=== design 1 ===
### Cell classes on the final placement, design 1

Fill, decap, tap and diode cells in grey.
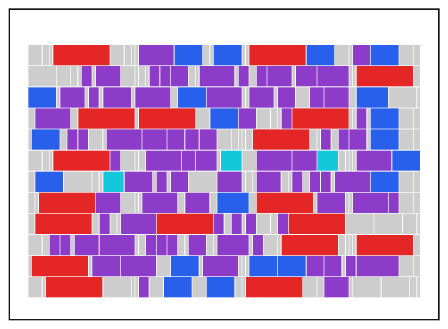
### Gate-type map, design 1

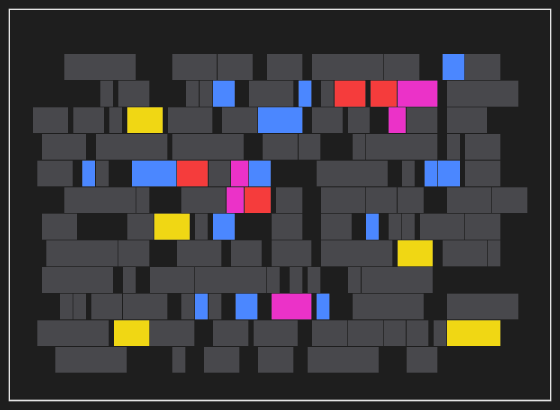
### Clock routing, design 1

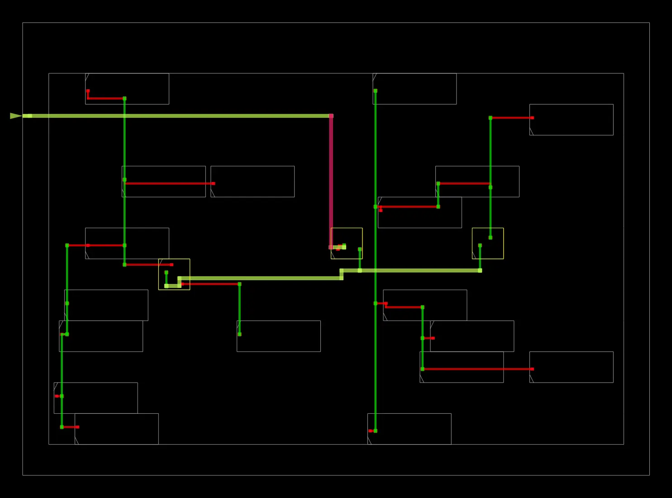
===== src/rtl/timer_pkg.sv =====
// rtl/timer_pkg.sv - digit limits and digit type for the MM:SS stopwatch
package timer_pkg;
   typedef logic [3:0] bcd_digit_t;

   localparam bcd_digit_t SEC_ONES_MAX = 4'd9;
   localparam bcd_digit_t SEC_TENS_MAX = 4'd5;
   localparam bcd_digit_t MIN_ONES_MAX = 4'd9;
   localparam bcd_digit_t MIN_TENS_MAX = 4'd5;
endpackage


===== src/rtl/bcd_digit.sv =====
// rtl/bcd_digit.sv - one wrapping BCD digit stage of the stopwatch carry chain
module bcd_digit
   import timer_pkg::*;
#(
   parameter bcd_digit_t MAX = 4'd9
) (
   input  logic       clk,
   input  logic       rst,
   input  logic       inc,
   output bcd_digit_t digit,
   output logic       carry_out
);
   bcd_digit_t r_digit;
   logic       w_at_max;

   // Codes above MAX can only come from corruption; treat them as MAX so they self-clear.
   assign w_at_max  = (r_digit >= MAX);
   assign carry_out = inc & w_at_max;
   assign digit     = r_digit;

   always_ff @(posedge clk) begin
      if (rst) begin
         r_digit <= '0;
      end else if (inc) begin
         r_digit <= w_at_max ? bcd_digit_t'(0) : r_digit + 4'd1;
      end
   end
endmodule


===== src/rtl/timer.sv =====
// rtl/timer.sv - MM:SS BCD stopwatch with start/stop toggle on a 1 Hz tick clock
module timer
   import timer_pkg::*;
(
   input  logic        rstn,
   input  logic        actv,
   input  logic        CLK1Hz,
   output logic [15:0] bcd_tim
);
   logic       r_actv_q;
   logic       r_run;
   logic       w_start_toggle;
   logic [2:0] w_carry;
   logic       w_unused_carry;
   bcd_digit_t w_sec_ones, w_sec_tens, w_min_ones, w_min_tens;

   assign w_start_toggle = actv & ~r_actv_q;

   // rstn is active-high despite its name.
   always_ff @(posedge CLK1Hz) begin
      if (rstn) begin
         r_actv_q <= 1'b0;
         r_run    <= 1'b0;
      end else begin
         r_actv_q <= actv;
         if (w_start_toggle) begin
            r_run <= ~r_run;
         end
      end
   end

   // Chain is fed by the pre-edge run value, so the starting edge does not count.
   bcd_digit #(.MAX(SEC_ONES_MAX)) u_sec_ones (
      .clk(CLK1Hz), .rst(rstn), .inc(r_run),      .digit(w_sec_ones), .carry_out(w_carry[0]));
   bcd_digit #(.MAX(SEC_TENS_MAX)) u_sec_tens (
      .clk(CLK1Hz), .rst(rstn), .inc(w_carry[0]), .digit(w_sec_tens), .carry_out(w_carry[1]));
   bcd_digit #(.MAX(MIN_ONES_MAX)) u_min_ones (
      .clk(CLK1Hz), .rst(rstn), .inc(w_carry[1]), .digit(w_min_ones), .carry_out(w_carry[2]));
   bcd_digit #(.MAX(MIN_TENS_MAX)) u_min_tens (
      .clk(CLK1Hz), .rst(rstn), .inc(w_carry[2]), .digit(w_min_tens), .carry_out(w_unused_carry));

   assign bcd_tim = {w_min_tens, w_min_ones, w_sec_tens, w_sec_ones};
endmodule


===== config.mk =====
export PLATFORM = sky130hd
export DESIGN_NAME = timer
export DESIGN_NICKNAME = d
export VERILOG_FILES = /design/src/rtl/timer_pkg.sv /design/src/rtl/bcd_digit.sv /design/src/rtl/timer.sv
export SDC_FILE = /design/constraint.sdc
export NUM_CORES = 1
export LEC_CHECK = 0
export CORE_ASPECT_RATIO = 0.7
export CORE_MARGIN = 2
export CORE_UTILIZATION = 54
export DETAILED_ROUTE_END_ITERATION = 8
export GPL_TIMING_DRIVEN = 0
export PLACE_DENSITY = 0.82
export SLEW_MARGIN = 20
export SYNTH_ARGS = -nofsm -noshare
export SYNTH_HDL_FRONTEND = slang
export SYNTH_HIERARCHICAL = 1
export SYNTH_SLANG_ARGS = --single-unit

===== constraint.sdc =====
create_clock -name CLK1Hz -period 4.46 [get_ports CLK1Hz]
set_input_delay 0.892 -clock CLK1Hz [delete_from_list [all_inputs] [get_ports CLK1Hz]]
set_output_delay 0.892 -clock CLK1Hz [all_outputs]
set_load 0.05 [all_outputs]

==> impl_metrics.tcl <==
# yosys + openroad results
set metrics [dict create \
    drc 0 \
    cp_data_arrival_time_ns 2.80 \
    met1_length_microns 928 \
    vias 724 \
    p_per_area_nw_per_um2 226 \
    power_leader "sequential cells" \
    clkCellAreaFrac_pct 1.85 \
    post-dp-hpwl_microns 1310 \
    combinationalPowerShare_pct 10.7 \
    gr-total-overflow 0 \
    fp_nets 118 \
    grt_usage_pct 18.6 \
    cts_hold_buf 0 \
    critPathMaxStageDelay_ns 0.45 \
    fillCellCount 146 \
    busiest_layer "met2" \
    comb.multi_input.count 75 \
    comb_share_pct 47.3 \
    largestClassByArea "logic gates" \
    antenna_found_initial 0 \
    inv_count 8 \
    layout.nets 141 \
    tapCellCount 21 \
    buf_share_pct 16.6 \
    fin_crit_sh_pct 57.9 \
    status "finished, final reports clean" \
    fp_util_pct 59.9 \
    gp_congestion 0.691 \
    ant_nets 0 \
]
About 'Cell classes on the final placement' of design 1:
- clock drivers: cyan (cells 3; share of their area 1.9%)
- other buffers and delay cells: blue (cells 20; share of their area 17%)
- combinational and other logic: purple (cells 83; share of their area 51%)
- flops: red (cells 18; share of their area 30%)

About 'Gate-type map' of design 1:
- AND-OR and OR-AND gates: red (cells 4)
- multiplexers: yellow (cells 5)
- NAND gates: blue (cells 14)
- inverting AOI/OAI gates: magenta (cells 5)

About 'Clock routing' of design 1:
flop count: 18
clock latency (worst-skew pair): 0.29 ns
P_clk: 0.0000776 W
CTS Sinks: 18

[stage by stage]
step / std cells / setup slack (ns) / instance area [sq um] / power, W
2_1_floorplan: 103 / 1.77 / 990 / 0.000192
3_3_place_gp: 142 / 1.99 / 1200 / 0.000201
3_5_place_dp: 142 / 1.96 / 1200 / 0.000202
4_1_cts: 145 / 1.89 / 1220 / 0.000280
5_1_grt: 145 / 1.68 / 1220 / 0.000289
6_report: 145 / 1.88 / 1220 / 0.000276
[worst max path at each step]
stage / end / depth (start not counted) / slack (ns)
after floorplan: u_min_tens/digit[3] / 12 / 1.77
after global placement: u_min_tens/digit[3] / 12 / 1.99
after detailed placement: u_min_tens/digit[3] / 12 / 1.96
after CTS: u_min_tens/digit[3] / 12 / 1.89
after global routing: u_min_tens/digit[3] / 12 / 1.68
final: u_min_tens/digit[3] / 12 / 1.88
[placed cells by master, fill, tap and decap left out, types with 3 or more instances in the layout]
cell             instances
xnor2_1                  4
a21oi_1                  3
ha_1                    12
nor2_1                  17
nand2b_1                 4
dfxtp_1                 18
inv_1                    8
clkdlybuf4s50_1         18
nor2b_1                  3
clkbuf_4                 3
mux2i_1                  4
nand2_1                  6
xor2_1                   6

=== design 2 ===
**src/rtl/dc_motor_pkg.sv**
```systemverilog
// Shared constants for the DC motor PWM driver: PWM period length and
// the widths of the duty and phase-counter registers.
package dc_motor_pkg;

  localparam int PWM_STEPS = 7;
  localparam int DUTY_W    = 3;
  localparam int CNT_W     = 3;

  // Last phase value before the counter wraps back to zero.
  localparam logic [CNT_W-1:0] CNT_LAST = CNT_W'(PWM_STEPS - 1);

endpackage

```
**src/rtl/dc_motor_sync_2ff.sv**
```systemverilog
// Two-flop synchronizer that brings the asynchronous speed switch into
// the clk domain; both flops clear on reset.
module sync_2ff #(
  parameter int WIDTH = 3
) (
  input  logic             clk,
  input  logic             rst_n,
  input  logic [WIDTH-1:0] d,
  output logic [WIDTH-1:0] q
);

  logic [WIDTH-1:0] meta;

  always_ff @(posedge clk or negedge rst_n) begin
    if (!rst_n) begin
      meta <= '0;
      q    <= '0;
    end else begin
      meta <= d;
      q    <= meta;
    end
  end

endmodule

```
**src/rtl/dc_motor.sv**
```systemverilog
// Seven-step PWM generator for a DC motor driver. The synchronized speed
// switch is latched only at period boundaries so a period is never cut short.
module dc_motor
  import dc_motor_pkg::*;
#(
  parameter int PRESCALE = 1
) (
  input  logic       clk,
  input  logic       rst_n,
  input  logic [2:0] psw,
  output logic       pdcm
);

  localparam logic [15:0] PS_LAST = 16'(PRESCALE - 1);

  logic [DUTY_W-1:0] psw_s;
  logic [15:0]       presc;
  logic              tick;
  logic [CNT_W-1:0]  cnt;
  logic              wrap;
  logic [DUTY_W-1:0] duty_q;

  sync_2ff #(
    .WIDTH(DUTY_W)
  ) u_sync (
    .clk   (clk),
    .rst_n (rst_n),
    .d     (psw),
    .q     (psw_s)
  );

  // With PRESCALE=1 the prescaler sits at zero and tick is always high.
  assign tick = (presc == PS_LAST);
  assign wrap = tick && (cnt == CNT_LAST);

  always_ff @(posedge clk or negedge rst_n) begin
    if (!rst_n) begin
      presc <= '0;
    end else if (tick) begin
      presc <= '0;
    end else begin
      presc <= presc + 16'd1;
    end
  end

  always_ff @(posedge clk or negedge rst_n) begin
    if (!rst_n) begin
      cnt <= '0;
    end else if (tick) begin
      cnt <= wrap ? '0 : cnt + CNT_W'(1);
    end
  end

  // New duty takes effect only on the 6->0 wrap, so periods stay whole.
  always_ff @(posedge clk or negedge rst_n) begin
    if (!rst_n) begin
      duty_q <= '0;
    end else if (wrap) begin
      duty_q <= psw_s;
    end
  end

  always_ff @(posedge clk or negedge rst_n) begin
    if (!rst_n) begin
      pdcm <= 1'b0;
    end else begin
      pdcm <= (cnt < duty_q);
    end
  end

endmodule

```
**config.mk**
```make
export PLATFORM = sky130hd
export DESIGN_NAME = dc_motor
export DESIGN_NICKNAME = d
export VERILOG_FILES = /design/src/rtl/dc_motor_pkg.sv /design/src/rtl/dc_motor_sync_2ff.sv /design/src/rtl/dc_motor.sv
export SDC_FILE = /design/constraint.sdc
export NUM_CORES = 1
export LEC_CHECK = 0
export ABC_AREA = 1
export CAP_MARGIN = 10
export CORE_MARGIN = 1.5
export CORE_UTILIZATION = 60
export DETAILED_ROUTE_END_ITERATION = 8
export GPL_ROUTABILITY_DRIVEN = 0
export GPL_TIMING_DRIVEN = 0
export PLACE_DENSITY_LB_ADDON = 0.2
export SETUP_SLACK_MARGIN = 0.05
export SYNTH_ARGS = -nofsm -noshare
export SYNTH_HDL_FRONTEND = slang
export SYNTH_HIERARCHICAL = 1
export SYNTH_SLANG_ARGS = --single-unit
```
**constraint.sdc**
```tcl
create_clock -name clk -period 3.7 [get_ports clk]
set_clock_uncertainty 0.15 [all_clocks]
set_input_delay 0.555 -clock clk [delete_from_list [all_inputs] [get_ports clk]]
set_output_delay 0.555 -clock clk [all_outputs]
set_load 0.005 [all_outputs]
```
### Clock wires, drivers and flops, design 2

Scale bar: 20 microns.
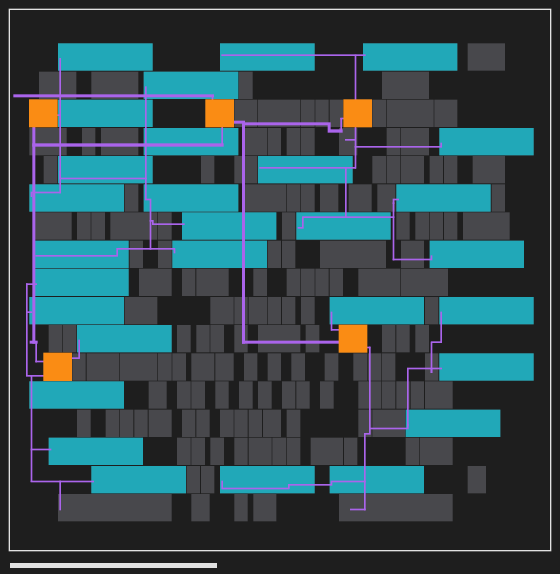
- clock drivers: orange (count 5)
- flip-flops: cyan (count 29)
- clock wires: purple (length 336 microns)
- routed clock nets: 6

==> impl_metrics.tcl <==
# yosys + openroad results
set metrics [dict create \
    status "finished, final reports clean" \
    fp_nets 180 \
    synth-edff-count 0 \
    timing.rr.end "presc[2]" \
    firstDrtPassIters 4 \
    grtUsageMet3_pct 5.17 \
    grt_usage_pct 22.9 \
    num_io_pins 6 \
    critPathCapture "pdcm" \
    die_area_sq_um 2720 \
    p_int_w 0.000537 \
    drtIter0Drc 27 \
    core-area_sq_um 2250 \
    fp_util_pct 64.3 \
    post-dp-hpwl_microns 1930 \
    r2r_start "presc[0]" \
    power_frac_clock_pct 48.7 \
    flop_cell "dfrtp_1" \
    hold_viol 0 \
]
### Clock routing, design 2

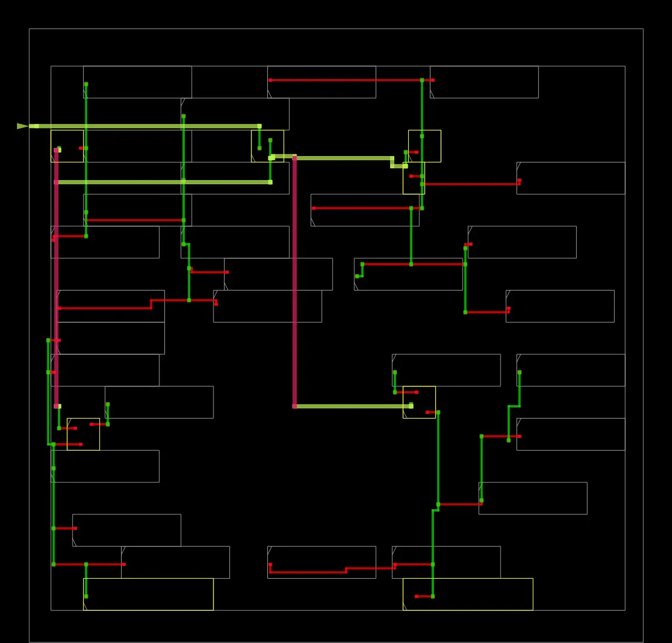
flop count: 29
Num CTS Buffers: 5
# clk buffers: 5

[placed cells by master, fill, tap and decap left out]
master,n
a21oi_1,1
nand4_1,10
clkdlybuf4s50_1,4
nor2_1,27
nor2_4,4
xnor2_1,1
clkbuf_4,5
ha_1,6
xor2_1,7
nand2_1,42
nor3_1,2
a21o_1,1
nand2_2,3
clkinv_2,1
buf_2,1
nand3_2,2
o21bai_1,1
nand3_1,4
dfrtp_1,29
nand3_4,1
inv_1,28
bufinv_16,2
[stage by stage]
step           util [%]  instances  hold WS [ns]  power, W  instance area [sq um]
3_5_place_dp       68.0        202         0.196  0.000346                   1530
6_report           72.4        210        0.0739  0.000661                   1630
4_1_cts            72.6        210         0.218  0.000667                   1640
2_1_floorplan         -        169         0.109  0.000333                   1450
3_3_place_gp       68.0        202         0.182  0.000345                   1530
5_1_grt            72.4        210         0.110  0.000685                   1630
[area by class of cell]
class	instances	share of cell area, %
clock buffers	5	2.30
clock inverters	3	3.99
inverters	28	6.44
multi-input cells	112	37.9
flip-flops and latches	29	44.5
well taps	28	2.15
repair buffers	5	2.76
[state kept, by name, indices dropped and copies added (netlist names)]
signal / flops
duty_q: 3
pdcm: 1
cnt: 3
u_sync/meta: 3
u_sync/q: 3
presc: 16

=== design 3 ===
==> config.mk <==
export PLATFORM = sky130hd
export DESIGN_NAME = ctrl_sequencer
export DESIGN_NICKNAME = d
export VERILOG_FILES = /design/src/rtl/ctrl_sequencer.sv
export SDC_FILE = /design/constraint.sdc
export NUM_CORES = 1
export LEC_CHECK = 0
export CAP_MARGIN = 20
export CELL_PAD_IN_SITES_DETAIL_PLACEMENT = 1
export CELL_PAD_IN_SITES_GLOBAL_PLACEMENT = 2
export CORE_MARGIN = 2
export CORE_UTILIZATION = 21
export CTS_BUF_LIST = sky130_fd_sc_hd__clkbuf_4
export CTS_CLUSTER_SIZE = 12
export DETAILED_ROUTE_END_ITERATION = 8
export PLACE_DENSITY = 0.78
export SLEW_MARGIN = 20
export SYNTH_ARGS = -nofsm -noshare
export SYNTH_HDL_FRONTEND = slang
export SYNTH_SLANG_ARGS = --single-unit
==> constraint.sdc <==
create_clock -name clk -period 1.8 [get_ports clk]
set_input_delay 0.54 -clock clk [delete_from_list [all_inputs] [get_ports clk]]
set_output_delay 0.54 -clock clk [all_outputs]
set_load 0.05 [all_outputs]
==> src/rtl/ctrl_sequencer.sv <==
// ctrl_sequencer -- multi-cycle control sequencer for the eightbit CPU.
// Walks each instruction through fetch, PC increment, decode and execute,
// and drives the register/ALU/memory control strobes of the datapath.
//
// Ports
//   clk, rst_n            clock (rising edge), async active-low reset
//   instruction           IR contents; opcode = instruction[INSTR_W-1 -: 4]
//   overflow, zero        ALU flags used by JMO / JMZ
//   mem_ready             memory completes the access this cycle
//   run                   level: free-run while 1
//   step                  pulse: run a single instruction from IDLE
//   ir_low .. alu_mem     register operations (reg_op_t encoding)
//   overflow_read .. mem_enable   single-bit strobes
//   alu_mem_mode          memory-ALU mode (memalu_op_t encoding)
//   halted                sequencer is in IDLE
//   fault                 sticky memory-timeout / illegal-opcode indication
//
// Optional build macro CTRL_TRACE_EN adds the outputs retired[CNT_W-1:0]
// (completed-instruction counter) and state_dbg[4:0] (current state code).
//
// State table
//   IDLE     | halted, waiting for run or step
//   FETCH_A  | PC onto address bus
//   FETCH_B  | memory read of the instruction, waits for mem_ready
//   FETCH_C  | instruction latched into IR
//   INCPC_A  | PC into memory-ALU for increment
//   INCPC_B  | incremented PC written back, opcode decoded
//   ASTL..MSTH | single-cycle register transfers
//   OPER_A/B | ALU operation and flag capture
//   JMP_A/B  | PC plus offset through memory-ALU
//   LOD_A-D  | memory load, LOD_C waits for mem_ready
//   STO_A-D  | memory store, STO_D waits for mem_ready
//   SWP_A-C  | accumulator/swap-register exchange via temp
//   MADD_A/B | memory pointer add through memory-ALU
//   FAULT    | sticky fault, left only by reset

package ctrl_sequencer_pkg;
    typedef enum logic [1:0] {
        REG_OP_NONE  = 2'd0,
        REG_OP_READ  = 2'd1,
        REG_OP_WRITE = 2'd2
    } reg_op_t;

    typedef enum logic [1:0] {
        MEMALU_OP_ADD    = 2'd0,
        MEMALU_OP_INCR   = 2'd1,
        MEMALU_OP_OFFSET = 2'd2
    } memalu_op_t;
endpackage

module ctrl_sequencer #(
    parameter int unsigned INSTR_W       = 4,
    parameter int unsigned MEM_TIMEOUT   = 8,
    parameter bit          ILLEGAL_FAULT = 1'b1,
    parameter int unsigned CNT_W         = 16
) (
    input  logic               clk,
    input  logic               rst_n,
    input  logic [INSTR_W-1:0] instruction,
    input  logic               overflow,
    input  logic               zero,
    input  logic               mem_ready,
    input  logic               run,
    input  logic               step,
    output logic [1:0]         ir_low,
    output logic [1:0]         ir_high,
    output logic [1:0]         acc_low,
    output logic [1:0]         acc_high,
    output logic [1:0]         temp_register,
    output logic [1:0]         pc,
    output logic [1:0]         mp16,
    output logic [1:0]         swap_register,
    output logic [1:0]         alu_data,
    output logic [1:0]         alu_mem,
    output logic               overflow_read,
    output logic               zero_read,
    output logic               mp8_low,
    output logic               mp8_high,
    output logic               address_read,
    output logic               data_in,
    output logic               data_out,
    output logic               mem_enable,
    output logic [1:0]         alu_mem_mode,
    output logic               halted,
    output logic               fault
`ifdef CTRL_TRACE_EN
    ,
    output logic [CNT_W-1:0]   retired,
    output logic [4:0]         state_dbg
`endif
);
    import ctrl_sequencer_pkg::*;

    typedef enum logic [4:0] {
        S_IDLE, S_FETCH_A, S_FETCH_B, S_FETCH_C, S_INCPC_A, S_INCPC_B,
        S_ASTL, S_ASTH, S_MSTL, S_MSTH, S_OPER_A, S_OPER_B,
        S_JMP_A, S_JMP_B, S_LOD_A, S_LOD_B, S_LOD_C, S_LOD_D,
        S_STO_A, S_STO_B, S_STO_C, S_STO_D, S_SWP_A, S_SWP_B, S_SWP_C,
        S_MADD_A, S_MADD_B, S_FAULT
    } state_t;

    localparam int unsigned WAIT_W = $clog2(MEM_TIMEOUT + 1);
    localparam logic [WAIT_W-1:0] WAIT_LAST = WAIT_W'(MEM_TIMEOUT - 1);

    state_t            state, state_next;
    logic [WAIT_W-1:0] wait_cnt, wait_cnt_next;
    logic [3:0]        opcode;
    logic              boundary;
    state_t            end_state;

    assign opcode    = instruction[INSTR_W-1 -: 4];
    assign end_state = run ? S_FETCH_A : S_IDLE;

    always_ff @(posedge clk or negedge rst_n) begin
        if (!rst_n) begin
            state    <= S_IDLE;
            wait_cnt <= '0;
        end else begin
            state    <= state_next;
            wait_cnt <= wait_cnt_next;
        end
    end

    always_comb begin
        state_next    = state;
        wait_cnt_next = wait_cnt;
        boundary      = 1'b0;
        case (state)
            S_IDLE:    if (run || step) state_next = S_FETCH_A;
            S_FETCH_A: state_next = S_FETCH_B;
            S_FETCH_B: begin
                // A ready access in the timeout cycle still completes.
                if (mem_ready) begin
                    state_next    = S_FETCH_C;
                    wait_cnt_next = '0;
                end else if (wait_cnt == WAIT_LAST) begin
                    state_next    = S_FAULT;
                    wait_cnt_next = '0;
                end else begin
                    wait_cnt_next = wait_cnt + 1'b1;
                end
            end
            S_FETCH_C: state_next = S_INCPC_A;
            S_INCPC_A: state_next = S_INCPC_B;
            S_INCPC_B: begin
                case (opcode)
                    4'd0:  state_next = S_ASTL;
                    4'd1:  state_next = S_ASTH;
                    4'd2:  state_next = S_MSTL;
                    4'd3:  state_next = S_MSTH;
                    4'd4:  state_next = S_OPER_A;
                    4'd6:  state_next = S_JMP_A;
                    4'd7: begin
                        if (zero) state_next = S_JMP_A;
                        else begin
                            state_next = end_state;
                            boundary   = 1'b1;
                        end
                    end
                    4'd8: begin
                        if (overflow) state_next = S_JMP_A;
                        else begin
                            state_next = end_state;
                            boundary   = 1'b1;
                        end
                    end
                    4'd9:  state_next = S_LOD_A;
                    4'd10: state_next = S_STO_A;
                    4'd11: state_next = S_SWP_A;
                    4'd12: state_next = S_MADD_A;
                    default: begin
                        if (ILLEGAL_FAULT) state_next = S_FAULT;
                        else begin
                            state_next = end_state;
                            boundary   = 1'b1;
                        end
                    end
                endcase
            end
            S_OPER_A: state_next = S_OPER_B;
            S_JMP_A:  state_next = S_JMP_B;
            S_LOD_A:  state_next = S_LOD_B;
            S_LOD_B:  state_next = S_LOD_C;
            S_LOD_C: begin
                if (mem_ready) begin
                    state_next    = S_LOD_D;
                    wait_cnt_next = '0;
                end else if (wait_cnt == WAIT_LAST) begin
                    state_next    = S_FAULT;
                    wait_cnt_next = '0;
                end else begin
                    wait_cnt_next = wait_cnt + 1'b1;
                end
            end
            S_STO_A: state_next = S_STO_B;
            S_STO_B: state_next = S_STO_C;
            S_STO_C: state_next = S_STO_D;
            S_STO_D: begin
                if (mem_ready) begin
                    state_next    = end_state;
                    boundary      = 1'b1;
                    wait_cnt_next = '0;
                end else if (wait_cnt == WAIT_LAST) begin
                    state_next    = S_FAULT;
                    wait_cnt_next = '0;
                end else begin
                    wait_cnt_next = wait_cnt + 1'b1;
                end
            end
            S_SWP_A:  state_next = S_SWP_B;
            S_SWP_B:  state_next = S_SWP_C;
            S_MADD_A: state_next = S_MADD_B;
            S_ASTL, S_ASTH, S_MSTL, S_MSTH, S_OPER_B, S_JMP_B,
            S_LOD_D, S_SWP_C, S_MADD_B: begin
                state_next = end_state;
                boundary   = 1'b1;
            end
            S_FAULT:  state_next = S_FAULT;
            default:  state_next = S_IDLE;
        endcase
    end

    always_comb begin
        ir_low        = REG_OP_NONE;
        ir_high       = REG_OP_NONE;
        acc_low       = REG_OP_NONE;
        acc_high      = REG_OP_NONE;
        temp_register = REG_OP_NONE;
        pc            = REG_OP_NONE;
        mp16          = REG_OP_NONE;
        swap_register = REG_OP_NONE;
        alu_data      = REG_OP_NONE;
        alu_mem       = REG_OP_NONE;
        overflow_read = 1'b0;
        zero_read     = 1'b0;
        mp8_low       = 1'b0;
        mp8_high      = 1'b0;
        address_read  = 1'b0;
        data_in       = 1'b0;
        data_out      = 1'b0;
        mem_enable    = 1'b0;
        alu_mem_mode  = MEMALU_OP_ADD;
        halted        = (state == S_IDLE);
        fault         = (state == S_FAULT);
        case (state)
            S_FETCH_A: begin pc = REG_OP_WRITE; address_read = 1'b1; end
            S_FETCH_B: begin data_in = 1'b1; mem_enable = 1'b1; end
            S_FETCH_C: begin
                data_in    = 1'b1;
                mem_enable = 1'b1;
                ir_low     = REG_OP_READ;
                ir_high    = REG_OP_READ;
            end
            S_INCPC_A: begin
                pc = REG_OP_WRITE; alu_mem = REG_OP_READ; alu_mem_mode = MEMALU_OP_INCR;
            end
            S_INCPC_B: begin
                alu_mem = REG_OP_WRITE; pc = REG_OP_READ; alu_mem_mode = MEMALU_OP_INCR;
            end
            S_ASTL: begin acc_low = REG_OP_READ; mp8_low = 1'b1; end
            S_ASTH: begin acc_high = REG_OP_READ; mp8_high = 1'b1; end
            S_MSTL: begin mp16 = REG_OP_READ; mp8_low = 1'b1; end
            S_MSTH: begin mp16 = REG_OP_READ; mp8_high = 1'b1; end
            S_OPER_A: begin
                acc_low = REG_OP_WRITE; acc_high = REG_OP_WRITE; alu_data = REG_OP_READ;
            end
            S_OPER_B: begin
                alu_data      = REG_OP_WRITE;
                acc_low       = REG_OP_READ;
                acc_high      = REG_OP_READ;
                overflow_read = 1'b1;
                zero_read     = 1'b1;
            end
            S_JMP_A: begin
                pc = REG_OP_WRITE; alu_mem = REG_OP_READ; alu_mem_mode = MEMALU_OP_OFFSET;
            end
            S_JMP_B: begin
                alu_mem = REG_OP_WRITE; pc = REG_OP_READ; alu_mem_mode = MEMALU_OP_OFFSET;
            end
            S_LOD_A, S_LOD_B, S_STO_A: begin mp16 = REG_OP_WRITE; address_read = 1'b1; end
            S_LOD_C: begin data_in = 1'b1; mem_enable = 1'b1; end
            S_LOD_D: begin data_in = 1'b1; acc_low = REG_OP_READ; end
            S_STO_B: begin acc_low = REG_OP_WRITE; temp_register = REG_OP_READ; end
            S_STO_C: begin temp_register = REG_OP_WRITE; data_out = 1'b1; end
            S_STO_D: begin
                temp_register = REG_OP_WRITE; data_out = 1'b1; mem_enable = 1'b1;
            end
            // Exchange acc_low and swap_register through the temp register.
            S_SWP_A: begin acc_low = REG_OP_WRITE; temp_register = REG_OP_READ; end
            S_SWP_B: begin swap_register = REG_OP_WRITE; acc_low = REG_OP_READ; end
            S_SWP_C: begin temp_register = REG_OP_WRITE; swap_register = REG_OP_READ; end
            S_MADD_A: begin mp16 = REG_OP_WRITE; alu_mem = REG_OP_READ; end
            S_MADD_B: begin alu_mem = REG_OP_WRITE; mp16 = REG_OP_READ; end
            default: ;
        endcase
    end

`ifdef CTRL_TRACE_EN
    always_ff @(posedge clk or negedge rst_n) begin
        if (!rst_n) retired <= '0;
        else if (boundary) retired <= retired + 1'b1;
    end

    assign state_dbg = state;
`endif

endmodule

### Cells by drive strength, design 3

Scale bar: 20 microns.
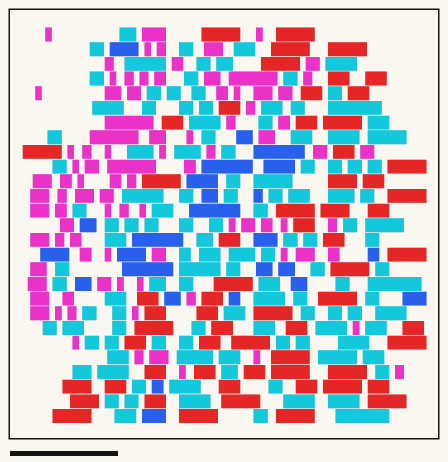
- _2 cells: blue (cells 25; share 8.4%; most used dfrtp_2)
- _3 and _4 cells: cyan (cells 122; share 41%; most used buf_4)
- _0 and _1 cells: magenta (cells 90; share 30%; most used nor2_1)
- _6 and larger: red (cells 62; share 21%; most used buf_6)

==> impl_metrics.tcl <==
# yosys + openroad results
set metrics [dict create \
    openroad.warnings 29 \
    cts_setup_buffers 17 \
    antenna_found_initial 0 \
    layout_setup_ws_ns -0.451 \
    ys_sh_simple_pct 34.1 \
    ys_sh_adder_pct 1.05 \
    status "finished, violations left" \
    clock_buffers 4 \
    ys_top_cells_by_count "nor2_1 (21), o21ai_0 (17), nand2_1 (14)" \
    die_x_microns 79.4 \
    failed_checks "setup timing" \
    comb_share_pct 42.4 \
    cts_buffers 3 \
    finalSetupTns_ns -11.85 \
    timing.rr.end "state[4]" \
    setup_violations 35 \
]
### Met4 routing, design 3

Supply wires on this layer in grey.
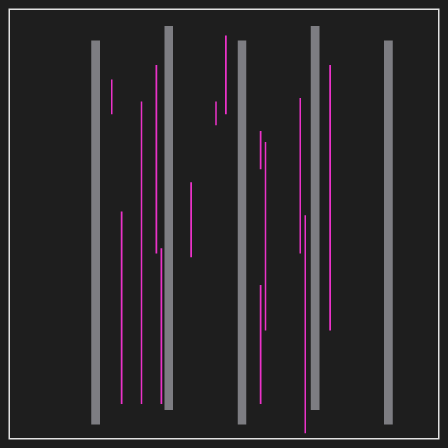
- share of all routed wire: 4.4%
- longest straight run: 55.8 microns

[per-stage QoR]
stage	hold slack [ns]	utilization (%)	instances	setup slack, ns	cell area (sq um)
finish	0.555	60.1	371	-0.451	3310
global route	0.562	60.1	371	-0.486	3310
CTS	0.521	54.0	359	-0.371	2970
detailed placement	0.507	45.8	338	-0.330	2520
global placement	0.469	45.8	338	-0.297	2520
floorplan	0.244	-	179	-0.354	1520
[how the worst min path moves through the flow]
stage                     slack [ns]     endpoint         from
after floorplan                 0.24     state[0]        rst_n
after detailed placement        0.51  wait_cnt[3]  wait_cnt[3]
after CTS                       0.52  wait_cnt[3]  wait_cnt[3]
after global placement          0.47  wait_cnt[3]  wait_cnt[3]
after global routing            0.56  wait_cnt[3]  wait_cnt[3]
final                           0.56  wait_cnt[3]  wait_cnt[3]
[report_power, final]
part / total (W) / switching (W) / internal [W]
clock network: 0.000198 / 0.0000972 / 0.000101
registers: 0.000449 / 0.000159 / 0.000290
logic: 0.00485 / 0.00255 / 0.00230
total: 0.00550 / 0.00281 / 0.00269
[state kept, by name (all words and copies together) (netlist names)]
signal,flops
state,5
wait_cnt,4

=== design 4 ===
### Met4 routing, design 4

Supply wires on this layer in grey.
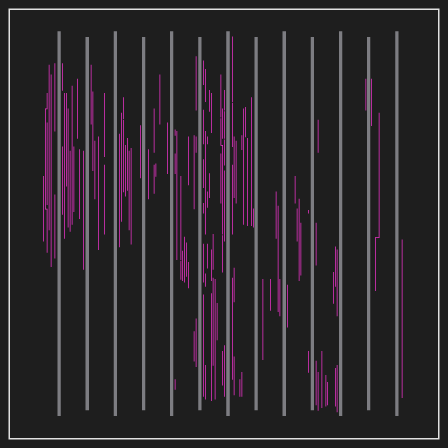
### Cells by drive strength, design 4

Scale bar: 50 microns.
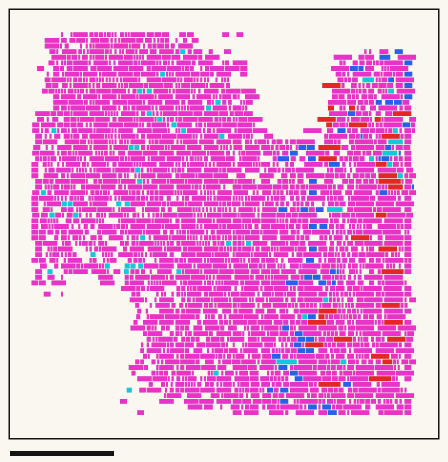
### Clock routing, design 4

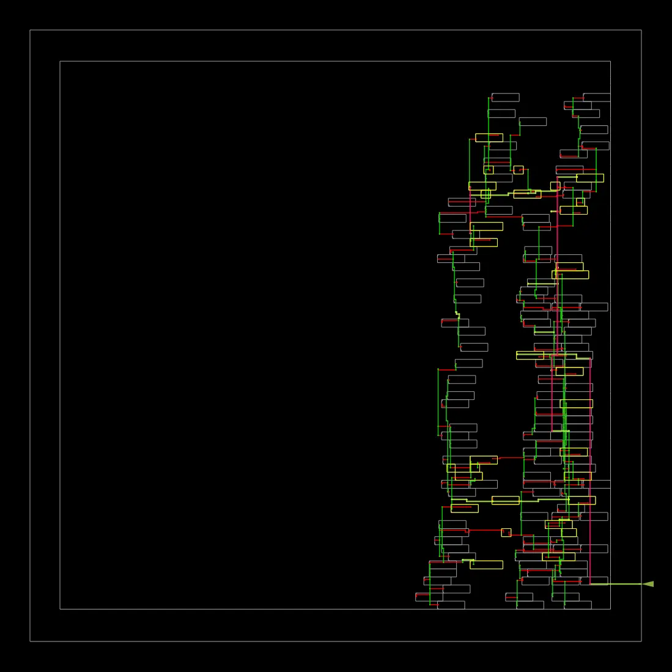
File: config.mk
export PLATFORM = sky130hd
export DESIGN_NAME = tinyml_mac_sequencer
export DESIGN_NICKNAME = d
export VERILOG_FILES = /design/src/rtl/tinyml_pkg.sv /design/src/rtl/tinyml_mac_pipe.sv /design/src/rtl/tinyml_mac_sequencer.sv
export SDC_FILE = /design/constraint.sdc
export NUM_CORES = 2
export LEC_CHECK = 0
export CAP_MARGIN = 20
export CORE_MARGIN = 10
export CORE_UTILIZATION = 65
export DETAILED_ROUTE_END_ITERATION = 16
export PLACE_DENSITY = 0.95
export SYNTH_ARGS = -nofsm -noshare
export SYNTH_HDL_FRONTEND = slang
export SYNTH_HIERARCHICAL = 1
export SYNTH_SLANG_ARGS = --single-unit
export TNS_END_PERCENT = 30
File: constraint.sdc
create_clock -name clk -period 10.25 [get_ports clk]
set_clock_uncertainty 0.2 [all_clocks]
set_input_delay 2.05 -clock clk [delete_from_list [all_inputs] [get_ports clk]]
set_output_delay 2.05 -clock clk [all_outputs]
set_load 0.1 [all_outputs]
File: src/rtl/tinyml_pkg.sv
// Shared definitions for the TinyML MAC sequencer and its front ends.
package tinyml_pkg;

  // Default datapath geometry.
  localparam int TINYML_DATA_W = 32;
  localparam int TINYML_LEN_W  = 8;

  // Custom-0 opcode space used by the PCPI front end when it issues commands.
  localparam logic [6:0] TINYML_OPCODE    = 7'b0001011;
  localparam logic [2:0] TINYML_F3_DOT    = 3'b000;  // start a dot-product command
  localparam logic [2:0] TINYML_F3_RESULT = 3'b001;  // collect the returned result
  localparam logic [2:0] TINYML_F3_STATUS = 3'b010;  // poll busy

  // Sequencer states.
  typedef enum logic [1:0] {
    ST_IDLE   = 2'd0,
    ST_STREAM = 2'd1,
    ST_DRAIN  = 2'd2,
    ST_RESULT = 2'd3
  } seq_state_e;

  // ReLU decision: the value survives unless ReLU is enabled and its sign bit is set.
  // Kept width-agnostic so any DATA_W can use it by passing the MSB.
  function automatic logic relu_keep(input logic relu_en, input logic sign_bit);
    return !(relu_en && sign_bit);
  endfunction

endpackage

File: src/rtl/tinyml_mac_pipe.sv
// Two-stage multiply/accumulate datapath: product register, then accumulator.
module tinyml_mac_pipe
  import tinyml_pkg::*;
#(
  parameter int DATA_W = TINYML_DATA_W
) (
  input  logic              clk,
  input  logic              reset,
  input  logic              in_valid,
  input  logic [DATA_W-1:0] in_a,
  input  logic [DATA_W-1:0] in_b,
  input  logic              clear,
  output logic [DATA_W-1:0] acc,
  output logic [DATA_W-1:0] acc_next
);

  logic [DATA_W-1:0] prod_q, prod_d;
  logic              prod_vld_q, prod_vld_d;
  logic [DATA_W-1:0] acc_q, acc_d;

  // Stage 1 captures the truncated product; stage 2 folds a valid product into the sum.
  // Bubbles (in_valid low) leave the accumulator untouched.
  always_comb begin
    prod_d     = prod_q;
    prod_vld_d = in_valid;
    acc_d      = acc_q;
    if (in_valid) begin
      prod_d = in_a * in_b;
    end
    if (clear) begin
      acc_d = '0;
    end else if (prod_vld_q) begin
      acc_d = acc_q + prod_q;
    end
  end

  // Pipeline registers; reset discards any in-flight product and partial sum.
  always_ff @(posedge clk or posedge reset) begin
    if (reset) begin
      prod_q     <= '0;
      prod_vld_q <= 1'b0;
      acc_q      <= '0;
    end else begin
      prod_q     <= prod_d;
      prod_vld_q <= prod_vld_d;
      acc_q      <= acc_d;
    end
  end

  assign acc      = acc_q;
  assign acc_next = acc_d;

endmodule

File: src/rtl/tinyml_mac_sequencer.sv
// Command-driven dot-product sequencer around the two-stage MAC pipeline.
module tinyml_mac_sequencer
  import tinyml_pkg::*;
#(
  parameter int DATA_W = TINYML_DATA_W,
  parameter int LEN_W  = TINYML_LEN_W
) (
  input  logic              clk,
  input  logic              reset,
  input  logic              cmd_valid,
  output logic              cmd_ready,
  input  logic [LEN_W-1:0]  cmd_len,
  input  logic              cmd_clear,
  input  logic              cmd_relu,
  input  logic              op_valid,
  output logic              op_ready,
  input  logic [DATA_W-1:0] op_a,
  input  logic [DATA_W-1:0] op_b,
  output logic              res_valid,
  input  logic              res_ready,
  output logic [DATA_W-1:0] res_data,
  output logic              busy
);

  seq_state_e        state_q, state_d;
  logic [LEN_W-1:0]  len_q, len_d;
  logic [LEN_W-1:0]  cnt_q, cnt_d;
  logic              relu_q, relu_d;
  logic [DATA_W-1:0] res_data_q, res_data_d;

  logic              cmd_fire;
  logic              op_fire;
  logic              pipe_clear;
  logic [DATA_W-1:0] acc;
  logic [DATA_W-1:0] acc_next;

  function automatic logic [DATA_W-1:0] apply_relu(input logic en, input logic [DATA_W-1:0] x);
    return relu_keep(en, x[DATA_W-1]) ? x : '0;
  endfunction

  // Handshake outputs come from registered state only; cmd_ready is additionally
  // held low while reset is asserted.
  assign cmd_ready  = (state_q == ST_IDLE) && !reset;
  assign op_ready   = (state_q == ST_STREAM) && (cnt_q < len_q);
  assign res_valid  = (state_q == ST_RESULT);
  assign busy       = (state_q != ST_IDLE);
  assign res_data   = res_data_q;

  assign cmd_fire   = cmd_valid && cmd_ready;
  assign op_fire    = op_valid && op_ready;
  assign pipe_clear = cmd_fire && cmd_clear;

  tinyml_mac_pipe #(
    .DATA_W (DATA_W)
  ) u_pipe (
    .clk      (clk),
    .reset    (reset),
    .in_valid (op_fire),
    .in_a     (op_a),
    .in_b     (op_b),
    .clear    (pipe_clear),
    .acc      (acc),
    .acc_next (acc_next)
  );

  // Next-state and datapath-control decode for the command FSM.
  always_comb begin
    state_d    = state_q;
    len_d      = len_q;
    cnt_d      = cnt_q;
    relu_d     = relu_q;
    res_data_d = res_data_q;
    unique case (state_q)
      ST_IDLE: begin
        if (cmd_fire) begin
          len_d  = cmd_len;
          relu_d = cmd_relu;
          cnt_d  = '0;
          if (cmd_len != '0) begin
            state_d = ST_STREAM;
          end else begin
            // Empty vector: the pipeline is already drained, so the result is
            // the (possibly cleared) accumulator right now.
            res_data_d = apply_relu(cmd_relu, cmd_clear ? '0 : acc);
            state_d    = ST_RESULT;
          end
        end
      end
      ST_STREAM: begin
        if (op_fire) begin
          cnt_d = cnt_q + 1'b1;
          if (cnt_d == len_q) begin
            state_d = ST_DRAIN;
          end
        end
      end
      ST_DRAIN: begin
        // The last product is being added this cycle; capture the sum it produces.
        res_data_d = apply_relu(relu_q, acc_next);
        state_d    = ST_RESULT;
      end
      ST_RESULT: begin
        if (res_ready) begin
          state_d = ST_IDLE;
        end
      end
      default: begin
        state_d = ST_IDLE;
      end
    endcase
  end

  // FSM and command-context registers.
  always_ff @(posedge clk or posedge reset) begin
    if (reset) begin
      state_q    <= ST_IDLE;
      len_q      <= '0;
      cnt_q      <= '0;
      relu_q     <= 1'b0;
      res_data_q <= '0;
    end else begin
      state_q    <= state_d;
      len_q      <= len_d;
      cnt_q      <= cnt_d;
      relu_q     <= relu_d;
      res_data_q <= res_data_d;
    end
  end

endmodule

==> impl_metrics.tcl <==
# yosys + openroad results
set metrics [dict create \
    crit_path_end_kind "flip-flop" \
    grt_pass1_vias 19869 \
    finalSetupTns_ns 0 \
    timing.critical_path.cells "clkdlybuf4s50_1 > and2_1 > fa_1 > fa_1 > fa_1 > inv_1 > fa_1 > inv_1 > fa_1 > inv_1 > fa_1 > inv_1 > fa_1 > fa_1 > ha_1 > and3_1 > and3_1 > and3b_1 > a21oi_1 > o2111ai_1 > o211ai_1 > o21ai_0 > xor2_1 > mux2_2" \
    diodes 0 \
    regToRegSetupSlack_ns 6.11 \
    path_delay_family "adder cells" \
    fin_crit_sh_pct 92.7 \
    status "finished, final reports clean" \
    inv_count 424 \
    comb_share_pct 71.0 \
    top_cell "inv_1" \
    worstSetupPathDepth 24 \
    timing.rr.end "res_data[21]" \
    wl_per_cell_microns 20.6 \
    buffers 157 \
    critPathKind "in -> reg" \
    busiest_layer "met2" \
    viasPerCell 6.07 \
    min_path_cells 2 \
    tapCellCount 455 \
]
Notes on 'Met4 routing' of design 4 above:
- share of all routed wire: 6.0%
- main direction: vertical
- wire length on this layer: 3,670 microns
- longest straight run: 92.5 microns
- nets with wire on the layer: 114

Notes on 'Cells by drive strength' of design 4 above:
- _2 cells: blue (cells 63; share 2.5%; most used mux2_2)
- _0 and _1 cells: magenta (cells 2,374; share 94%; most used inv_1)
- _6 and larger: red (cells 31; share 1.2%; most used clkbuf_16)
- _3 and _4 cells: cyan (cells 49; share 1.9%; most used buf_4)

Notes on 'Clock routing' of design 4 above:
flop count: 116
Num CTS Buffers: 17
CTS Sinks: 116
# clk buffers: 19

stage by stage:
step	cells	setup WS, ns
final	2972	0.751
after detailed placement	2937	0.391
after global routing	2972	0.490
after global placement	2937	0.695
after floorplan	2449	1.41
after CTS	2969	0.838
kinds of logic (layout without fill, tap and decap cells):
logic type,count (synthesis),count (layout),share of synthesized area (%)
fa+ha+maj,576,576,45.5
mux,57,57,2.74
xor+xnor,116,116,4.50
compound gates,265,265,8.05
buf+inv,545,613,9.21
simple gates,774,774,17.1
flops,116,116,12.9
worst reg2reg max path: stages, from the launching register on:
cell and delay (ns):
dfrtp_1 0.41, ha_1 0.37, a21o_1 0.23, a21oi_1 0.35
o21ai_1 0.17, o211a_1 0.28, o21ai_2 0.22, a31oi_4 0.15
a221oi_2 0.33, or4b_1 0.17, o2111ai_1 0.21, a21boi_2 0.38
buf_8 0.24, a22oi_1 0.11, a21oi_1 0.23
registers in the layout (all words and copies together) (netlist names):
register	flops
u_pipe/prod_q	32
res_data	32
u_pipe/prod_vld_q	1
len_q	8
cnt_q	8
state_q	2
relu_q	1
u_pipe/acc	32

=== design 5 ===
<file path="src/rtl/up_to_limit_if.sv">
// Control/status bundle for the up_to_limit timer: the master drives the commands and the limit,
// the slave (the timer) returns the count, busy and the done pulse.
interface up_to_limit_if #(
  parameter int WIDTH = 4
);
  logic             start;
  logic             stop;
  logic             clear;
  logic             tick;
  logic [WIDTH-1:0] limit;
  logic [WIDTH-1:0] q_bus;
  logic             busy;
  logic             done;

  modport master (
    output start, stop, clear, tick, limit,
    input  q_bus, busy, done
  );

  modport slave (
    input  start, stop, clear, tick, limit,
    output q_bus, busy, done
  );
endinterface

</file>
<file path="src/rtl/up_to_limit.sv">
// Up-counting timer: counts ticks from 0 up to a latched (clamped) limit, then pulses done.
// Optional UP_TO_LIMIT_AUTO_RELOAD_EN: wrap to 0 on reaching the limit and keep counting.
module up_to_limit #(
  parameter int WIDTH     = 4,
  parameter int MAX_LIMIT = 15
) (
  input  logic             clock,
  input  logic             reset,
  up_to_limit_if.slave     bus
);

  typedef enum logic [1:0] {
    S_IDLE     = 2'd0,
    S_COUNTING = 2'd1,
    S_DONE     = 2'd2
  } state_t;

  localparam logic [WIDTH-1:0] MAX_L = WIDTH'(MAX_LIMIT);

  state_t           r_state;
  logic [WIDTH-1:0] r_q;
  logic [WIDTH-1:0] r_limit;
  logic             r_busy;
  logic             r_done;

  state_t           w_state_nxt;
  logic [WIDTH-1:0] w_q_nxt;
  logic [WIDTH-1:0] w_limit_nxt;
  logic             w_busy_nxt;
  logic             w_done_nxt;
  logic [WIDTH-1:0] w_lim_clamped;
  logic             w_counting;
  logic             w_stop_hit;
  logic             w_last_tick;

  assign w_lim_clamped = (bus.limit > MAX_L) ? MAX_L : bus.limit;
  assign w_counting    = (r_state == S_COUNTING);
  // stop only matters while counting, so outside COUNTING a start beneath it still wins
  assign w_stop_hit    = bus.stop && w_counting;
  assign w_last_tick   = bus.tick && w_counting && (r_q == r_limit - WIDTH'(1));

  always_ff @(posedge clock or posedge reset) begin
    if (reset) begin
      r_state <= S_IDLE;
      r_q     <= '0;
      r_limit <= '0;
      r_busy  <= 1'b0;
      r_done  <= 1'b0;
    end else begin
      r_state <= w_state_nxt;
      r_q     <= w_q_nxt;
      r_limit <= w_limit_nxt;
      r_busy  <= w_busy_nxt;
      r_done  <= w_done_nxt;
    end
  end

  always_comb begin
    w_state_nxt = r_state;
    if (bus.clear) begin
      w_state_nxt = S_IDLE;
    end else if (w_stop_hit) begin
      w_state_nxt = S_IDLE;
    end else if (bus.start) begin
      w_state_nxt = (w_lim_clamped == '0) ? S_DONE : S_COUNTING;
    end else if (w_last_tick) begin
`ifdef UP_TO_LIMIT_AUTO_RELOAD_EN
      w_state_nxt = S_COUNTING;
`else
      w_state_nxt = S_DONE;
`endif
    end
  end

  always_comb begin
    w_q_nxt     = r_q;
    w_limit_nxt = r_limit;
    w_done_nxt  = 1'b0;
    if (bus.clear) begin
      w_q_nxt = '0;
    end else if (w_stop_hit) begin
      w_q_nxt = r_q;
    end else if (bus.start) begin
      w_q_nxt     = '0;
      w_limit_nxt = w_lim_clamped;
      w_done_nxt  = (w_lim_clamped == '0);
    end else if (w_last_tick) begin
`ifdef UP_TO_LIMIT_AUTO_RELOAD_EN
      w_q_nxt    = '0;
`else
      w_q_nxt    = r_limit;
`endif
      w_done_nxt = 1'b1;
    end else if (bus.tick && w_counting) begin
      w_q_nxt = r_q + WIDTH'(1);
    end
    w_busy_nxt = (w_state_nxt == S_COUNTING);
  end

  assign bus.q_bus = r_q;
  assign bus.busy  = r_busy;
  assign bus.done  = r_done;

endmodule

</file>
<file path="src/flat_wrapper.sv">
// flat-port wrapper written by rule: the top's interface ports become plain ports
module up_to_limit_flat 
#(
  parameter int WIDTH     = 4,
  parameter int MAX_LIMIT = 15
)
  (clock, reset, bus_start, bus_stop, bus_clear, bus_tick, bus_limit, bus_q_bus, bus_busy, bus_done);
  up_to_limit_if #(.WIDTH(WIDTH)) bus_i ();
  input  logic clock;
  input  logic reset;
  input wire logic [$bits(bus_i.start)-1:0] bus_start;
  input wire logic [$bits(bus_i.stop)-1:0] bus_stop;
  input wire logic [$bits(bus_i.clear)-1:0] bus_clear;
  input wire logic [$bits(bus_i.tick)-1:0] bus_tick;
  input wire logic [$bits(bus_i.limit)-1:0] bus_limit;
  output wire logic [$bits(bus_i.q_bus)-1:0] bus_q_bus;
  output wire logic [$bits(bus_i.busy)-1:0] bus_busy;
  output wire logic [$bits(bus_i.done)-1:0] bus_done;
  assign bus_i.start = bus_start;
  assign bus_i.stop = bus_stop;
  assign bus_i.clear = bus_clear;
  assign bus_i.tick = bus_tick;
  assign bus_i.limit = bus_limit;
  assign bus_q_bus = bus_i.q_bus;
  assign bus_busy = bus_i.busy;
  assign bus_done = bus_i.done;
  up_to_limit #(.WIDTH(WIDTH), .MAX_LIMIT(MAX_LIMIT)) u_core (.clock(clock), .reset(reset), .bus(bus_i));
endmodule
</file>
<file path="config.mk">
export PLATFORM = sky130hd
export DESIGN_NAME = up_to_limit_flat
export DESIGN_NICKNAME = d
export VERILOG_FILES = /design/src/rtl/up_to_limit_if.sv /design/src/rtl/up_to_limit.sv /design/src/flat_wrapper.sv
export SDC_FILE = /design/constraint.sdc
export NUM_CORES = 1
export LEC_CHECK = 0
export CAP_MARGIN = 20
export CORE_ASPECT_RATIO = 0.8
export CORE_MARGIN = 3
export CORE_UTILIZATION = 30
export CTS_BUF_LIST = sky130_fd_sc_hd__clkbuf_2 sky130_fd_sc_hd__clkbuf_4 sky130_fd_sc_hd__clkbuf_8
export CTS_CLUSTER_DIAMETER = 80
export DETAILED_ROUTE_END_ITERATION = 16
export SETUP_SLACK_MARGIN = 0.05
export SLEW_MARGIN = 10
export SYNTH_ARGS = -nofsm -noshare
export SYNTH_HDL_FRONTEND = slang
export SYNTH_SLANG_ARGS = --single-unit
</file>
<file path="constraint.sdc">
create_clock -name clock -period 1.7 [get_ports clock]
set_input_delay 0.255 -clock clock [delete_from_list [all_inputs] [get_ports clock]]
set_output_delay 0.255 -clock clock [all_outputs]
set_load 0.1 [all_outputs]
</file>
==> impl_metrics.tcl <==
# yosys + openroad results
set metrics [dict create \
    flop_cell "dfrtp_1" \
    synth_flops 12 \
    max_freq_ghz 0.561 \
    cp_data_arrival_time_ns 1.93 \
    layout_setup_ws_ns -0.0811 \
    yosys-stat-area_sq_um 743 \
    status "finished, violations left" \
    layout_top_cell "buf_4" \
    critPathMaxStageDelay_ns 0.44 \
    failed_checks "setup timing" \
    setup_violations 3 \
    wl_met3_microns 110 \
    crit_slowest_cell "or3_4" \
    largest_area_cell "dfrtp_1" \
    p_leak_nw 0.492 \
]
## power by group
part | internal (W) | switching (W)
registers | 0.000309 | 0.0000247
logic | 0.000167 | 0.000178
clock network | 0.000130 | 0.000106
total | 0.000606 | 0.000309
## cells by family (layout without fill, tap and decap cells)
logic type,Yosys count,in the layout,share of synthesized area [%]
buffers and inverters,9,41,4.55
AND-OR/OR-AND,16,16,17.5
adder cells (fa/ha/maj),2,2,3.37
AND/OR/NAND/NOR,19,19,17.3
XOR/XNOR,8,8,9.43
multiplexers,5,5,7.41
flip-flops,12,12,40.4
## area by class of cell
| cell class | count | share of cell area, % |
|---|---|---|
| multi-input cells | 50 | 40.8 |
| flip-flops and latches | 12 | 25.5 |
| repair buffers | 28 | 25.3 |
| well taps | 25 | 2.57 |
| inverters | 9 | 2.78 |
| clock buffers | 4 | 2.98 |
## through the flow
step,cell area [sq um],hold slack (ns),power (W)
6_report,1220,0.277,0.000915
5_1_grt,1220,0.352,0.000969
4_1_cts,1180,0.296,0.000906
3_5_place_dp,1110,0.535,0.000631
3_3_place_gp,1110,0.532,0.000627
2_1_floorplan,768,0.120,0.000503
### Gate-type map, design 5

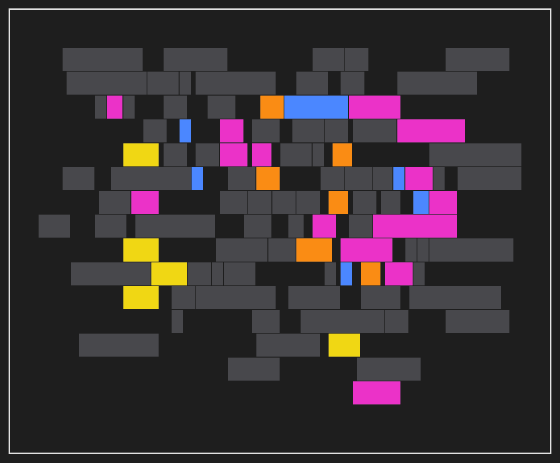
- AND and OR gates: orange (cells 6)
- inverting AOI/OAI gates: magenta (cells 14)
- multiplexers: yellow (cells 5)
- NAND gates: blue (cells 6)

### Cells by drive strength, design 5

Scale bar: 20 microns.
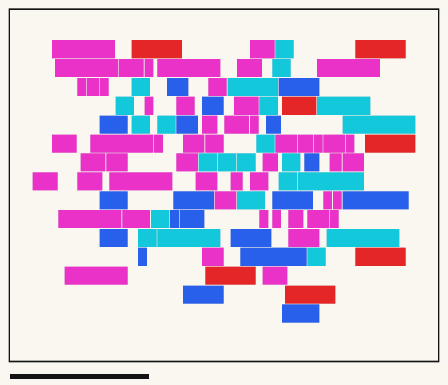
- _2 cells: blue (cells 19; share 18%)
- _6 and larger: red (cells 7; share 6.8%; most used buf_12)
- _3 and _4 cells: cyan (cells 23; share 22%; most used buf_4)
- _0 and _1 cells: magenta (cells 54; share 52%; most used clkdlybuf4s50_1)

### Clock wires, drivers and flops, design 5

Scale bar: 20 microns.
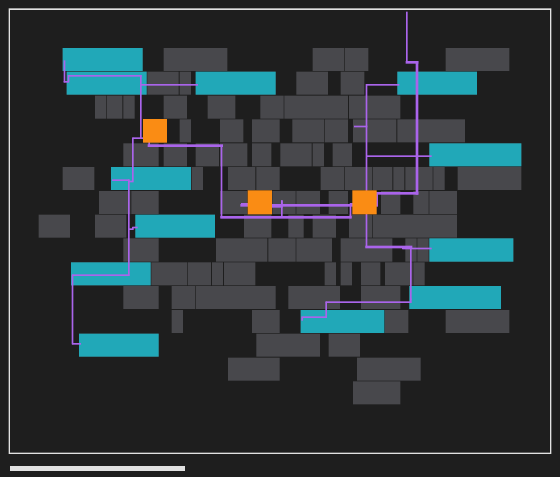
- flip-flops: cyan (count 12)
- clock wires: purple (length 207 microns)
- clock drivers: orange (count 3)
- routed clock nets: 4


=== design 6 ===
### Sequential cells grouped by signal name, design 6

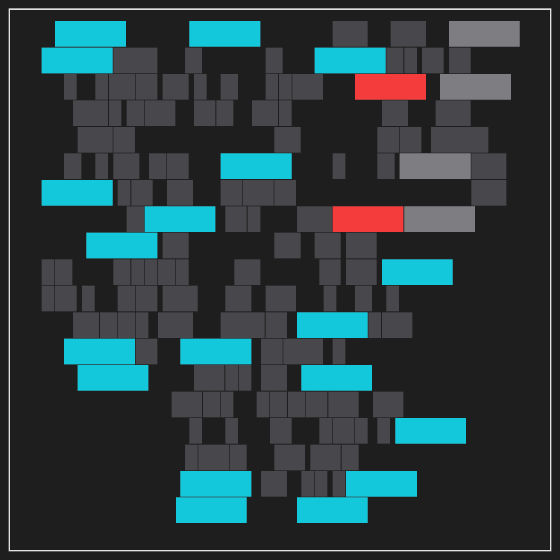
### Cells by drive strength, design 6

Scale bar: 20 microns.
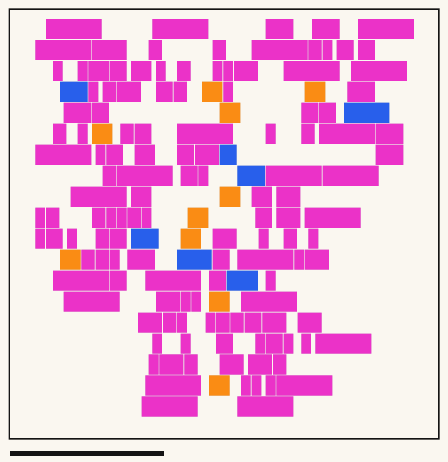
### Gate-type map, design 6

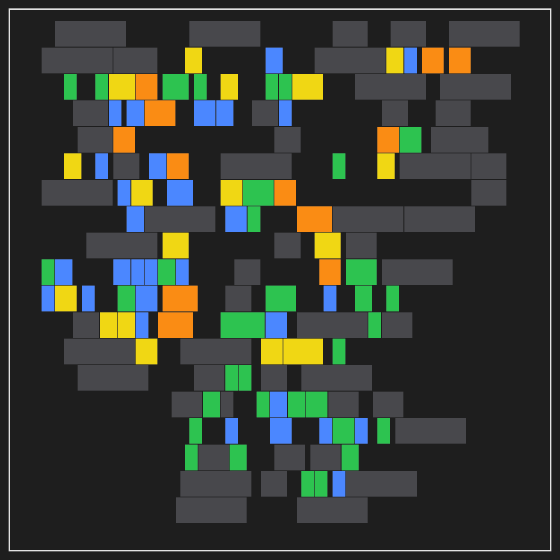
File: config.mk
export PLATFORM = sky130hd
export DESIGN_NAME = button_conditioner
export DESIGN_NICKNAME = d
export VERILOG_FILES = /design/src/rtl/button_conditioner_pkg.sv /design/src/rtl/sync_2ff.sv /design/src/rtl/button_conditioner.sv
export SDC_FILE = /design/constraint.sdc
export NUM_CORES = 1
export LEC_CHECK = 0
export CORE_UTILIZATION = 40
export CTS_CLUSTER_DIAMETER = 120
export DETAILED_ROUTE_END_ITERATION = 16
export MAX_ROUTING_LAYER = met4
export SYNTH_ARGS = -nofsm -noshare
export SYNTH_HDL_FRONTEND = slang
export SYNTH_HIERARCHICAL = 1
export SYNTH_SLANG_ARGS = --single-unit
File: constraint.sdc
create_clock -name clock -period 2.11 [get_ports clock]
set_clock_uncertainty 0.05 [all_clocks]
set_input_delay 0.211 -clock clock [delete_from_list [all_inputs] [get_ports clock]]
set_output_delay 0.211 -clock clock [all_outputs]
set_load 0.05 [all_outputs]
File: src/rtl/button_conditioner_pkg.sv
// Shared definitions for the push-button conditioner: FSM state encodings
// and the default debounce length for the 50 MHz board clock.
package button_conditioner_pkg;

  localparam logic [1:0] ST_IDLE        = 2'b00;
  localparam logic [1:0] ST_DEB_PRESS   = 2'b01;
  localparam logic [1:0] ST_PRESSED     = 2'b10;
  localparam logic [1:0] ST_DEB_RELEASE = 2'b11;

  localparam int unsigned CLK_HZ           = 50_000_000;
  // 10 ms worth of cycles at CLK_HZ
  localparam int unsigned DEFAULT_DEBOUNCE = CLK_HZ / 100;

  typedef enum logic [1:0] {
    IDLE        = ST_IDLE,
    DEB_PRESS   = ST_DEB_PRESS,
    PRESSED     = ST_PRESSED,
    DEB_RELEASE = ST_DEB_RELEASE
  } state_t;

endpackage

File: src/rtl/sync_2ff.sv
// Two-flop synchroniser for an asynchronous single-bit input; the reset
// value lets callers park the chain at the pin's inactive level.
module sync_2ff #(
  parameter bit RESET_VAL = 1'b0
) (
  input  logic clock,
  input  logic reset,
  input  logic d,
  output logic q
);

  logic s1;

  always_ff @(posedge clock) begin
    if (reset) begin
      s1 <= RESET_VAL;
      q  <= RESET_VAL;
    end else begin
      s1 <= d;
      q  <= s1;
    end
  end

endmodule

File: src/rtl/button_conditioner.sv
// Turns a raw, bouncing push-button pin into a debounced level and a single
// one-cycle pulse per accepted press, for stepping the state counter.
module button_conditioner
  import button_conditioner_pkg::*;
#(
  parameter int unsigned DEBOUNCE_CYCLES = DEFAULT_DEBOUNCE,
  parameter bit          ACTIVE_LOW      = 1'b1
) (
  input  logic clock,
  input  logic reset,
  input  logic botao_raw,
  output logic botao_pulse,
  output logic botao_level,
  output logic busy
);

  localparam int            CW   = $clog2(DEBOUNCE_CYCLES + 1);
  localparam logic [CW-1:0] LAST = CW'(DEBOUNCE_CYCLES - 1);

  logic          s2;
  logic          pressed_s;
  state_t        state;
  state_t        next_state;
  logic [CW-1:0] count;
  logic [CW-1:0] next_count;
  logic          next_pulse;

  sync_2ff #(
    .RESET_VAL(ACTIVE_LOW)
  ) u_sync (
    .clock(clock),
    .reset(reset),
    .d    (botao_raw),
    .q    (s2)
  );

  assign pressed_s = s2 ^ ACTIVE_LOW;

  // Counter only runs inside the debounce states and is cleared on every
  // state change, so it can never wrap.
  always_comb begin
    next_state = state;
    next_count = count;
    next_pulse = 1'b0;
    case (state)
      IDLE: begin
        if (pressed_s) begin
          next_state = DEB_PRESS;
          next_count = '0;
        end
      end
      DEB_PRESS: begin
        if (!pressed_s) begin
          next_state = IDLE;
          next_count = '0;
        end else if (count == LAST) begin
          next_state = PRESSED;
          next_count = '0;
          next_pulse = 1'b1;
        end else begin
          next_count = count + CW'(1);
        end
      end
      PRESSED: begin
        if (!pressed_s) begin
          next_state = DEB_RELEASE;
          next_count = '0;
        end
      end
      DEB_RELEASE: begin
        // A re-press here is release bounce: back to PRESSED with no pulse.
        if (pressed_s) begin
          next_state = PRESSED;
          next_count = '0;
        end else if (count == LAST) begin
          next_state = IDLE;
          next_count = '0;
        end else begin
          next_count = count + CW'(1);
        end
      end
      default: begin
        next_state = IDLE;
        next_count = '0;
      end
    endcase
  end

  always_ff @(posedge clock) begin
    if (reset) begin
      state       <= IDLE;
      count       <= '0;
      botao_pulse <= 1'b0;
      botao_level <= 1'b0;
      busy        <= 1'b0;
    end else begin
      state       <= next_state;
      count       <= next_count;
      botao_pulse <= next_pulse;
      botao_level <= (next_state == PRESSED) || (next_state == DEB_RELEASE);
      busy        <= (next_state == DEB_PRESS) || (next_state == DEB_RELEASE);
    end
  end

endmodule
==> impl_metrics.tcl <==
# yosys + openroad results
set metrics [dict create \
    pg_seq_w 0.000477 \
    slew_headroom_pct 63.6 \
    die_h_microns 55.5 \
    num_io_pins 6 \
    yosys-stat-area_sq_um 1140 \
    r2r_start "count[7]" \
    layout_top_cell "dfxtp_1" \
    status "finished, final reports clean" \
    gp_congestion 0.733 \
    cap_violations 0 \
    cts_hold_buf 0 \
    clkCellAreaFrac_pct 2.30 \
    synth_flops 25 \
    async_flop_share_pct 0 \
    core-area_sq_um 2730 \
    top_cell "dfxtp_1" \
    seq_area_sq_um 500 \
    setup_violations 0 \
    openroad.warnings 26 \
    comb.multi_input.count 106 \
    final_layout_top_logic_cells "dfxtp_1 (25), nor2_1 (19), nand2_1 (16)" \
    max_freq_ghz 0.513 \
    die_area_sq_um 3080 \
]
## Picture notes: 'Sequential cells grouped by signal name' of design 6
- count: cyan (flops 19)
- state: red (flops 2)

## Picture notes: 'Cells by drive strength' of design 6
- _0 and _1 cells: magenta (cells 130; share 88%; most used dfxtp_1)
- _2 cells: blue (cells 7; share 4.8%)
- _3 and _4 cells: orange (cells 10; share 6.8%; most used buf_4)

## Picture notes: 'Gate-type map' of design 6
- AND and OR gates: orange (cells 12)
- NOR gates: green (cells 34)
- inverting AOI/OAI gates: yellow (cells 17)
- NAND gates: blue (cells 30)

[registers in the layout, summed over array words and instances (netlist names)]
signal	flops
botao_level	1
botao_pulse	1
count	19
state	2
u_sync/q	1
u_sync/s1	1
[routing by layer]
metal  wire (microns)  up-vias  track usage (%)
met5                0        -                -
met4               46        0             9.64
met3               78        5             3.75
met2             1030       18             25.5
met1             1220      478             24.7
li1                 -      515                -
[worst max-delay path by stage]
stage / from / endpoint / slack [ns]
detailed placement: u_sync/q / count[9] / 0.17
floorplan: state[0] / count[9] / 0.31
finish: count[7] / botao_level / 0.16
CTS: u_sync/q / count[9] / 0.10
global route: count[7] / botao_level / -0.003
global placement: u_sync/q / count[3] / 0.23
[critical path, cell delays in order (launching register included)]
cell     delay [ns]
dfxtp_1        0.38
or4b_1         0.52
nor4_2         0.26
nand4_1        0.22
or2_0          0.28
a21oi_1        0.18
[logic make-up (layout without fill, tap and decap cells)]
| kind of cell | count (synthesis) | after routing |
|---|---|---|
| buffers and inverters | 4 | 16 |
| xor gates and xnor gates | 10 | 10 |
| AOI/OAI and AO/OA | 18 | 18 |
| and+or+nand+nor | 76 | 76 |
| adders and majority gates | 1 | 1 |
| muxes | 1 | 1 |
| DFF | 25 | 25 |

=== design 7 ===
### Cells by drive strength, design 7

Scale bar: 20 microns.
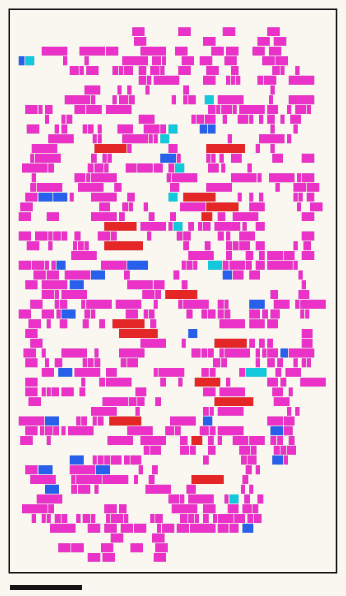
File: config.mk
export PLATFORM = sky130hd
export DESIGN_NAME = shared_divider_arb
export DESIGN_NICKNAME = d
export VERILOG_FILES = /design/src/rtl/shared_divider_arb.sv
export SDC_FILE = /design/constraint.sdc
export NUM_CORES = 1
export LEC_CHECK = 0
export ABC_CLOCK_PERIOD_IN_PS = 6400
export CELL_PAD_IN_SITES_DETAIL_PLACEMENT = 0
export CELL_PAD_IN_SITES_GLOBAL_PLACEMENT = 2
export CORE_AREA = 2 2 89 155
export CTS_CLUSTER_DIAMETER = 100
export DETAILED_ROUTE_END_ITERATION = 10
export DIE_AREA = 0 0 91 157
export HOLD_SLACK_MARGIN = 0.15
export PLACE_DENSITY_LB_ADDON = 0.1
export REMOVE_ABC_BUFFERS = 1
export SETUP_SLACK_MARGIN = 0.2
export SYNTH_ARGS = -nofsm -noshare
export SYNTH_HDL_FRONTEND = slang
export SYNTH_SLANG_ARGS = --single-unit
File: constraint.sdc
create_clock -name clock -period 6.4 [get_ports clock]
set_input_delay 1.28 -clock clock [delete_from_list [all_inputs] [get_ports clock]]
set_output_delay 1.28 -clock clock [all_outputs]
set_load 0.02 [all_outputs]
File: src/rtl/shared_divider_arb.sv
// shared_divider_arb: round-robin shared restoring divider for N_CH clients
// Ports: clock/reset (sync, active-high); req per-channel level request;
// dividend/divisor packed operands, channel i at [i*WIDTH +: WIDTH];
// grant one-hot owner; done one-cycle result pulse; quotient/remainder/div_zero
// held results; busy high while an operation is in flight.
module shared_divider_arb #(
  parameter int WIDTH = 12,
  parameter int N_CH  = 2
) (
  input  logic                  clock,
  input  logic                  reset,
  input  logic [N_CH-1:0]       req,
  input  logic [N_CH*WIDTH-1:0] dividend,
  input  logic [N_CH*WIDTH-1:0] divisor,
  output logic [N_CH-1:0]       grant,
  output logic [N_CH-1:0]       done,
  output logic [WIDTH-1:0]      quotient,
  output logic [WIDTH-1:0]      remainder,
  output logic                  div_zero,
  output logic                  busy
);
  localparam int CW = N_CH > 1 ? $clog2(N_CH) : 1;
  localparam int NW = $clog2(WIDTH + 1);
  typedef enum logic [1:0] {IDLE, RUN, DONE} state_t;
  state_t           r_state;
  logic [CW-1:0]    r_last;
  logic [NW-1:0]    r_cnt;
  logic [WIDTH-1:0] r_rem;
  logic [WIDTH-1:0] r_q;
  logic [WIDTH-1:0] r_dvs;
  logic [N_CH-1:0]  r_grant;
  logic [N_CH-1:0]  r_done;
  logic [WIDTH-1:0] r_quo;
  logic [WIDTH-1:0] r_remo;
  logic             r_dz;
  logic             r_busy;
  logic             w_found;
  logic [CW-1:0]    w_sel;
  logic [CW-1:0]    w_j;
  logic [WIDTH-1:0] w_a;
  logic [WIDTH-1:0] w_b;
  logic [WIDTH:0]   w_sh;
  logic             w_ge;
  logic [WIDTH-1:0] w_rem_n;
  logic [WIDTH-1:0] w_q_n;
  // first requester searching upward from last-served + 1, wrapping
  always_comb begin
    w_found = 1'b0;
    w_sel   = r_last;
    w_j     = r_last;
    for (int i = 1; i <= N_CH; i++) begin
      w_j = CW'((int'(r_last) + i) % N_CH);
      if (!w_found && req[w_j]) begin
        w_found = 1'b1;
        w_sel   = w_j;
      end
    end
  end
  assign w_a = dividend[int'(w_sel)*WIDTH +: WIDTH];
  assign w_b = divisor[int'(w_sel)*WIDTH +: WIDTH];
  // one restoring step: the shifted partial remainder needs one extra bit
  assign w_sh    = {r_rem, r_q[WIDTH-1]};
  assign w_ge    = w_sh >= {1'b0, r_dvs};
  assign w_rem_n = w_ge ? WIDTH'(w_sh - {1'b0, r_dvs}) : w_sh[WIDTH-1:0];
  assign w_q_n   = {r_q[WIDTH-2:0], w_ge};
  always_ff @(posedge clock) begin
    if (reset) begin
      r_state <= IDLE;
      r_last  <= CW'(N_CH - 1);
      r_cnt   <= '0;
      r_rem   <= '0;
      r_q     <= '0;
      r_dvs   <= '0;
      r_grant <= '0;
      r_done  <= '0;
      r_quo   <= '0;
      r_remo  <= '0;
      r_dz    <= 1'b0;
      r_busy  <= 1'b0;
    end else begin
      case (r_state)
        IDLE: if (w_found) begin
          r_last  <= w_sel;
          r_grant <= N_CH'(1) << w_sel;
          r_busy  <= 1'b1;
          r_q     <= w_a;
          r_dvs   <= w_b;
          r_rem   <= '0;
          r_cnt   <= NW'(WIDTH - 1);
          if (w_b == '0) begin
            r_state <= DONE;
            r_done  <= N_CH'(1) << w_sel;
            r_quo   <= '1;
            r_remo  <= w_a;
            r_dz    <= 1'b1;
          end else begin
            r_state <= RUN;
          end
        end
        RUN: begin
          r_rem <= w_rem_n;
          r_q   <= w_q_n;
          r_cnt <= r_cnt - NW'(1);
          if (r_cnt == '0) begin
            r_state <= DONE;
            r_done  <= r_grant;
            r_quo   <= w_q_n;
            r_remo  <= w_rem_n;
            r_dz    <= 1'b0;
          end
        end
        DONE: begin
          r_state <= IDLE;
          r_done  <= '0;
          r_grant <= '0;
          r_busy  <= 1'b0;
        end
        default: r_state <= IDLE;
      endcase
    end
  end
  assign grant     = r_grant;
  assign done      = r_done;
  assign quotient  = r_quo;
  assign remainder = r_remo;
  assign div_zero  = r_dz;
  assign busy      = r_busy;
endmodule

==> impl_metrics.tcl <==
# yosys + openroad results
set metrics [dict create \
    worstSetupPathDepth 8 \
    dpl_cell_area_sq_um 4950 \
    powerClk_w 0.000627 \
    timing.rr.end "remainder[10]" \
    p_leak_nw 2.10 \
    pg_comb_w 0.00168 \
    critPathCapture "remainder[7]" \
    critPathLaunch "req[0]" \
    crit_path_end_kind "flip-flop" \
    hp-start "remainder[0]" \
    diodes 0 \
    min_path_type "reg -> reg" \
    r2r_start "r_q[11]" \
    yosys_warnings 0 \
    final_max_slew_viol_count 0 \
    skew_ns 0.00663 \
    syn2layout_area_growth_pct 30.7 \
    final_layout_top_logic_cells "clkdlybuf4s50_1 (80), dfxtp_1 (73), nand2_1 (70)" \
    layout.nets 647 \
    hold_end "remainder[0]" \
    clk_root_buffer_cell "clkbuf_16" \
    synth-edff-count 0 \
    async_flop_share_pct 0 \
    pre_cts_ws_ns 2.12 \
    vias 3875 \
    wl_met3_microns 474 \
    layout_top_cell "clkdlybuf4s50_1" \
    busiest_layer "met2" \
    max_freq_ghz 0.260 \
    status "finished, final reports clean" \
]
## Picture notes: 'Cells by drive strength' of design 7
- _0 and _1 cells: magenta (cells 530; share 91%; most used clkdlybuf4s50_1)
- _6 and larger: red (cells 16; share 2.8%; most used clkbuf_16)
- _3 and _4 cells: cyan (cells 10; share 1.7%; most used buf_4)
- _2 cells: blue (cells 25; share 4.3%; most used o221a_2)

==> area by class of cell <==
| class | instances | area, sq um |
|---|---|---|
| Multi-Input combinational cell | 381 | 2330 |
| Sequential cell | 73 | 1460 |
| Clock buffer | 10 | 229 |
| Tap cell | 171 | 214 |
| Fill cell | 1390 | 7620 |
| Inverter | 22 | 82.6 |
| Timing Repair Buffer | 89 | 866 |
| Clock inverter | 6 | 138 |
==> cells by family (layout without fill, tap and decap cells) <==
family                     Yosys count  after routing  synth area share, %
muxes                                4              4                0.983
xor gates and xnor gates             8              8                 1.72
DFF                                 73             73                 35.9
AOI/OAI and AO/OA                  134            134                 23.6
buffers and inverters               55            127                 6.95
and+or+nand+nor                    216            216                 24.8
adders and majority gates           19             19                 6.02
==> state kept, by name, indices dropped and copies added (netlist names) <==
name       count
quotient      12
r_dvs         12
r_q           12
r_rem         12
remainder     12
r_cnt          4
done           2
grant          2
r_state        2
busy           1
div_zero       1
r_last         1
==> metrics by stage <==
| step | total power [W] | instances |
|---|---|---|
| after floorplan | 0.00187 | 476 |
| after global placement | 0.00245 | 736 |
| after detailed placement | 0.00246 | 736 |
| after CTS | 0.00311 | 752 |
| after global routing | 0.00333 | 752 |
| final | 0.00307 | 752 |

=== design 8 ===
===== src/rtl/mem_port_if.sv =====
// Bundle of the fetch requester, data requester and shared-memory signals
// around the single-port memory arbiter.
interface mem_port_if #(
  parameter int AW = 32,
  parameter int DW = 32
) ();
  logic          if_req;
  logic [AW-1:0] if_addr;
  logic          if_done;
  logic [DW-1:0] if_rdata;
  logic          dm_req;
  logic          dm_we;
  logic [AW-1:0] dm_addr;
  logic [DW-1:0] dm_wdata;
  logic          dm_done;
  logic [DW-1:0] dm_rdata;
  logic          m_req;
  logic          m_we;
  logic [AW-1:0] m_addr;
  logic [DW-1:0] m_wdata;
  logic          m_ready;
  logic [DW-1:0] m_rdata;
  logic          stall_if;
  logic          stall_mem;

  modport slave (
    input  if_req, if_addr, dm_req, dm_we, dm_addr, dm_wdata, m_ready, m_rdata,
    output if_done, if_rdata, dm_done, dm_rdata, m_req, m_we, m_addr, m_wdata,
           stall_if, stall_mem
  );

  modport master (
    output if_req, if_addr, dm_req, dm_we, dm_addr, dm_wdata, m_ready, m_rdata,
    input  if_done, if_rdata, dm_done, dm_rdata, m_req, m_we, m_addr, m_wdata,
           stall_if, stall_mem
  );
endinterface


===== src/rtl/mem_port_arbiter.sv =====
// Arbitrates instruction-fetch and data-stage requests onto one single-port
// memory, one transaction at a time, with a bounded fetch-starvation window.
module mem_port_arbiter #(
  parameter int AW           = 32,
  parameter int DW           = 32,
  parameter int STARVE_LIMIT = 4
) (
  input  logic     clk,
  input  logic     rst,
  mem_port_if.slave bus
);
  typedef enum logic [1:0] {IDLE, BUSY_IF, BUSY_DM, RESP} state_t;

  localparam logic [3:0] LIMIT4 = 4'(STARVE_LIMIT);

  state_t        state_r, state_s;
  logic [3:0]    starve_r, starve_s;
  logic          grant_if_s, grant_dm_s;
  logic          m_req_r, m_we_r;
  logic [AW-1:0] m_addr_r;
  logic [DW-1:0] m_wdata_r;
  logic [DW-1:0] if_rdata_r, dm_rdata_r;
  logic          if_done_r, dm_done_r;

  // State and starvation counter registers.
  always_ff @(posedge clk or negedge rst) begin
    if (!rst) begin
      state_r  <= IDLE;
      starve_r <= 4'd0;
    end else begin
      state_r  <= state_s;
      starve_r <= starve_s;
    end
  end

  // Grant decision and next-state logic; the counter cannot exceed the limit
  // because a DM grant with a pending fetch needs starve_r below it.
  always_comb begin
    state_s    = state_r;
    starve_s   = starve_r;
    grant_if_s = 1'b0;
    grant_dm_s = 1'b0;
    case (state_r)
      IDLE: begin
        if (bus.dm_req && (!bus.if_req || (starve_r < LIMIT4))) begin
          grant_dm_s = 1'b1;
          state_s    = BUSY_DM;
          if (bus.if_req) begin
            starve_s = starve_r + 4'd1;
          end else begin
            starve_s = 4'd0;
          end
        end else if (bus.if_req) begin
          grant_if_s = 1'b1;
          state_s    = BUSY_IF;
          starve_s   = 4'd0;
        end else begin
          state_s = IDLE;
        end
      end
      BUSY_IF, BUSY_DM: begin
        if (bus.m_ready) begin
          state_s = RESP;
        end else begin
          state_s = state_r;
        end
      end
      RESP:    state_s = IDLE;
      default: state_s = IDLE;
    endcase
  end

  // Memory-side command registers, read-data capture and done pulses.
  always_ff @(posedge clk or negedge rst) begin
    if (!rst) begin
      m_req_r    <= 1'b0;
      m_we_r     <= 1'b0;
      m_addr_r   <= '0;
      m_wdata_r  <= '0;
      if_rdata_r <= '0;
      dm_rdata_r <= '0;
      if_done_r  <= 1'b0;
      dm_done_r  <= 1'b0;
    end else begin
      if_done_r <= 1'b0;
      dm_done_r <= 1'b0;
      if (grant_dm_s) begin
        m_req_r   <= 1'b1;
        m_we_r    <= bus.dm_we;
        m_addr_r  <= bus.dm_addr;
        m_wdata_r <= bus.dm_wdata;
      end else if (grant_if_s) begin
        m_req_r  <= 1'b1;
        m_we_r   <= 1'b0;
        m_addr_r <= bus.if_addr;
      end else if (((state_r == BUSY_IF) || (state_r == BUSY_DM)) && bus.m_ready) begin
        m_req_r <= 1'b0;
        m_we_r  <= 1'b0;
        if (state_r == BUSY_IF) begin
          if_rdata_r <= bus.m_rdata;
          if_done_r  <= 1'b1;
        end else begin
          dm_done_r <= 1'b1;
          // A completed write leaves the data-stage read register untouched.
          if (!m_we_r) begin
            dm_rdata_r <= bus.m_rdata;
          end
        end
      end
    end
  end

  assign bus.m_req     = m_req_r;
  assign bus.m_we      = m_we_r;
  assign bus.m_addr    = m_addr_r;
  assign bus.m_wdata   = m_wdata_r;
  assign bus.if_rdata  = if_rdata_r;
  assign bus.dm_rdata  = dm_rdata_r;
  assign bus.if_done   = if_done_r;
  assign bus.dm_done   = dm_done_r;
  assign bus.stall_if  = bus.if_req & ~if_done_r;
  assign bus.stall_mem = bus.dm_req & ~dm_done_r;
endmodule


===== src/flat_wrapper.sv =====
// flat-port wrapper written by rule: the top's interface ports become plain ports
module mem_port_arbiter_flat 
#(
  parameter int AW           = 32,
  parameter int DW           = 32,
  parameter int STARVE_LIMIT = 4
)
  (clk, rst, bus_if_req, bus_if_addr, bus_dm_req, bus_dm_we, bus_dm_addr, bus_dm_wdata, bus_m_ready, bus_m_rdata, bus_if_done, bus_if_rdata, bus_dm_done, bus_dm_rdata, bus_m_req, bus_m_we, bus_m_addr, bus_m_wdata, bus_stall_if, bus_stall_mem);
  mem_port_if #(.AW(AW), .DW(DW)) bus_i ();
  input  logic clk;
  input  logic rst;
  input wire logic [$bits(bus_i.if_req)-1:0] bus_if_req;
  input wire logic [$bits(bus_i.if_addr)-1:0] bus_if_addr;
  input wire logic [$bits(bus_i.dm_req)-1:0] bus_dm_req;
  input wire logic [$bits(bus_i.dm_we)-1:0] bus_dm_we;
  input wire logic [$bits(bus_i.dm_addr)-1:0] bus_dm_addr;
  input wire logic [$bits(bus_i.dm_wdata)-1:0] bus_dm_wdata;
  input wire logic [$bits(bus_i.m_ready)-1:0] bus_m_ready;
  input wire logic [$bits(bus_i.m_rdata)-1:0] bus_m_rdata;
  output wire logic [$bits(bus_i.if_done)-1:0] bus_if_done;
  output wire logic [$bits(bus_i.if_rdata)-1:0] bus_if_rdata;
  output wire logic [$bits(bus_i.dm_done)-1:0] bus_dm_done;
  output wire logic [$bits(bus_i.dm_rdata)-1:0] bus_dm_rdata;
  output wire logic [$bits(bus_i.m_req)-1:0] bus_m_req;
  output wire logic [$bits(bus_i.m_we)-1:0] bus_m_we;
  output wire logic [$bits(bus_i.m_addr)-1:0] bus_m_addr;
  output wire logic [$bits(bus_i.m_wdata)-1:0] bus_m_wdata;
  output wire logic [$bits(bus_i.stall_if)-1:0] bus_stall_if;
  output wire logic [$bits(bus_i.stall_mem)-1:0] bus_stall_mem;
  assign bus_i.if_req = bus_if_req;
  assign bus_i.if_addr = bus_if_addr;
  assign bus_i.dm_req = bus_dm_req;
  assign bus_i.dm_we = bus_dm_we;
  assign bus_i.dm_addr = bus_dm_addr;
  assign bus_i.dm_wdata = bus_dm_wdata;
  assign bus_i.m_ready = bus_m_ready;
  assign bus_i.m_rdata = bus_m_rdata;
  assign bus_if_done = bus_i.if_done;
  assign bus_if_rdata = bus_i.if_rdata;
  assign bus_dm_done = bus_i.dm_done;
  assign bus_dm_rdata = bus_i.dm_rdata;
  assign bus_m_req = bus_i.m_req;
  assign bus_m_we = bus_i.m_we;
  assign bus_m_addr = bus_i.m_addr;
  assign bus_m_wdata = bus_i.m_wdata;
  assign bus_stall_if = bus_i.stall_if;
  assign bus_stall_mem = bus_i.stall_mem;
  mem_port_arbiter #(.AW(AW), .DW(DW), .STARVE_LIMIT(STARVE_LIMIT)) u_core (.clk(clk), .rst(rst), .bus(bus_i));
endmodule

===== config.mk =====
export PLATFORM = sky130hd
export DESIGN_NAME = mem_port_arbiter_flat
export DESIGN_NICKNAME = d
export VERILOG_FILES = /design/src/rtl/mem_port_if.sv /design/src/rtl/mem_port_arbiter.sv /design/src/flat_wrapper.sv
export SDC_FILE = /design/constraint.sdc
export NUM_CORES = 1
export LEC_CHECK = 0
export ABC_AREA = 1
export CAP_MARGIN = 20
export CORE_AREA = 2 2 145 105
export CTS_CLUSTER_SIZE = 20
export DETAILED_ROUTE_END_ITERATION = 6
export DIE_AREA = 0 0 147 107
export GPL_TIMING_DRIVEN = 1
export PLACE_DENSITY = 0.78
export SLEW_MARGIN = 0
export SYNTH_ARGS = -nofsm -noshare
export SYNTH_HDL_FRONTEND = slang
export SYNTH_SLANG_ARGS = --single-unit

===== constraint.sdc =====
create_clock -name clk -period 2.05 [get_ports clk]
set_input_delay 0.615 -clock clk [delete_from_list [all_inputs] [get_ports clk]]
set_output_delay 0.615 -clock clk [all_outputs]
set_load 0.02 [all_outputs]

### Sequential cells grouped by signal name, design 8

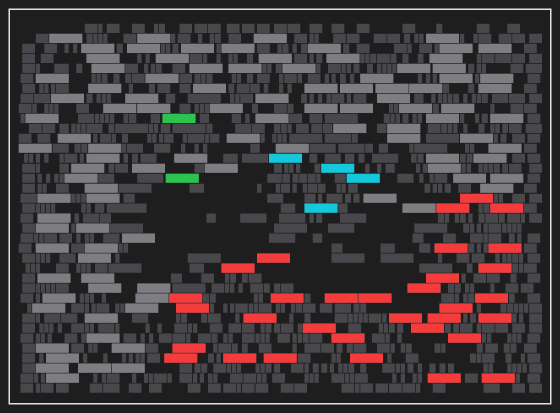
- u_core.starve_r: cyan (flops 4; where centre)
- u_core.bus.m_addr: red (flops 32)
- u_core.state_r: green (flops 2)

### Cells by drive strength, design 8

Scale bar: 50 microns.
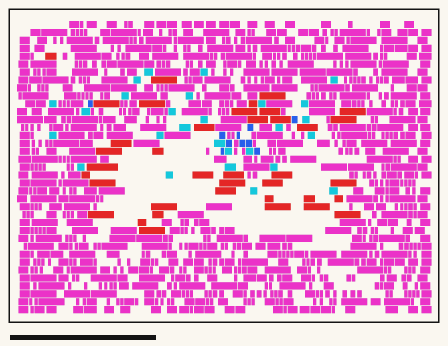
- _0 and _1 cells: magenta (cells 924; share 92%; most used nand2_1)
- _6 and larger: red (cells 38; share 3.8%; most used clkbuf_16)
- _3 and _4 cells: cyan (cells 27; share 2.7%; most used buf_4)
- _2 cells: blue (cells 10; share 1.0%; most used nand2_2)

==> impl_metrics.tcl <==
# yosys + openroad results
set metrics [dict create \
    vias 5734 \
    antenna_found_initial 0 \
    gr-total-overflow 0 \
    final_cell_area_sq_um 9620 \
    openroad.warnings 27 \
    fp_util_pct 41.2 \
    grt_usage_pct 24.2 \
    firstDrtPassIters 4 \
    sequential_cell_total 138 \
    clock_buffers 17 \
    crit_path_end_kind "output pin" \
    status "finished, final reports clean" \
    yosys-stat-area_sq_um 5920 \
    slew_headroom_pct 67.9 \
    wl_met2_microns 8500 \
    ys_cells 713 \
    synth_cell_type_count 22 \
    wl_per_cell_microns 15.5 \
    inv_count 44 \
    syn2layout_area_growth_pct 62.6 \
    diodes 0 \
    max_freq_ghz 0.494 \
    busiest_layer "met2" \
]
### Clock wires, drivers and flops, design 8

Scale bar: 50 microns.
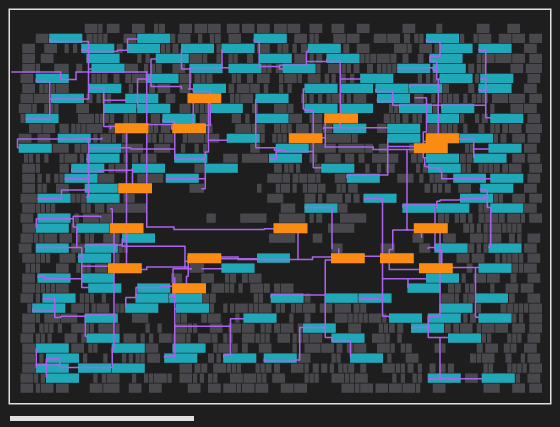
- clock wires: purple (length 1,840 microns)
- clock drivers: orange (count 17)
- flip-flops: cyan (count 138)
- routed clock nets: 18
- flops lie: spread over the die

==> cell usage after synthesis, drive strengths merged <==
| cell | count |
|---|---|
| nor3 | 1 |
| nand3 | 67 |
| xor2 | 1 |
| a22oi | 2 |
| o31ai | 1 |
| buf | 26 |
| clkbuf | 15 |
| dfrtp | 138 |
| o21ai | 65 |
| inv | 44 |
| nor2 | 44 |
| o211ai | 1 |
| ha | 3 |
| nand4 | 1 |
| a21oi | 1 |
| nand2 | 303 |
==> report_power, final <==
group / leakage (nW) / internal [W] / switching [W]
logic: 3.03 / 0.00336 / 0.00422
clock network: 0.281 / 0.00172 / 0.00130
registers: 1.73 / 0.00398 / 0.000673
==> state kept, by name (all words and copies together) (netlist names) <==
register and count:
u_core.bus.m_we 1, u_core.bus.m_wdata 32, u_core.bus.m_addr 32, u_core.state_r 2, u_core.starve_r 4, u_core.bus.m_req 1, u_core.bus.if_done 1, u_core.bus.dm_rdata 32
u_core.bus.if_rdata 32, u_core.bus.dm_done 1
==> cell families (layout without fill, tap and decap cells) <==
logic type	after synthesis	count (layout)	synth area share, %
compound gates	70	70	6.09
fa+ha+maj	3	3	0.635
buf+inv	85	371	6.28
simple gates	416	416	28.5
xor+xnor	1	1	0.148
flops	138	138	58.4

=== design 9 ===
### Met4 routing, design 9

Supply wires on this layer in grey.
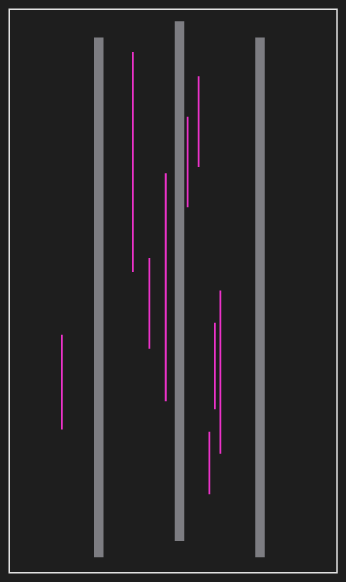
### Clock wires, drivers and flops, design 9

Scale bar: 20 microns.
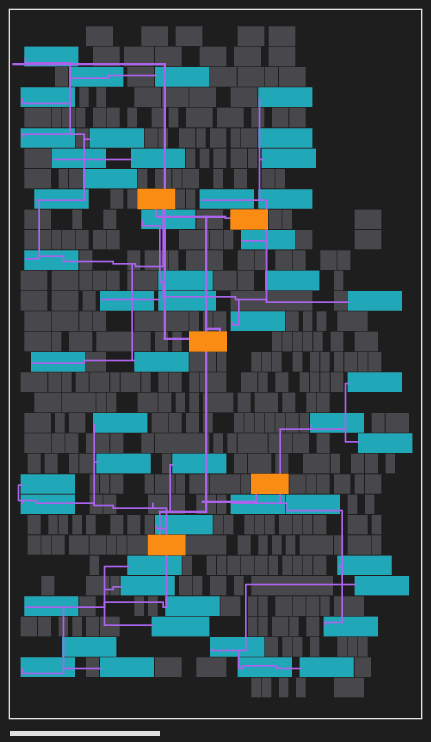
**src/rtl/uart_program_loader.sv**
```systemverilog
// uart_program_loader: streams received UART bytes into program sram from address 0, then writes a 0x00 end marker and raises done.
// Define LOADER_FILTER_EN to store only the eight command bytes + - < > [ ] . , and discard every other non-terminator byte.
module uart_program_loader #(
   parameter int         ADDR_WIDTH   = 10,
   parameter logic [7:0] TERM_CHAR    = 8'h21,
   parameter int         IDLE_TIMEOUT = 86800
) (
   input  logic                  clock,
   input  logic                  reset,
   input  logic                  start_load,
   input  logic [7:0]            rx_data,
   input  logic                  rx_valid,
   output logic                  mem_write,
   output logic [ADDR_WIDTH-1:0] mem_addr,
   output logic [7:0]            mem_data,
   output logic                  loading,
   output logic                  done,
   output logic                  overflow,
   output logic [ADDR_WIDTH-1:0] prog_len
);
   localparam int CW = IDLE_TIMEOUT < 2 ? 1 : $clog2(IDLE_TIMEOUT + 1);
   typedef enum logic [2:0] {IDLE, WAIT_BYTE, WRITE, TERM, DONE} state_t;
   state_t state, state_n;
   logic prev_start, start_edge, storable, full, tmo, armed;
   logic [ADDR_WIDTH-1:0] ptr;
   logic [CW-1:0] cnt;
`ifdef LOADER_FILTER_EN
   assign storable = rx_data inside {8'h2B, 8'h2D, 8'h3C, 8'h3E, 8'h5B, 8'h5D, 8'h2E, 8'h2C};
`else
   assign storable = rx_data != TERM_CHAR;
`endif
   assign start_edge = start_load & ~prev_start;
   assign full       = &ptr;
   // cnt holds the number of clocks since the last byte, so TERM lands IDLE_TIMEOUT clocks after it
   assign tmo        = IDLE_TIMEOUT != 0 && armed && cnt >= CW'(IDLE_TIMEOUT - 1);
   assign mem_write  = state == WRITE || state == TERM;
   assign loading    = state == WAIT_BYTE || state == WRITE;
   assign done       = state == TERM || state == DONE;
   assign prog_len   = ptr;
   always_comb begin
      state_n = state;
      if (start_edge)
         state_n = WAIT_BYTE;
      else if (state == WAIT_BYTE && rx_valid)
         state_n = rx_data == TERM_CHAR ? TERM : !storable ? WAIT_BYTE : full ? TERM : WRITE;
      else if (state == WAIT_BYTE && tmo)
         state_n = TERM;
      else if (state == WRITE)
         state_n = WAIT_BYTE;
      else if (state == TERM)
         state_n = DONE;
   end
   always_ff @(posedge clock) begin
      if (reset) begin
         state      <= IDLE;
         prev_start <= 1'b0;
         ptr        <= '0;
         cnt        <= '0;
         armed      <= 1'b0;
         overflow   <= 1'b0;
         mem_addr   <= '0;
         mem_data   <= '0;
      end else begin
         state      <= state_n;
         prev_start <= start_load;
         if (start_edge) begin
            ptr      <= '0;
            cnt      <= '0;
            armed    <= 1'b0;
            overflow <= 1'b0;
         end else begin
            if (state == WRITE)
               ptr <= ptr + 1'b1;
            if (state == WAIT_BYTE && rx_valid) begin
               armed <= 1'b1;
               cnt   <= CW'(1);
            end else if (state == TERM)
               armed <= 1'b0;
            else if (armed)
               cnt <= cnt + 1'b1;
            if (state == WAIT_BYTE && rx_valid && rx_data != TERM_CHAR && storable && full)
               overflow <= 1'b1;
         end
         if (state_n == WRITE || (state_n == TERM && state == WAIT_BYTE)) begin
            mem_addr <= ptr;
            mem_data <= state_n == WRITE ? rx_data : 8'h00;
         end
      end
   end
endmodule

```
**config.mk**
```make
export PLATFORM = sky130hd
export DESIGN_NAME = uart_program_loader
export DESIGN_NICKNAME = d
export VERILOG_FILES = /design/src/rtl/uart_program_loader.sv
export SDC_FILE = /design/constraint.sdc
export NUM_CORES = 1
export LEC_CHECK = 0
export ABC_AREA = 1
export CAP_MARGIN = 10
export CORE_ASPECT_RATIO = 1.75
export CORE_UTILIZATION = 50
export CTS_BUF_LIST = sky130_fd_sc_hd__clkbuf_4 sky130_fd_sc_hd__clkbuf_8
export DETAILED_ROUTE_END_ITERATION = 6
export PLACE_DENSITY = 0.82
export SLEW_MARGIN = 20
export SYNTH_ARGS = -nofsm -noshare
export SYNTH_HDL_FRONTEND = slang
export SYNTH_SLANG_ARGS = --single-unit
```
**constraint.sdc**
```tcl
create_clock -name clock -period 1.8 [get_ports clock]
set_input_delay 0.27 -clock clock [delete_from_list [all_inputs] [get_ports clock]]
set_output_delay 0.27 -clock clock [all_outputs]
set_load 0.02 [all_outputs]
```
==> impl_metrics.tcl <==
# yosys + openroad results
set metrics [dict create \
    status "finished, final reports clean" \
    yosys_warnings 0 \
    synth_flops 51 \
    final_max_slew_viol_count 0 \
    power_frac_clock_pct 41.4 \
    critPathRequiredTime_ns 1.53 \
    critPathKind "reg -> out" \
    gp_congestion 0.866 \
    timing.critical_path.cells "inv_1 > nand3_1 > nand2_1 > dlygate4sd2_1" \
    comb_share_pct 39.9 \
    grt_use_met1_pct 25.6 \
    cp_data_arrival_time_ns 1.46 \
    synth-edff-count 0 \
    final_cells 448 \
    layout_top_cell "nand2_1" \
    combinationalPowerShare_pct 8.4 \
    clock_buffers 6 \
    top_cell "nand2_1" \
    cp-start-kind "flip-flop" \
    crit_slowest_cell "dfxtp_1" \
    sequential_cell_total 51 \
    final_util_pct 68.0 \
    firstDrtPassIters 4 \
    rsz0062_at_grt "true" \
    tapCellCount 52 \
    antenna_found_initial 0 \
    combGateArea_sq_um 1280 \
]
## Picture notes: 'Met4 routing' of design 9
- longest straight run: 38.1 microns
- share of all routed wire: 2.9%
- nets with wire on the layer: 8
- wire length on this layer: 187 microns
- main direction: vertical

## Picture notes: 'Clock wires, drivers and flops' of design 9
- clock wires: purple (length 590 microns)
- flip-flops: cyan (count 51)
- clock drivers: orange (count 5)
- routed clock nets: 6

## final timing paths
check | cells past startpoint | endpoint | slack, ns
worst max-delay path | 4 | loading | 0.07
worst min-delay path | 2 | mem_data[6] | 0.47
worst max register to register | 14 | mem_data[5] | 0.11
worst min register to register | 2 | mem_data[6] | 0.47
## kinds of logic (layout without fill, tap and decap cells)
logic type / after synthesis / in the layout / synth area share (%)
flip-flops: 51 / 51 / 41.7
AND/OR/NAND/NOR: 169 / 172 / 34.2
AND-OR/OR-AND: 58 / 58 / 12.5
adder cells (fa/ha/maj): 2 / 2 / 1.02
buffers and inverters: 52 / 108 / 8.88
XOR/XNOR: 5 / 5 / 1.79
## critical path: cells and delay by family, from the launching register on
kind / cells / cell delay, ns
buf+inv: 2 / 0.45
flops: 1 / 0.44
simple gates: 2 / 0.28
## sequential cells by signal, indices dropped and copies added (netlist names)
name and count:
overflow 1, state 3, mem_addr 10, prev_start 1, cnt 17, mem_data 8
prog_len 10, armed 1
## repair_timing
| item | 4_1_cts | 5_1_grt |
|---|---|---|
| setup endpoints to repair | 3 | 21 |
| pin swaps | 0 | 2 |
| buffers inserted | 0 | 1 |
| hold buffers | 0 | 0 |
| cloned | 0 | 3 |
| resized | 3 | 13 |

=== design 10 ===
==> config.mk <==
export PLATFORM = sky130hd
export DESIGN_NAME = mem_arbiter
export DESIGN_NICKNAME = d
export VERILOG_FILES = /design/src/rtl/mem_arbiter.sv
export SDC_FILE = /design/constraint.sdc
export NUM_CORES = 1
export LEC_CHECK = 0
export ABC_AREA = 1
export CORE_MARGIN = 2
export CORE_UTILIZATION = 42
export CTS_BUF_LIST = sky130_fd_sc_hd__clkbuf_16
export DETAILED_ROUTE_END_ITERATION = 12
export PLACE_DENSITY = 0.89
export SYNTH_ARGS = -nofsm -noshare
export SYNTH_HDL_FRONTEND = slang
export SYNTH_SLANG_ARGS = --single-unit
==> constraint.sdc <==
create_clock -name clock -period 1.59 [get_ports clock]
set_clock_uncertainty 0.15 [all_clocks]
set_input_delay 0.318 -clock clock [delete_from_list [all_inputs] [get_ports clock]]
set_output_delay 0.318 -clock clock [all_outputs]
set_load 0.01 [all_outputs]
==> src/rtl/mem_arbiter.sv <==
// Round-robin arbiter sharing one single-ported data memory between two requesters.
// Each access takes one ISSUE cycle on the memory bus, then a one-cycle ack to the winner.
module mem_arbiter #(
    parameter int ADDR_WIDTH = 32,
    parameter int DATA_WIDTH = 32
) (
    input  logic                  clock,
    input  logic                  reset,

    input  logic                  req0,
    input  logic                  we0,
    input  logic [ADDR_WIDTH-1:0] addr0,
    input  logic [DATA_WIDTH-1:0] wdata0,
    output logic                  ack0,
    output logic [DATA_WIDTH-1:0] rdata0,

    input  logic                  req1,
    input  logic                  we1,
    input  logic [ADDR_WIDTH-1:0] addr1,
    input  logic [DATA_WIDTH-1:0] wdata1,
    output logic                  ack1,
    output logic [DATA_WIDTH-1:0] rdata1,

    output logic [ADDR_WIDTH-1:0] memAddress,
    output logic [DATA_WIDTH-1:0] memWriteData,
    output logic                  memWrite,
    output logic                  memRead,
    input  logic [DATA_WIDTH-1:0] memReadData,

    output logic                  busy
);

    typedef enum logic [1:0] {
        IDLE  = 2'd0,
        ISSUE = 2'd1,
        DONE  = 2'd2
    } state_t;

    state_t state;
    logic   last_grant;
    logic   winner;

    logic   grant_valid;
    logic   grant_port;
    logic   grant_we;

    // NOTE: every signal written in always_comb gets a default first, so no path can infer a latch.
    always_comb begin
        grant_valid = req0 | req1;
        grant_port  = 1'b0;
        if (req0 && req1) begin
            grant_port = ~last_grant;
        end else if (req1) begin
            grant_port = 1'b1;
        end
        grant_we = grant_port ? we1 : we0;
    end

    // NOTE: state and registered outputs use non-blocking assignments so every
    // read in this block sees the value from before the clock edge.
    always_ff @(posedge clock) begin
        if (reset) begin
            state        <= IDLE;
            last_grant   <= 1'b1;
            winner       <= 1'b0;
            ack0         <= 1'b0;
            ack1         <= 1'b0;
            busy         <= 1'b0;
            memWrite     <= 1'b0;
            memRead      <= 1'b0;
            memAddress   <= '0;
            memWriteData <= '0;
            rdata0       <= '0;
            rdata1       <= '0;
        end else begin
            ack0 <= 1'b0;
            ack1 <= 1'b0;

            case (state)
                IDLE: begin
                    if (grant_valid) begin
                        // The memory-side registers double as the latched request.
                        winner       <= grant_port;
                        memAddress   <= grant_port ? addr1 : addr0;
                        memWriteData <= grant_port ? wdata1 : wdata0;
                        memWrite     <= grant_we;
                        memRead      <= ~grant_we;
                        busy         <= 1'b1;
                        state        <= ISSUE;
                    end
                end

                ISSUE: begin
                    if (memRead) begin
                        if (winner) begin
                            rdata1 <= memReadData;
                        end else begin
                            rdata0 <= memReadData;
                        end
                    end
                    memWrite <= 1'b0;
                    memRead  <= 1'b0;
                    ack0     <= ~winner;
                    ack1     <= winner;
                    state    <= DONE;
                end

                DONE: begin
                    last_grant <= winner;
                    busy       <= 1'b0;
                    state      <= IDLE;
                end

                default: begin
                    busy     <= 1'b0;
                    memWrite <= 1'b0;
                    memRead  <= 1'b0;
                    state    <= IDLE;
                end
            endcase
        end
    end

    a_ack_exclusive: assert property (@(posedge clock) disable iff (reset) !(ack0 && ack1));
    a_mem_exclusive: assert property (@(posedge clock) disable iff (reset) !(memWrite && memRead));
    a_busy_tracks:   assert property (@(posedge clock) disable iff (reset) busy == (state != IDLE));

endmodule

### Met4 routing, design 10

Supply wires on this layer in grey.
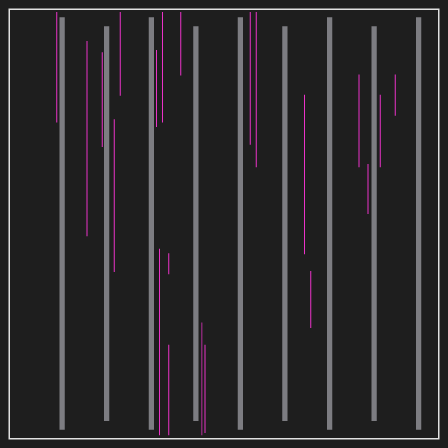
- main direction: vertical
- share of all routed wire: 3.2%

==> impl_metrics.tcl <==
# yosys + openroad results
set metrics [dict create \
    yosys.stat.seqShare_pct 40.9 \
    met1_length_microns 7680 \
    combGateArea_sq_um 3170 \
    comb_share_pct 30.3 \
    wl_microns 20200 \
    clock_buffers 17 \
    synth_cell_type_count 21 \
    status "finished, final reports clean" \
    drc 0 \
    min_path_type "in -> reg" \
    crit_path_end_kind "output pin" \
    sequential_cell_total 137 \
    ys_sh_adder_pct 0 \
    pre_cts_ws_ns -0.229 \
    synth_cells 1051 \
    seq_area_sq_um 2740 \
    num_io_pins 299 \
    ys_sh_simple_pct 39.7 \
    busiest_layer "met2" \
    clk_path_buf_depth 2 \
    die_area_sq_um 17000 \
    path_delay_family "buffers and inverters" \
]
==> sequential cells by signal, indices dropped and copies added, names as in the netlist <==
name          count
winner            1
rdata1           32
state             2
ack0              1
memRead           1
memAddress       32
memWriteData     32
last_grant        1
memWrite          1
rdata0           32
busy              1
ack1              1
==> worst paths after layout <==
path | startpoint | end | slack, ns | cells after the start
worst max-delay path | memWriteData[2] | memWriteData[2] | 0.03 | 1
worst min-delay path | req1 | winner | 0.25 | 4
worst max register to register | state[1] | rdata1[18] | 0.13 | 7
worst min register to register | busy | busy | 0.31 | 2
==> cells in the mapped netlist <==
cell type / n / area, sq um
inv_1: 100 / 375
buf_1: 4 / 15.0
nor2_8: 1 / 20.0
nor2_1: 261 / 980
o21ai_0: 1 / 5.00
a21oi_1: 2 / 10.0
buf_6: 10 / 113
nor2_4: 2 / 22.5
clkbuf_1: 20 / 75.1
a21boi_0: 61 / 458
inv_2: 3 / 11.3
a21boi_1: 3 / 22.5
nand3b_1: 1 / 7.51
clkinv_1: 1 / 3.75
buf_2: 19 / 95.1
dfxtp_1: 137 / 2740
nand4_1: 2 / 12.5
nand2_2: 1 / 6.26
buf_4: 15 / 113
nand2_1: 338 / 1270
nand3_1: 69 / 345

=== design 11 ===
### Clock routing, design 11

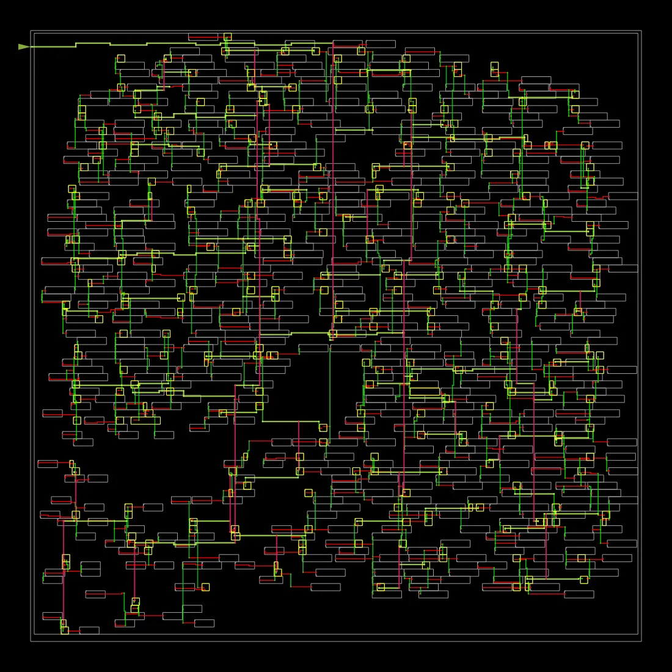
File: config.mk
export PLATFORM = sky130hd
export DESIGN_NAME = frame_word_fifo
export DESIGN_NICKNAME = d
export VERILOG_FILES = /design/src/rtl/frame_word_fifo.sv
export SDC_FILE = /design/constraint.sdc
export NUM_CORES = 1
export LEC_CHECK = 0
export CORE_UTILIZATION = 45
export CTS_BUF_LIST = sky130_fd_sc_hd__clkbuf_4
export CTS_CLUSTER_SIZE = 10
export DETAILED_ROUTE_END_ITERATION = 10
export GPL_ROUTABILITY_DRIVEN = 0
export PLACE_DENSITY_LB_ADDON = 0.12
export RECOVER_POWER = 50
export SLEW_MARGIN = 40
export SYNTH_ARGS = -nofsm -noshare
export SYNTH_HDL_FRONTEND = slang
export SYNTH_SLANG_ARGS = --single-unit
File: constraint.sdc
create_clock -name clk_50mhz -period 4.9 [get_ports clk_50mhz]
set_input_delay 1.225 -clock clk_50mhz [delete_from_list [all_inputs] [get_ports clk_50mhz]]
set_output_delay 1.225 -clock clk_50mhz [all_outputs]
set_load 0.01 [all_outputs]
File: src/rtl/frame_word_fifo.sv
// frame_word_fifo: packs RMII dibits into words and holds them speculatively until the FCS verdict.
// Optional last-word tag output axiol is enabled by defining FRAME_WORD_FIFO_LAST_EN.
module frame_word_fifo #(
   parameter int WORD_WIDTH = 32,
   parameter int DEPTH      = 16,
   parameter int CNT_WIDTH  = 16
) (
   input  logic                  clk_50mhz,
   input  logic                  rst,
   input  logic                  axiiv,
   input  logic [1:0]            axiid,
   input  logic                  fcs_done,
   input  logic                  fcs_kill,
   output logic                  axiov,
   output logic [WORD_WIDTH-1:0] axiod,
`ifdef FRAME_WORD_FIFO_LAST_EN
   output logic                  axiol,
`endif
   input  logic                  axior,
   output logic                  full,
   output logic                  empty,
   output logic [CNT_WIDTH-1:0]  frame_count,
   output logic [CNT_WIDTH-1:0]  drop_count
);

   localparam int AW  = $clog2(DEPTH);
   localparam int PW  = AW + 1;
   localparam int DPW = WORD_WIDTH / 2;
   localparam int DW  = $clog2(DPW);

   localparam logic [1:0] S_IDLE     = 2'd0;
   localparam logic [1:0] S_RECV     = 2'd1;
   localparam logic [1:0] S_DROP     = 2'd2;
   localparam logic [1:0] S_WAIT_FCS = 2'd3;

   localparam logic [PW-1:0]        PTR_ONE    = PW'(1);
   localparam logic [PW-1:0]        PTR_DEPTH  = PW'(DEPTH);
   localparam logic [DW-1:0]        LAST_DIBIT = DW'(DPW - 1);
   localparam logic [CNT_WIDTH-1:0] CNT_MAX    = {CNT_WIDTH{1'b1}};

   logic [1:0]            state_r, state_s;
   logic [PW-1:0]         wr_ptr_r, wr_ptr_s;
   logic [PW-1:0]         cm_ptr_r, cm_ptr_s;
   logic [PW-1:0]         rd_ptr_r;
   logic [DW-1:0]         dcnt_r, dcnt_s;
   logic [WORD_WIDTH-3:0] sh_r, sh_s;
   logic                  bad_r, bad_s;
   logic                  done_d_r, kill_d_r;
   logic [CNT_WIDTH-1:0]  frame_count_r, drop_count_r;
   logic [WORD_WIDTH-1:0] mem_r [DEPTH];

   logic                  done_rise_s, kill_rise_s;
   logic                  axiov_s, rd_fire_s, full_s, word_done_s;
   logic [WORD_WIDTH-1:0] word_s;
   logic                  take_s, wr_en_s, frame_inc_s, drop_inc_s, last_set_s;

   // Status, edge detection and the packed word candidate
   always_comb begin
      done_rise_s = fcs_done & ~done_d_r;
      kill_rise_s = fcs_kill & ~kill_d_r;
      axiov_s     = (cm_ptr_r != rd_ptr_r);
      rd_fire_s   = axiov_s & axior;
      full_s      = ((wr_ptr_r - rd_ptr_r) == PTR_DEPTH);
      word_done_s = axiiv & (dcnt_r == LAST_DIBIT);
      word_s      = {sh_r, axiid};
   end

   // Frame state machine, speculative pointer moves and dibit packer
   always_comb begin
      state_s     = state_r;
      wr_ptr_s    = wr_ptr_r;
      cm_ptr_s    = cm_ptr_r;
      dcnt_s      = dcnt_r;
      sh_s        = sh_r;
      bad_s       = bad_r;
      take_s      = 1'b0;
      wr_en_s     = 1'b0;
      frame_inc_s = 1'b0;
      drop_inc_s  = 1'b0;
      last_set_s  = 1'b0;
      case (state_r)
         S_IDLE: begin
            if (axiiv) begin
               state_s = S_RECV;
               bad_s   = 1'b0;
               take_s  = 1'b1;
            end else begin
               state_s = S_IDLE;
            end
         end
         S_RECV: begin
            if (!axiiv) begin
               state_s    = S_WAIT_FCS;
               dcnt_s     = {DW{1'b0}};
               last_set_s = (wr_ptr_r != cm_ptr_r);
            end else if (word_done_s && full_s && !rd_fire_s) begin
               // No room even after this cycle's read: abandon the whole frame
               state_s  = S_DROP;
               bad_s    = 1'b1;
               wr_ptr_s = cm_ptr_r;
               dcnt_s   = {DW{1'b0}};
            end else begin
               take_s = 1'b1;
            end
         end
         S_DROP: begin
            if (!axiiv) begin
               state_s = S_WAIT_FCS;
            end else begin
               state_s = S_DROP;
            end
         end
         S_WAIT_FCS: begin
            if (kill_rise_s || (done_rise_s && bad_r)) begin
               wr_ptr_s   = cm_ptr_r;
               drop_inc_s = 1'b1;
               state_s    = S_IDLE;
            end else if (done_rise_s) begin
               cm_ptr_s    = wr_ptr_r;
               frame_inc_s = 1'b1;
               state_s     = S_IDLE;
            end else if (axiiv) begin
               wr_ptr_s   = cm_ptr_r;
               drop_inc_s = 1'b1;
            end else begin
               state_s = S_WAIT_FCS;
            end
            // A new frame may start while still waiting; its first dibit is kept
            if (axiiv) begin
               state_s = S_RECV;
               bad_s   = 1'b0;
               take_s  = 1'b1;
            end else begin
               take_s = 1'b0;
            end
         end
         default: begin
            state_s = S_IDLE;
         end
      endcase
      if (take_s) begin
         sh_s = word_s[WORD_WIDTH-3:0];
         if (dcnt_r == LAST_DIBIT) begin
            wr_en_s  = 1'b1;
            wr_ptr_s = wr_ptr_r + PTR_ONE;
            dcnt_s   = {DW{1'b0}};
         end else begin
            dcnt_s = dcnt_r + DW'(1);
         end
      end else begin
         wr_en_s = 1'b0;
      end
   end

   // Control registers, pointers and saturating statistics
   always_ff @(posedge clk_50mhz) begin
      if (rst) begin
         state_r       <= S_IDLE;
         wr_ptr_r      <= {PW{1'b0}};
         cm_ptr_r      <= {PW{1'b0}};
         rd_ptr_r      <= {PW{1'b0}};
         dcnt_r        <= {DW{1'b0}};
         bad_r         <= 1'b0;
         done_d_r      <= 1'b0;
         kill_d_r      <= 1'b0;
         frame_count_r <= {CNT_WIDTH{1'b0}};
         drop_count_r  <= {CNT_WIDTH{1'b0}};
      end else begin
         state_r  <= state_s;
         wr_ptr_r <= wr_ptr_s;
         cm_ptr_r <= cm_ptr_s;
         dcnt_r   <= dcnt_s;
         bad_r    <= bad_s;
         done_d_r <= fcs_done;
         kill_d_r <= fcs_kill;
         if (rd_fire_s) begin
            rd_ptr_r <= rd_ptr_r + PTR_ONE;
         end
         if (frame_inc_s && (frame_count_r != CNT_MAX)) begin
            frame_count_r <= frame_count_r + CNT_WIDTH'(1);
         end
         if (drop_inc_s && (drop_count_r != CNT_MAX)) begin
            drop_count_r <= drop_count_r + CNT_WIDTH'(1);
         end
      end
   end

   // Shift register and word storage need no reset
   always_ff @(posedge clk_50mhz) begin
      sh_r <= sh_s;
      if (wr_en_s) begin
         mem_r[wr_ptr_r[AW-1:0]] <= word_s;
      end
   end

`ifdef FRAME_WORD_FIFO_LAST_EN
   logic last_mem_r [DEPTH];
   logic [AW-1:0] last_idx_s;

   // Index of the most recently written word of the frame being closed
   always_comb begin
      last_idx_s = wr_ptr_r[AW-1:0] - AW'(1);
   end

   // The last tag is only known once the frame ends, so it is set retroactively
   always_ff @(posedge clk_50mhz) begin
      if (wr_en_s) begin
         last_mem_r[wr_ptr_r[AW-1:0]] <= 1'b0;
      end else if (last_set_s) begin
         last_mem_r[last_idx_s] <= 1'b1;
      end
   end

   assign axiol = axiov_s & last_mem_r[rd_ptr_r[AW-1:0]];
`endif

   assign axiov       = axiov_s;
   assign axiod       = mem_r[rd_ptr_r[AW-1:0]];
   assign full        = full_s;
   assign empty       = ~axiov_s;
   assign frame_count = frame_count_r;
   assign drop_count  = drop_count_r;

endmodule
==> impl_metrics.tcl <==
# yosys + openroad results
set metrics [dict create \
    wl_microns 50600 \
    cp-start-kind "flip-flop" \
    critPathMaxStageDelay_ns 0.61 \
    yosys.stat.seqShare_pct 75.1 \
    status "finished, violations left" \
    die_area_sq_um 52700 \
    rsz0062_at_grt "false" \
    met1_length_microns 22100 \
    cap_violations 1 \
    timing.critical_path.cells "buf_6 > mux4_2 > mux4_2 > clkdlybuf4s50_1" \
    die_x_microns 229 \
    failed_checks "capacitance limit, slew limit" \
    synth_flops 602 \
    final_max_slew_viol_count 55 \
    switchingPower_w 0.00217 \
]
Notes on 'Clock routing' of design 11 above:
Clock Skew: 0.0427 ns
# clk buffers: 246
P_clk: 0.00435 W
clock latency (worst-skew pair): 0.95 ns

[sequential cells by signal (all words and copies together), names as in the netlist, 2 cells and up, named ones only]
name / flops
frame_count: 16
sh_r: 30
state_r: 2
cm_ptr_r: 5
mem_r: 512
drop_count: 16
rd_ptr_r: 5
dcnt_r: 4
wr_ptr_r: 5
[logic make-up (layout without fill, tap and decap cells)]
kind of cell / count (synthesis) / in the layout / synth area share (%)
adder cells (fa/ha/maj): 16 / 16 / 0.860
multiplexers: 166 / 166 / 15.7
AND-OR/OR-AND: 63 / 63 / 2.27
buffers and inverters: 69 / 421 / 1.20
other: 0 / 1 / 0
XOR/XNOR: 38 / 38 / 1.49
flip-flops: 602 / 602 / 75.1
AND/OR/NAND/NOR: 162 / 162 / 3.39
[area by class of cell]
type | instances | area (sq um) | area share [%]
Sequential cell | 602 | 17500 | 64.0
Multi-Input combinational cell | 445 | 5660 | 20.7
Tap cell | 680 | 851 | 3.11
Clock buffer | 246 | 1850 | 6.75
Inverter | 23 | 86.3 | 0.316
Clock inverter | 35 | 199 | 0.728
Antenna cell | 1 | 2.50 | 0.00915
Timing Repair Buffer | 117 | 1200 | 4.38

=== design 12 ===
### Clock routing, design 12

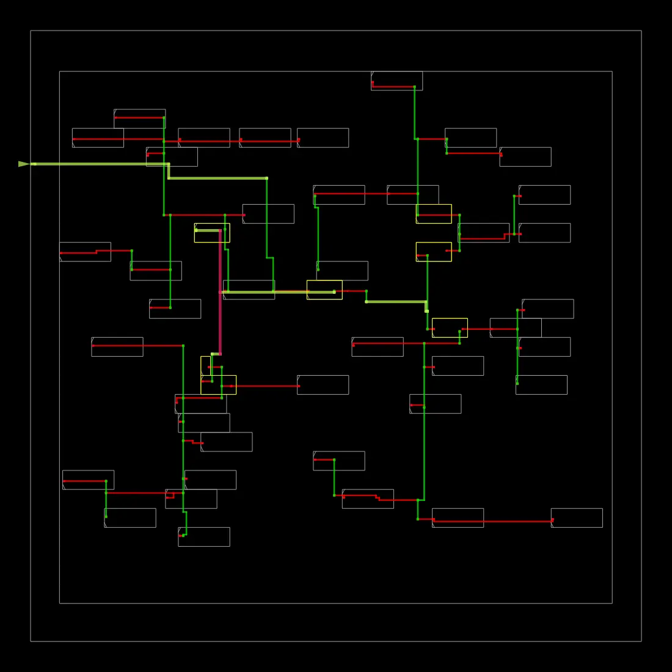
### Sequential cells grouped by signal name, design 12

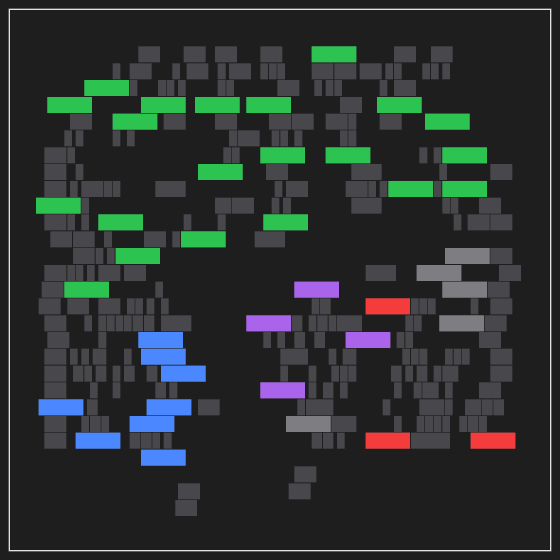
### Gate-type map, design 12

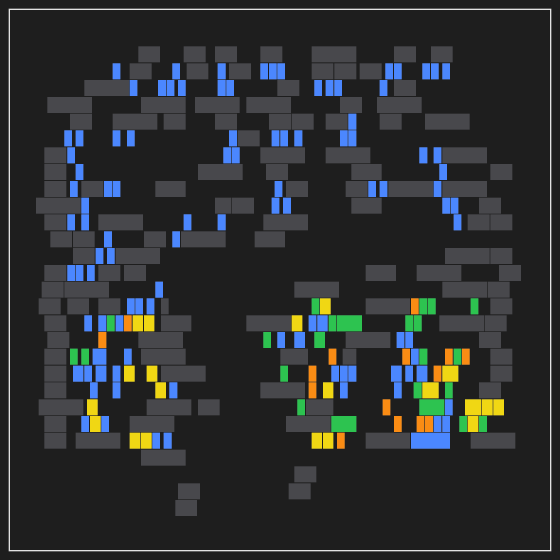
===== src/rtl/blit_bus_responder.sv =====
// Target end of the blitter bus: grants the bus, runs one
// memory access per mreq and returns a single-cycle ack.
module blit_bus_responder #(
  parameter int unsigned WAIT_STATES = 2
) (
  input  logic        clk,
  input  logic        reset,
  input  logic        busreq,
  input  logic        hipri_req,
  input  logic        mreq,
  input  logic        read,
  input  logic [3:0]  width,
  input  logic        justify,
  input  logic [23:0] blit_addr,
  output logic        blit_back,
  output logic        ack,
  output logic        mem_cs,
  output logic        mem_we,
  output logic [20:0] mem_addr,
  output logic [7:0]  mem_be,
  input  logic        mem_rdy,
  output logic        granted_hp
);

  typedef enum logic [2:0] {
    S_IDLE,
    S_GRANT,
    S_ACCESS,
    S_ACK,
    S_HP
  } state_t;

  localparam logic [3:0] WS = 4'(WAIT_STATES);

  state_t      state_q, state_d;
  logic [3:0]  wait_q, wait_d;
  logic [20:0] mem_addr_q, mem_addr_d;
  logic [7:0]  mem_be_q, mem_be_d;
  logic        mem_we_q, mem_we_d;
  logic        blit_back_q, blit_back_d;
  logic        ack_q, ack_d;
  logic        mem_cs_q, mem_cs_d;
  logic        granted_hp_q, granted_hp_d;

  logic [7:0]  lane_mask;
  logic [2:0]  lane_low;
  logic [2:0]  lane_base;
  logic [7:0]  be_calc;

  // Byte-lane enables for the request currently on the bus
  always_comb begin
    lane_mask = 8'h01;
    lane_low  = 3'b000;
    priority case (1'b1)
      width[3]: begin
        lane_mask = 8'hFF;
        lane_low  = 3'b111;
      end
      width[2]: begin
        lane_mask = 8'h0F;
        lane_low  = 3'b011;
      end
      width[1]: begin
        lane_mask = 8'h03;
        lane_low  = 3'b001;
      end
      default: begin
        lane_mask = 8'h01;
        lane_low  = 3'b000;
      end
    endcase
    lane_base = justify ? (blit_addr[2:0] & ~lane_low) : 3'b000;
    be_calc   = lane_mask << lane_base;
  end

  // Next-state, access latches and output decode
  always_comb begin
    state_d    = state_q;
    wait_d     = wait_q;
    mem_addr_d = mem_addr_q;
    mem_be_d   = mem_be_q;
    mem_we_d   = mem_we_q;
    case (state_q)
      S_IDLE: begin
        if (hipri_req)   state_d = S_HP;
        else if (busreq) state_d = S_GRANT;
      end
      S_GRANT: begin
        if (mreq) begin
          mem_addr_d = blit_addr[23:3];
          mem_be_d   = be_calc;
          mem_we_d   = ~read;
          wait_d     = WS;
          state_d    = S_ACCESS;
        end else if (hipri_req) begin
          state_d = S_HP;
        end else if (!busreq) begin
          state_d = S_IDLE;
        end
      end
      S_ACCESS: begin
        if (wait_q != 4'd0) wait_d = wait_q - 4'd1;
        else if (mem_rdy)   state_d = S_ACK;
      end
      S_ACK: begin
        if (hipri_req)   state_d = S_HP;
        else if (busreq) state_d = S_GRANT;
        else             state_d = S_IDLE;
      end
      S_HP: begin
        if (!hipri_req) state_d = S_IDLE;
      end
      default: state_d = S_IDLE;
    endcase
    blit_back_d  = (state_d == S_GRANT) ||
                   (state_d == S_ACCESS) ||
                   (state_d == S_ACK);
    mem_cs_d     = (state_d == S_ACCESS);
    ack_d        = (state_d == S_ACK);
    granted_hp_d = (state_d == S_HP);
  end

  // State and registered outputs
  always_ff @(posedge clk) begin
    if (reset) begin
      state_q      <= S_IDLE;
      wait_q       <= 4'd0;
      mem_addr_q   <= '0;
      mem_be_q     <= '0;
      mem_we_q     <= 1'b0;
      blit_back_q  <= 1'b0;
      ack_q        <= 1'b0;
      mem_cs_q     <= 1'b0;
      granted_hp_q <= 1'b0;
    end else begin
      state_q      <= state_d;
      wait_q       <= wait_d;
      mem_addr_q   <= mem_addr_d;
      mem_be_q     <= mem_be_d;
      mem_we_q     <= mem_we_d;
      blit_back_q  <= blit_back_d;
      ack_q        <= ack_d;
      mem_cs_q     <= mem_cs_d;
      granted_hp_q <= granted_hp_d;
    end
  end

  assign blit_back  = blit_back_q;
  assign ack        = ack_q;
  assign mem_cs     = mem_cs_q;
  assign mem_we     = mem_we_q;
  assign mem_addr   = mem_addr_q;
  assign mem_be     = mem_be_q;
  assign granted_hp = granted_hp_q;

endmodule

===== config.mk =====
export PLATFORM = sky130hd
export DESIGN_NAME = blit_bus_responder
export DESIGN_NICKNAME = d
export VERILOG_FILES = /design/src/rtl/blit_bus_responder.sv
export SDC_FILE = /design/constraint.sdc
export NUM_CORES = 1
export LEC_CHECK = 0
export ABC_AREA = 1
export CORE_MARGIN = 4
export CORE_UTILIZATION = 25
export CTS_CLUSTER_DIAMETER = 60
export DETAILED_ROUTE_END_ITERATION = 10
export SETUP_SLACK_MARGIN = 0.4
export SYNTH_ARGS = -nofsm -noshare
export SYNTH_HDL_FRONTEND = slang
export SYNTH_SLANG_ARGS = --single-unit

===== constraint.sdc =====
create_clock -name clk -period 2.9 [get_ports clk]
set_clock_uncertainty 0.2 [all_clocks]
set_input_delay 0.29 -clock clk [delete_from_list [all_inputs] [get_ports clk]]
set_output_delay 0.29 -clock clk [all_outputs]
set_load 0.02 [all_outputs]

==> impl_metrics.tcl <==
# yosys + openroad results
set metrics [dict create \
    status "finished, final reports clean" \
    vias 1467 \
    grt_use_met2_pct 17.3 \
    ys_sh_simple_pct 33.1 \
    firstDrtPassIters 4 \
    layout_top_cell "nand2_1" \
    cp_data_arrival_time_ns 1.81 \
    switching_share_pct 24.2 \
    clock_buffers 7 \
    slew_headroom_pct 52.1 \
    inv_count 15 \
    dpl_cell_area_sq_um 2310 \
    synth_cells 209 \
    critPathLaunch "mreq" \
    seqPwrFrac_pct 52.6 \
    critPathKind "in -> reg" \
    finalSetupTns_ns 0 \
    ant_nets 0 \
    xor_share_pct 0 \
    power_frac_clock_pct 32.9 \
    grt_max_degree 32 \
    hold_viol 0 \
    comb_share_pct 27.3 \
    post-dp-hpwl_microns 2810 \
    crit_path_end_kind "flip-flop" \
    drtIter0Drc 53 \
    ys_cells 209 \
    die_x_microns 87.4 \
]
Notes on 'Clock routing' of design 12 above:
CTS Sinks: 41
flop count: 41
Num CTS Buffers: 5
clock latency (worst-skew pair): 0.28 ns
P_clk: 0.000371 W

Notes on 'Sequential cells grouped by signal name' of design 12 above:
- state_q: red (flops 3)
- mem_addr: green (flops 21)
- wait_q: purple (flops 4; where centre)
- mem_be: blue (flops 8; where south-west)
- not coloured: 5

Notes on 'Gate-type map' of design 12 above:
- inverters: orange (cells 15)
- NAND gates: blue (cells 102)
- inverting AOI/OAI gates: yellow (cells 20)
- NOR gates: green (cells 23)

==> cells in the mapped netlist, drive strengths merged <==
| library cell | n | area share [%] |
|---|---|---|
| a21boi | 1 | 0.48 |
| a21oi | 5 | 1.6 |
| and3 | 1 | 0.40 |
| buf | 5 | 2.9 |
| dfxtp | 41 | 52 |
| ha | 2 | 1.6 |
| inv | 15 | 3.6 |
| nand2 | 94 | 22 |
| nand3 | 7 | 3.0 |
| nand4 | 1 | 0.40 |
| nor2 | 22 | 6.7 |
| nor3 | 1 | 0.32 |
| o211ai | 2 | 0.95 |
| o21ai | 12 | 3.8 |
==> worst max-delay path, stage by stage <==
cell	delay, ns
clkdlybuf4s50_1	0.50
nand3_4	0.17
inv_2	0.07
nor2_4	0.55
nand2_1	0.13
o21ai_1	0.10
==> worst min-delay path by stage <==
stage                            start           end  cells past startpoint
after floorplan                  reset           ack                      1
after global placement    mem_addr[12]  mem_addr[12]                      2
after detailed placement  mem_addr[15]  mem_addr[15]                      2
after CTS                 mem_addr[15]  mem_addr[15]                      2
after global routing      mem_addr[12]  mem_addr[12]                      2
final                     mem_addr[15]  mem_addr[15]                      2


==> screenshots <==
Cells by drive strength.
picture 1
Scale bar: 20 microns.
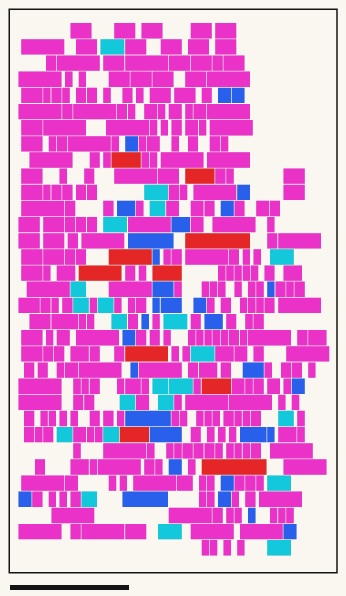
picture 2
Scale bar: 50 microns.
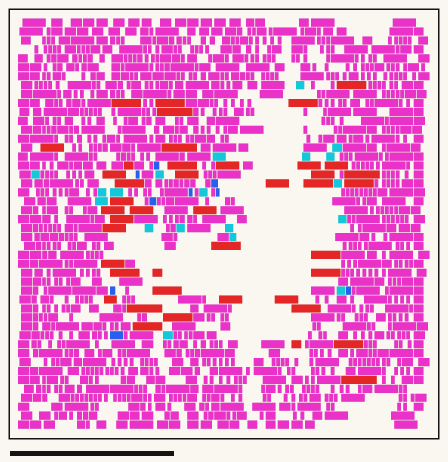
picture 3
Scale bar: 20 microns.
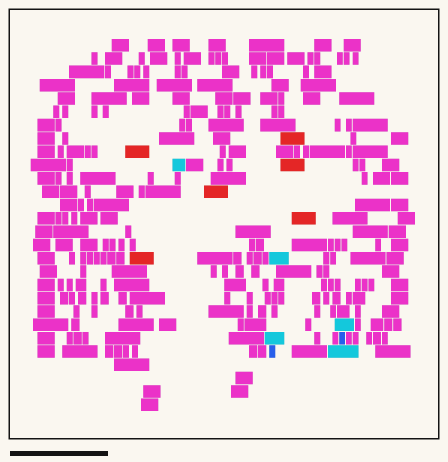
picture 4
Scale bar: 20 microns.
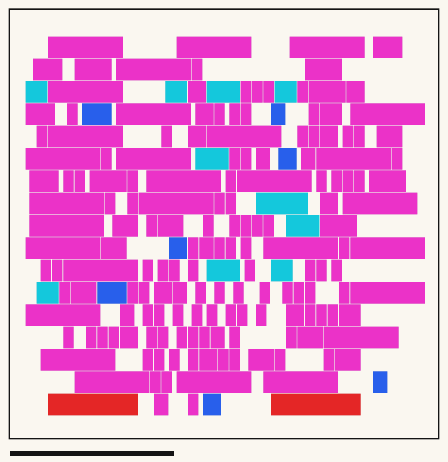
picture 5
Scale bar: 20 microns.
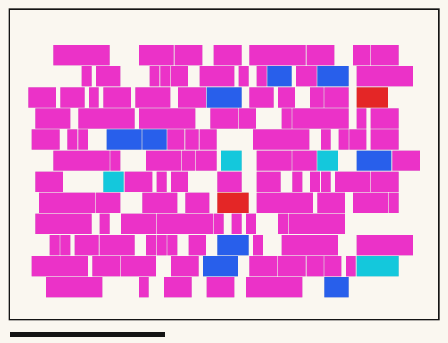
picture 6
Scale bar: 50 microns.
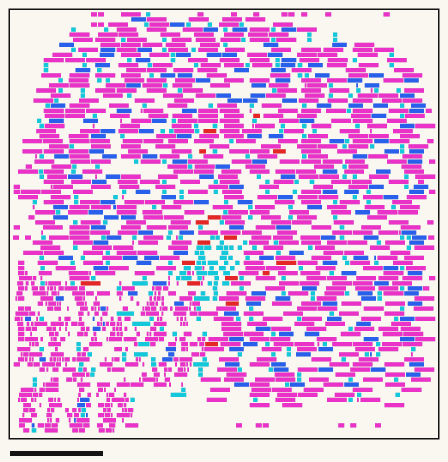
- largest die: picture 6
design 1: picture 5
design 12: picture 3
design 10: picture 2
design 2: picture 4
design 9: picture 1
design 11: picture 6


==> gallery <==
Clock wires, drivers and flops.
Plate I
Scale bar: 50 microns.
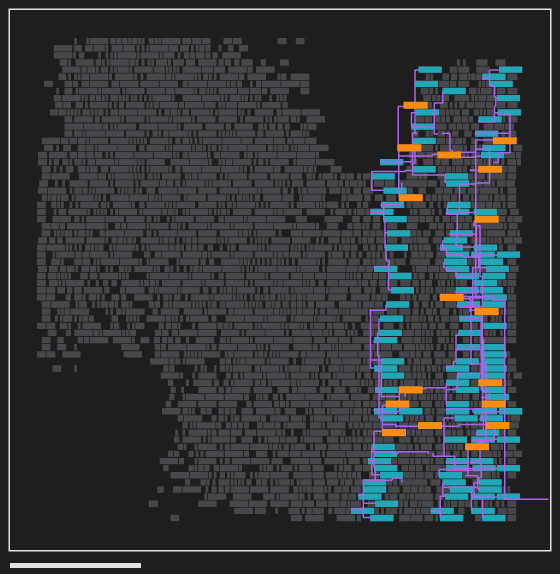
Plate II
Scale bar: 20 microns.
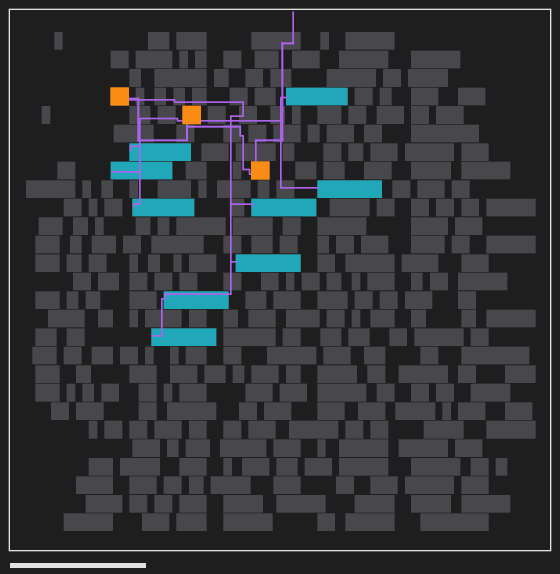
Plate III
Scale bar: 20 microns.
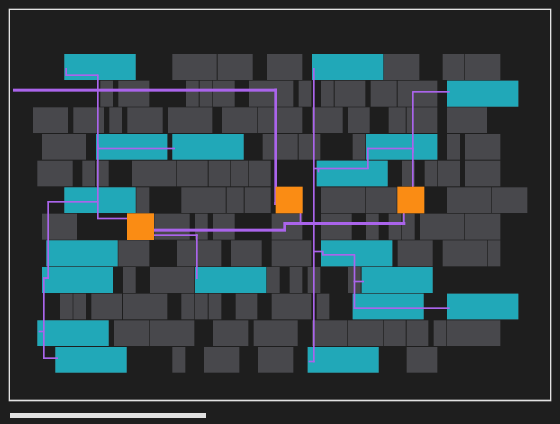
Plate IV
Scale bar: 20 microns.
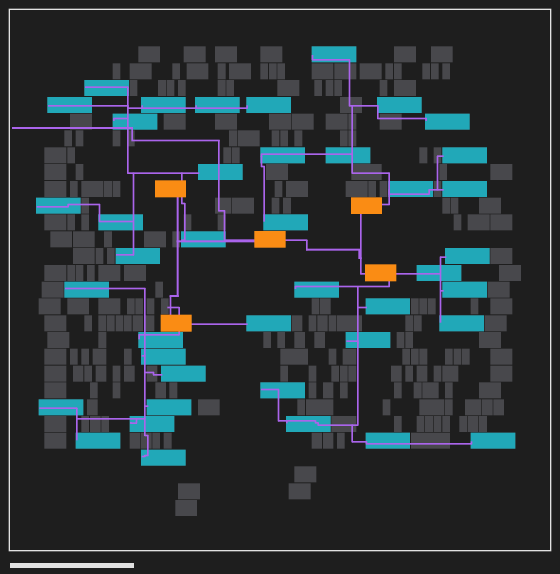
Plate V
Scale bar: 50 microns.
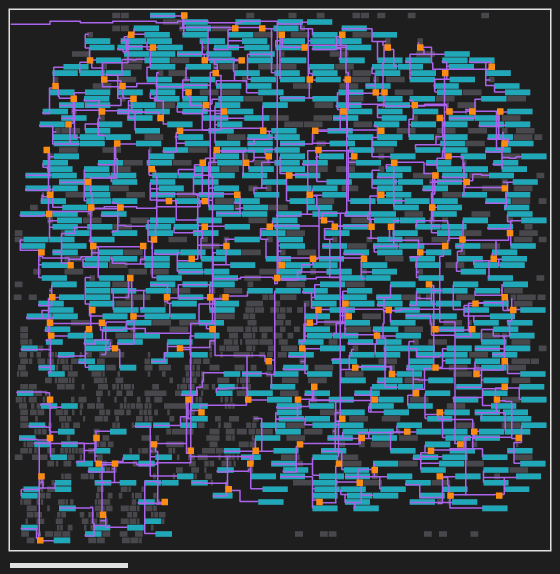
Plate VI
Scale bar: 50 microns.
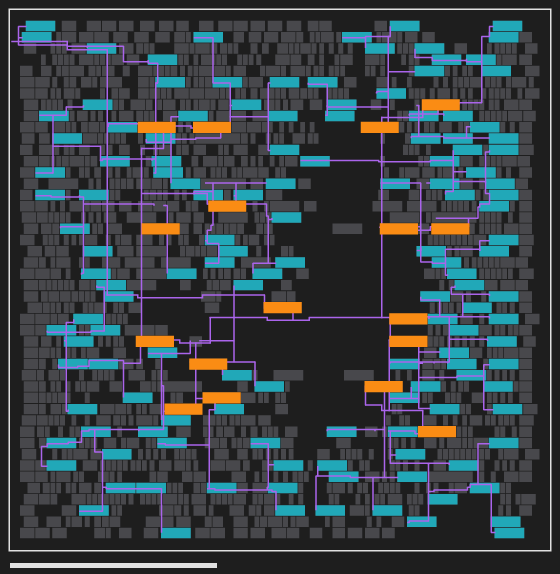
The one with the fewest sequential cells is Plate II.
Plate V -> design 11
Plate IV -> design 12
Plate I -> design 4
Plate VI -> design 10
Plate III -> design 1
Plate II -> design 3

Power is estimated from default activity; no workload was simulated.
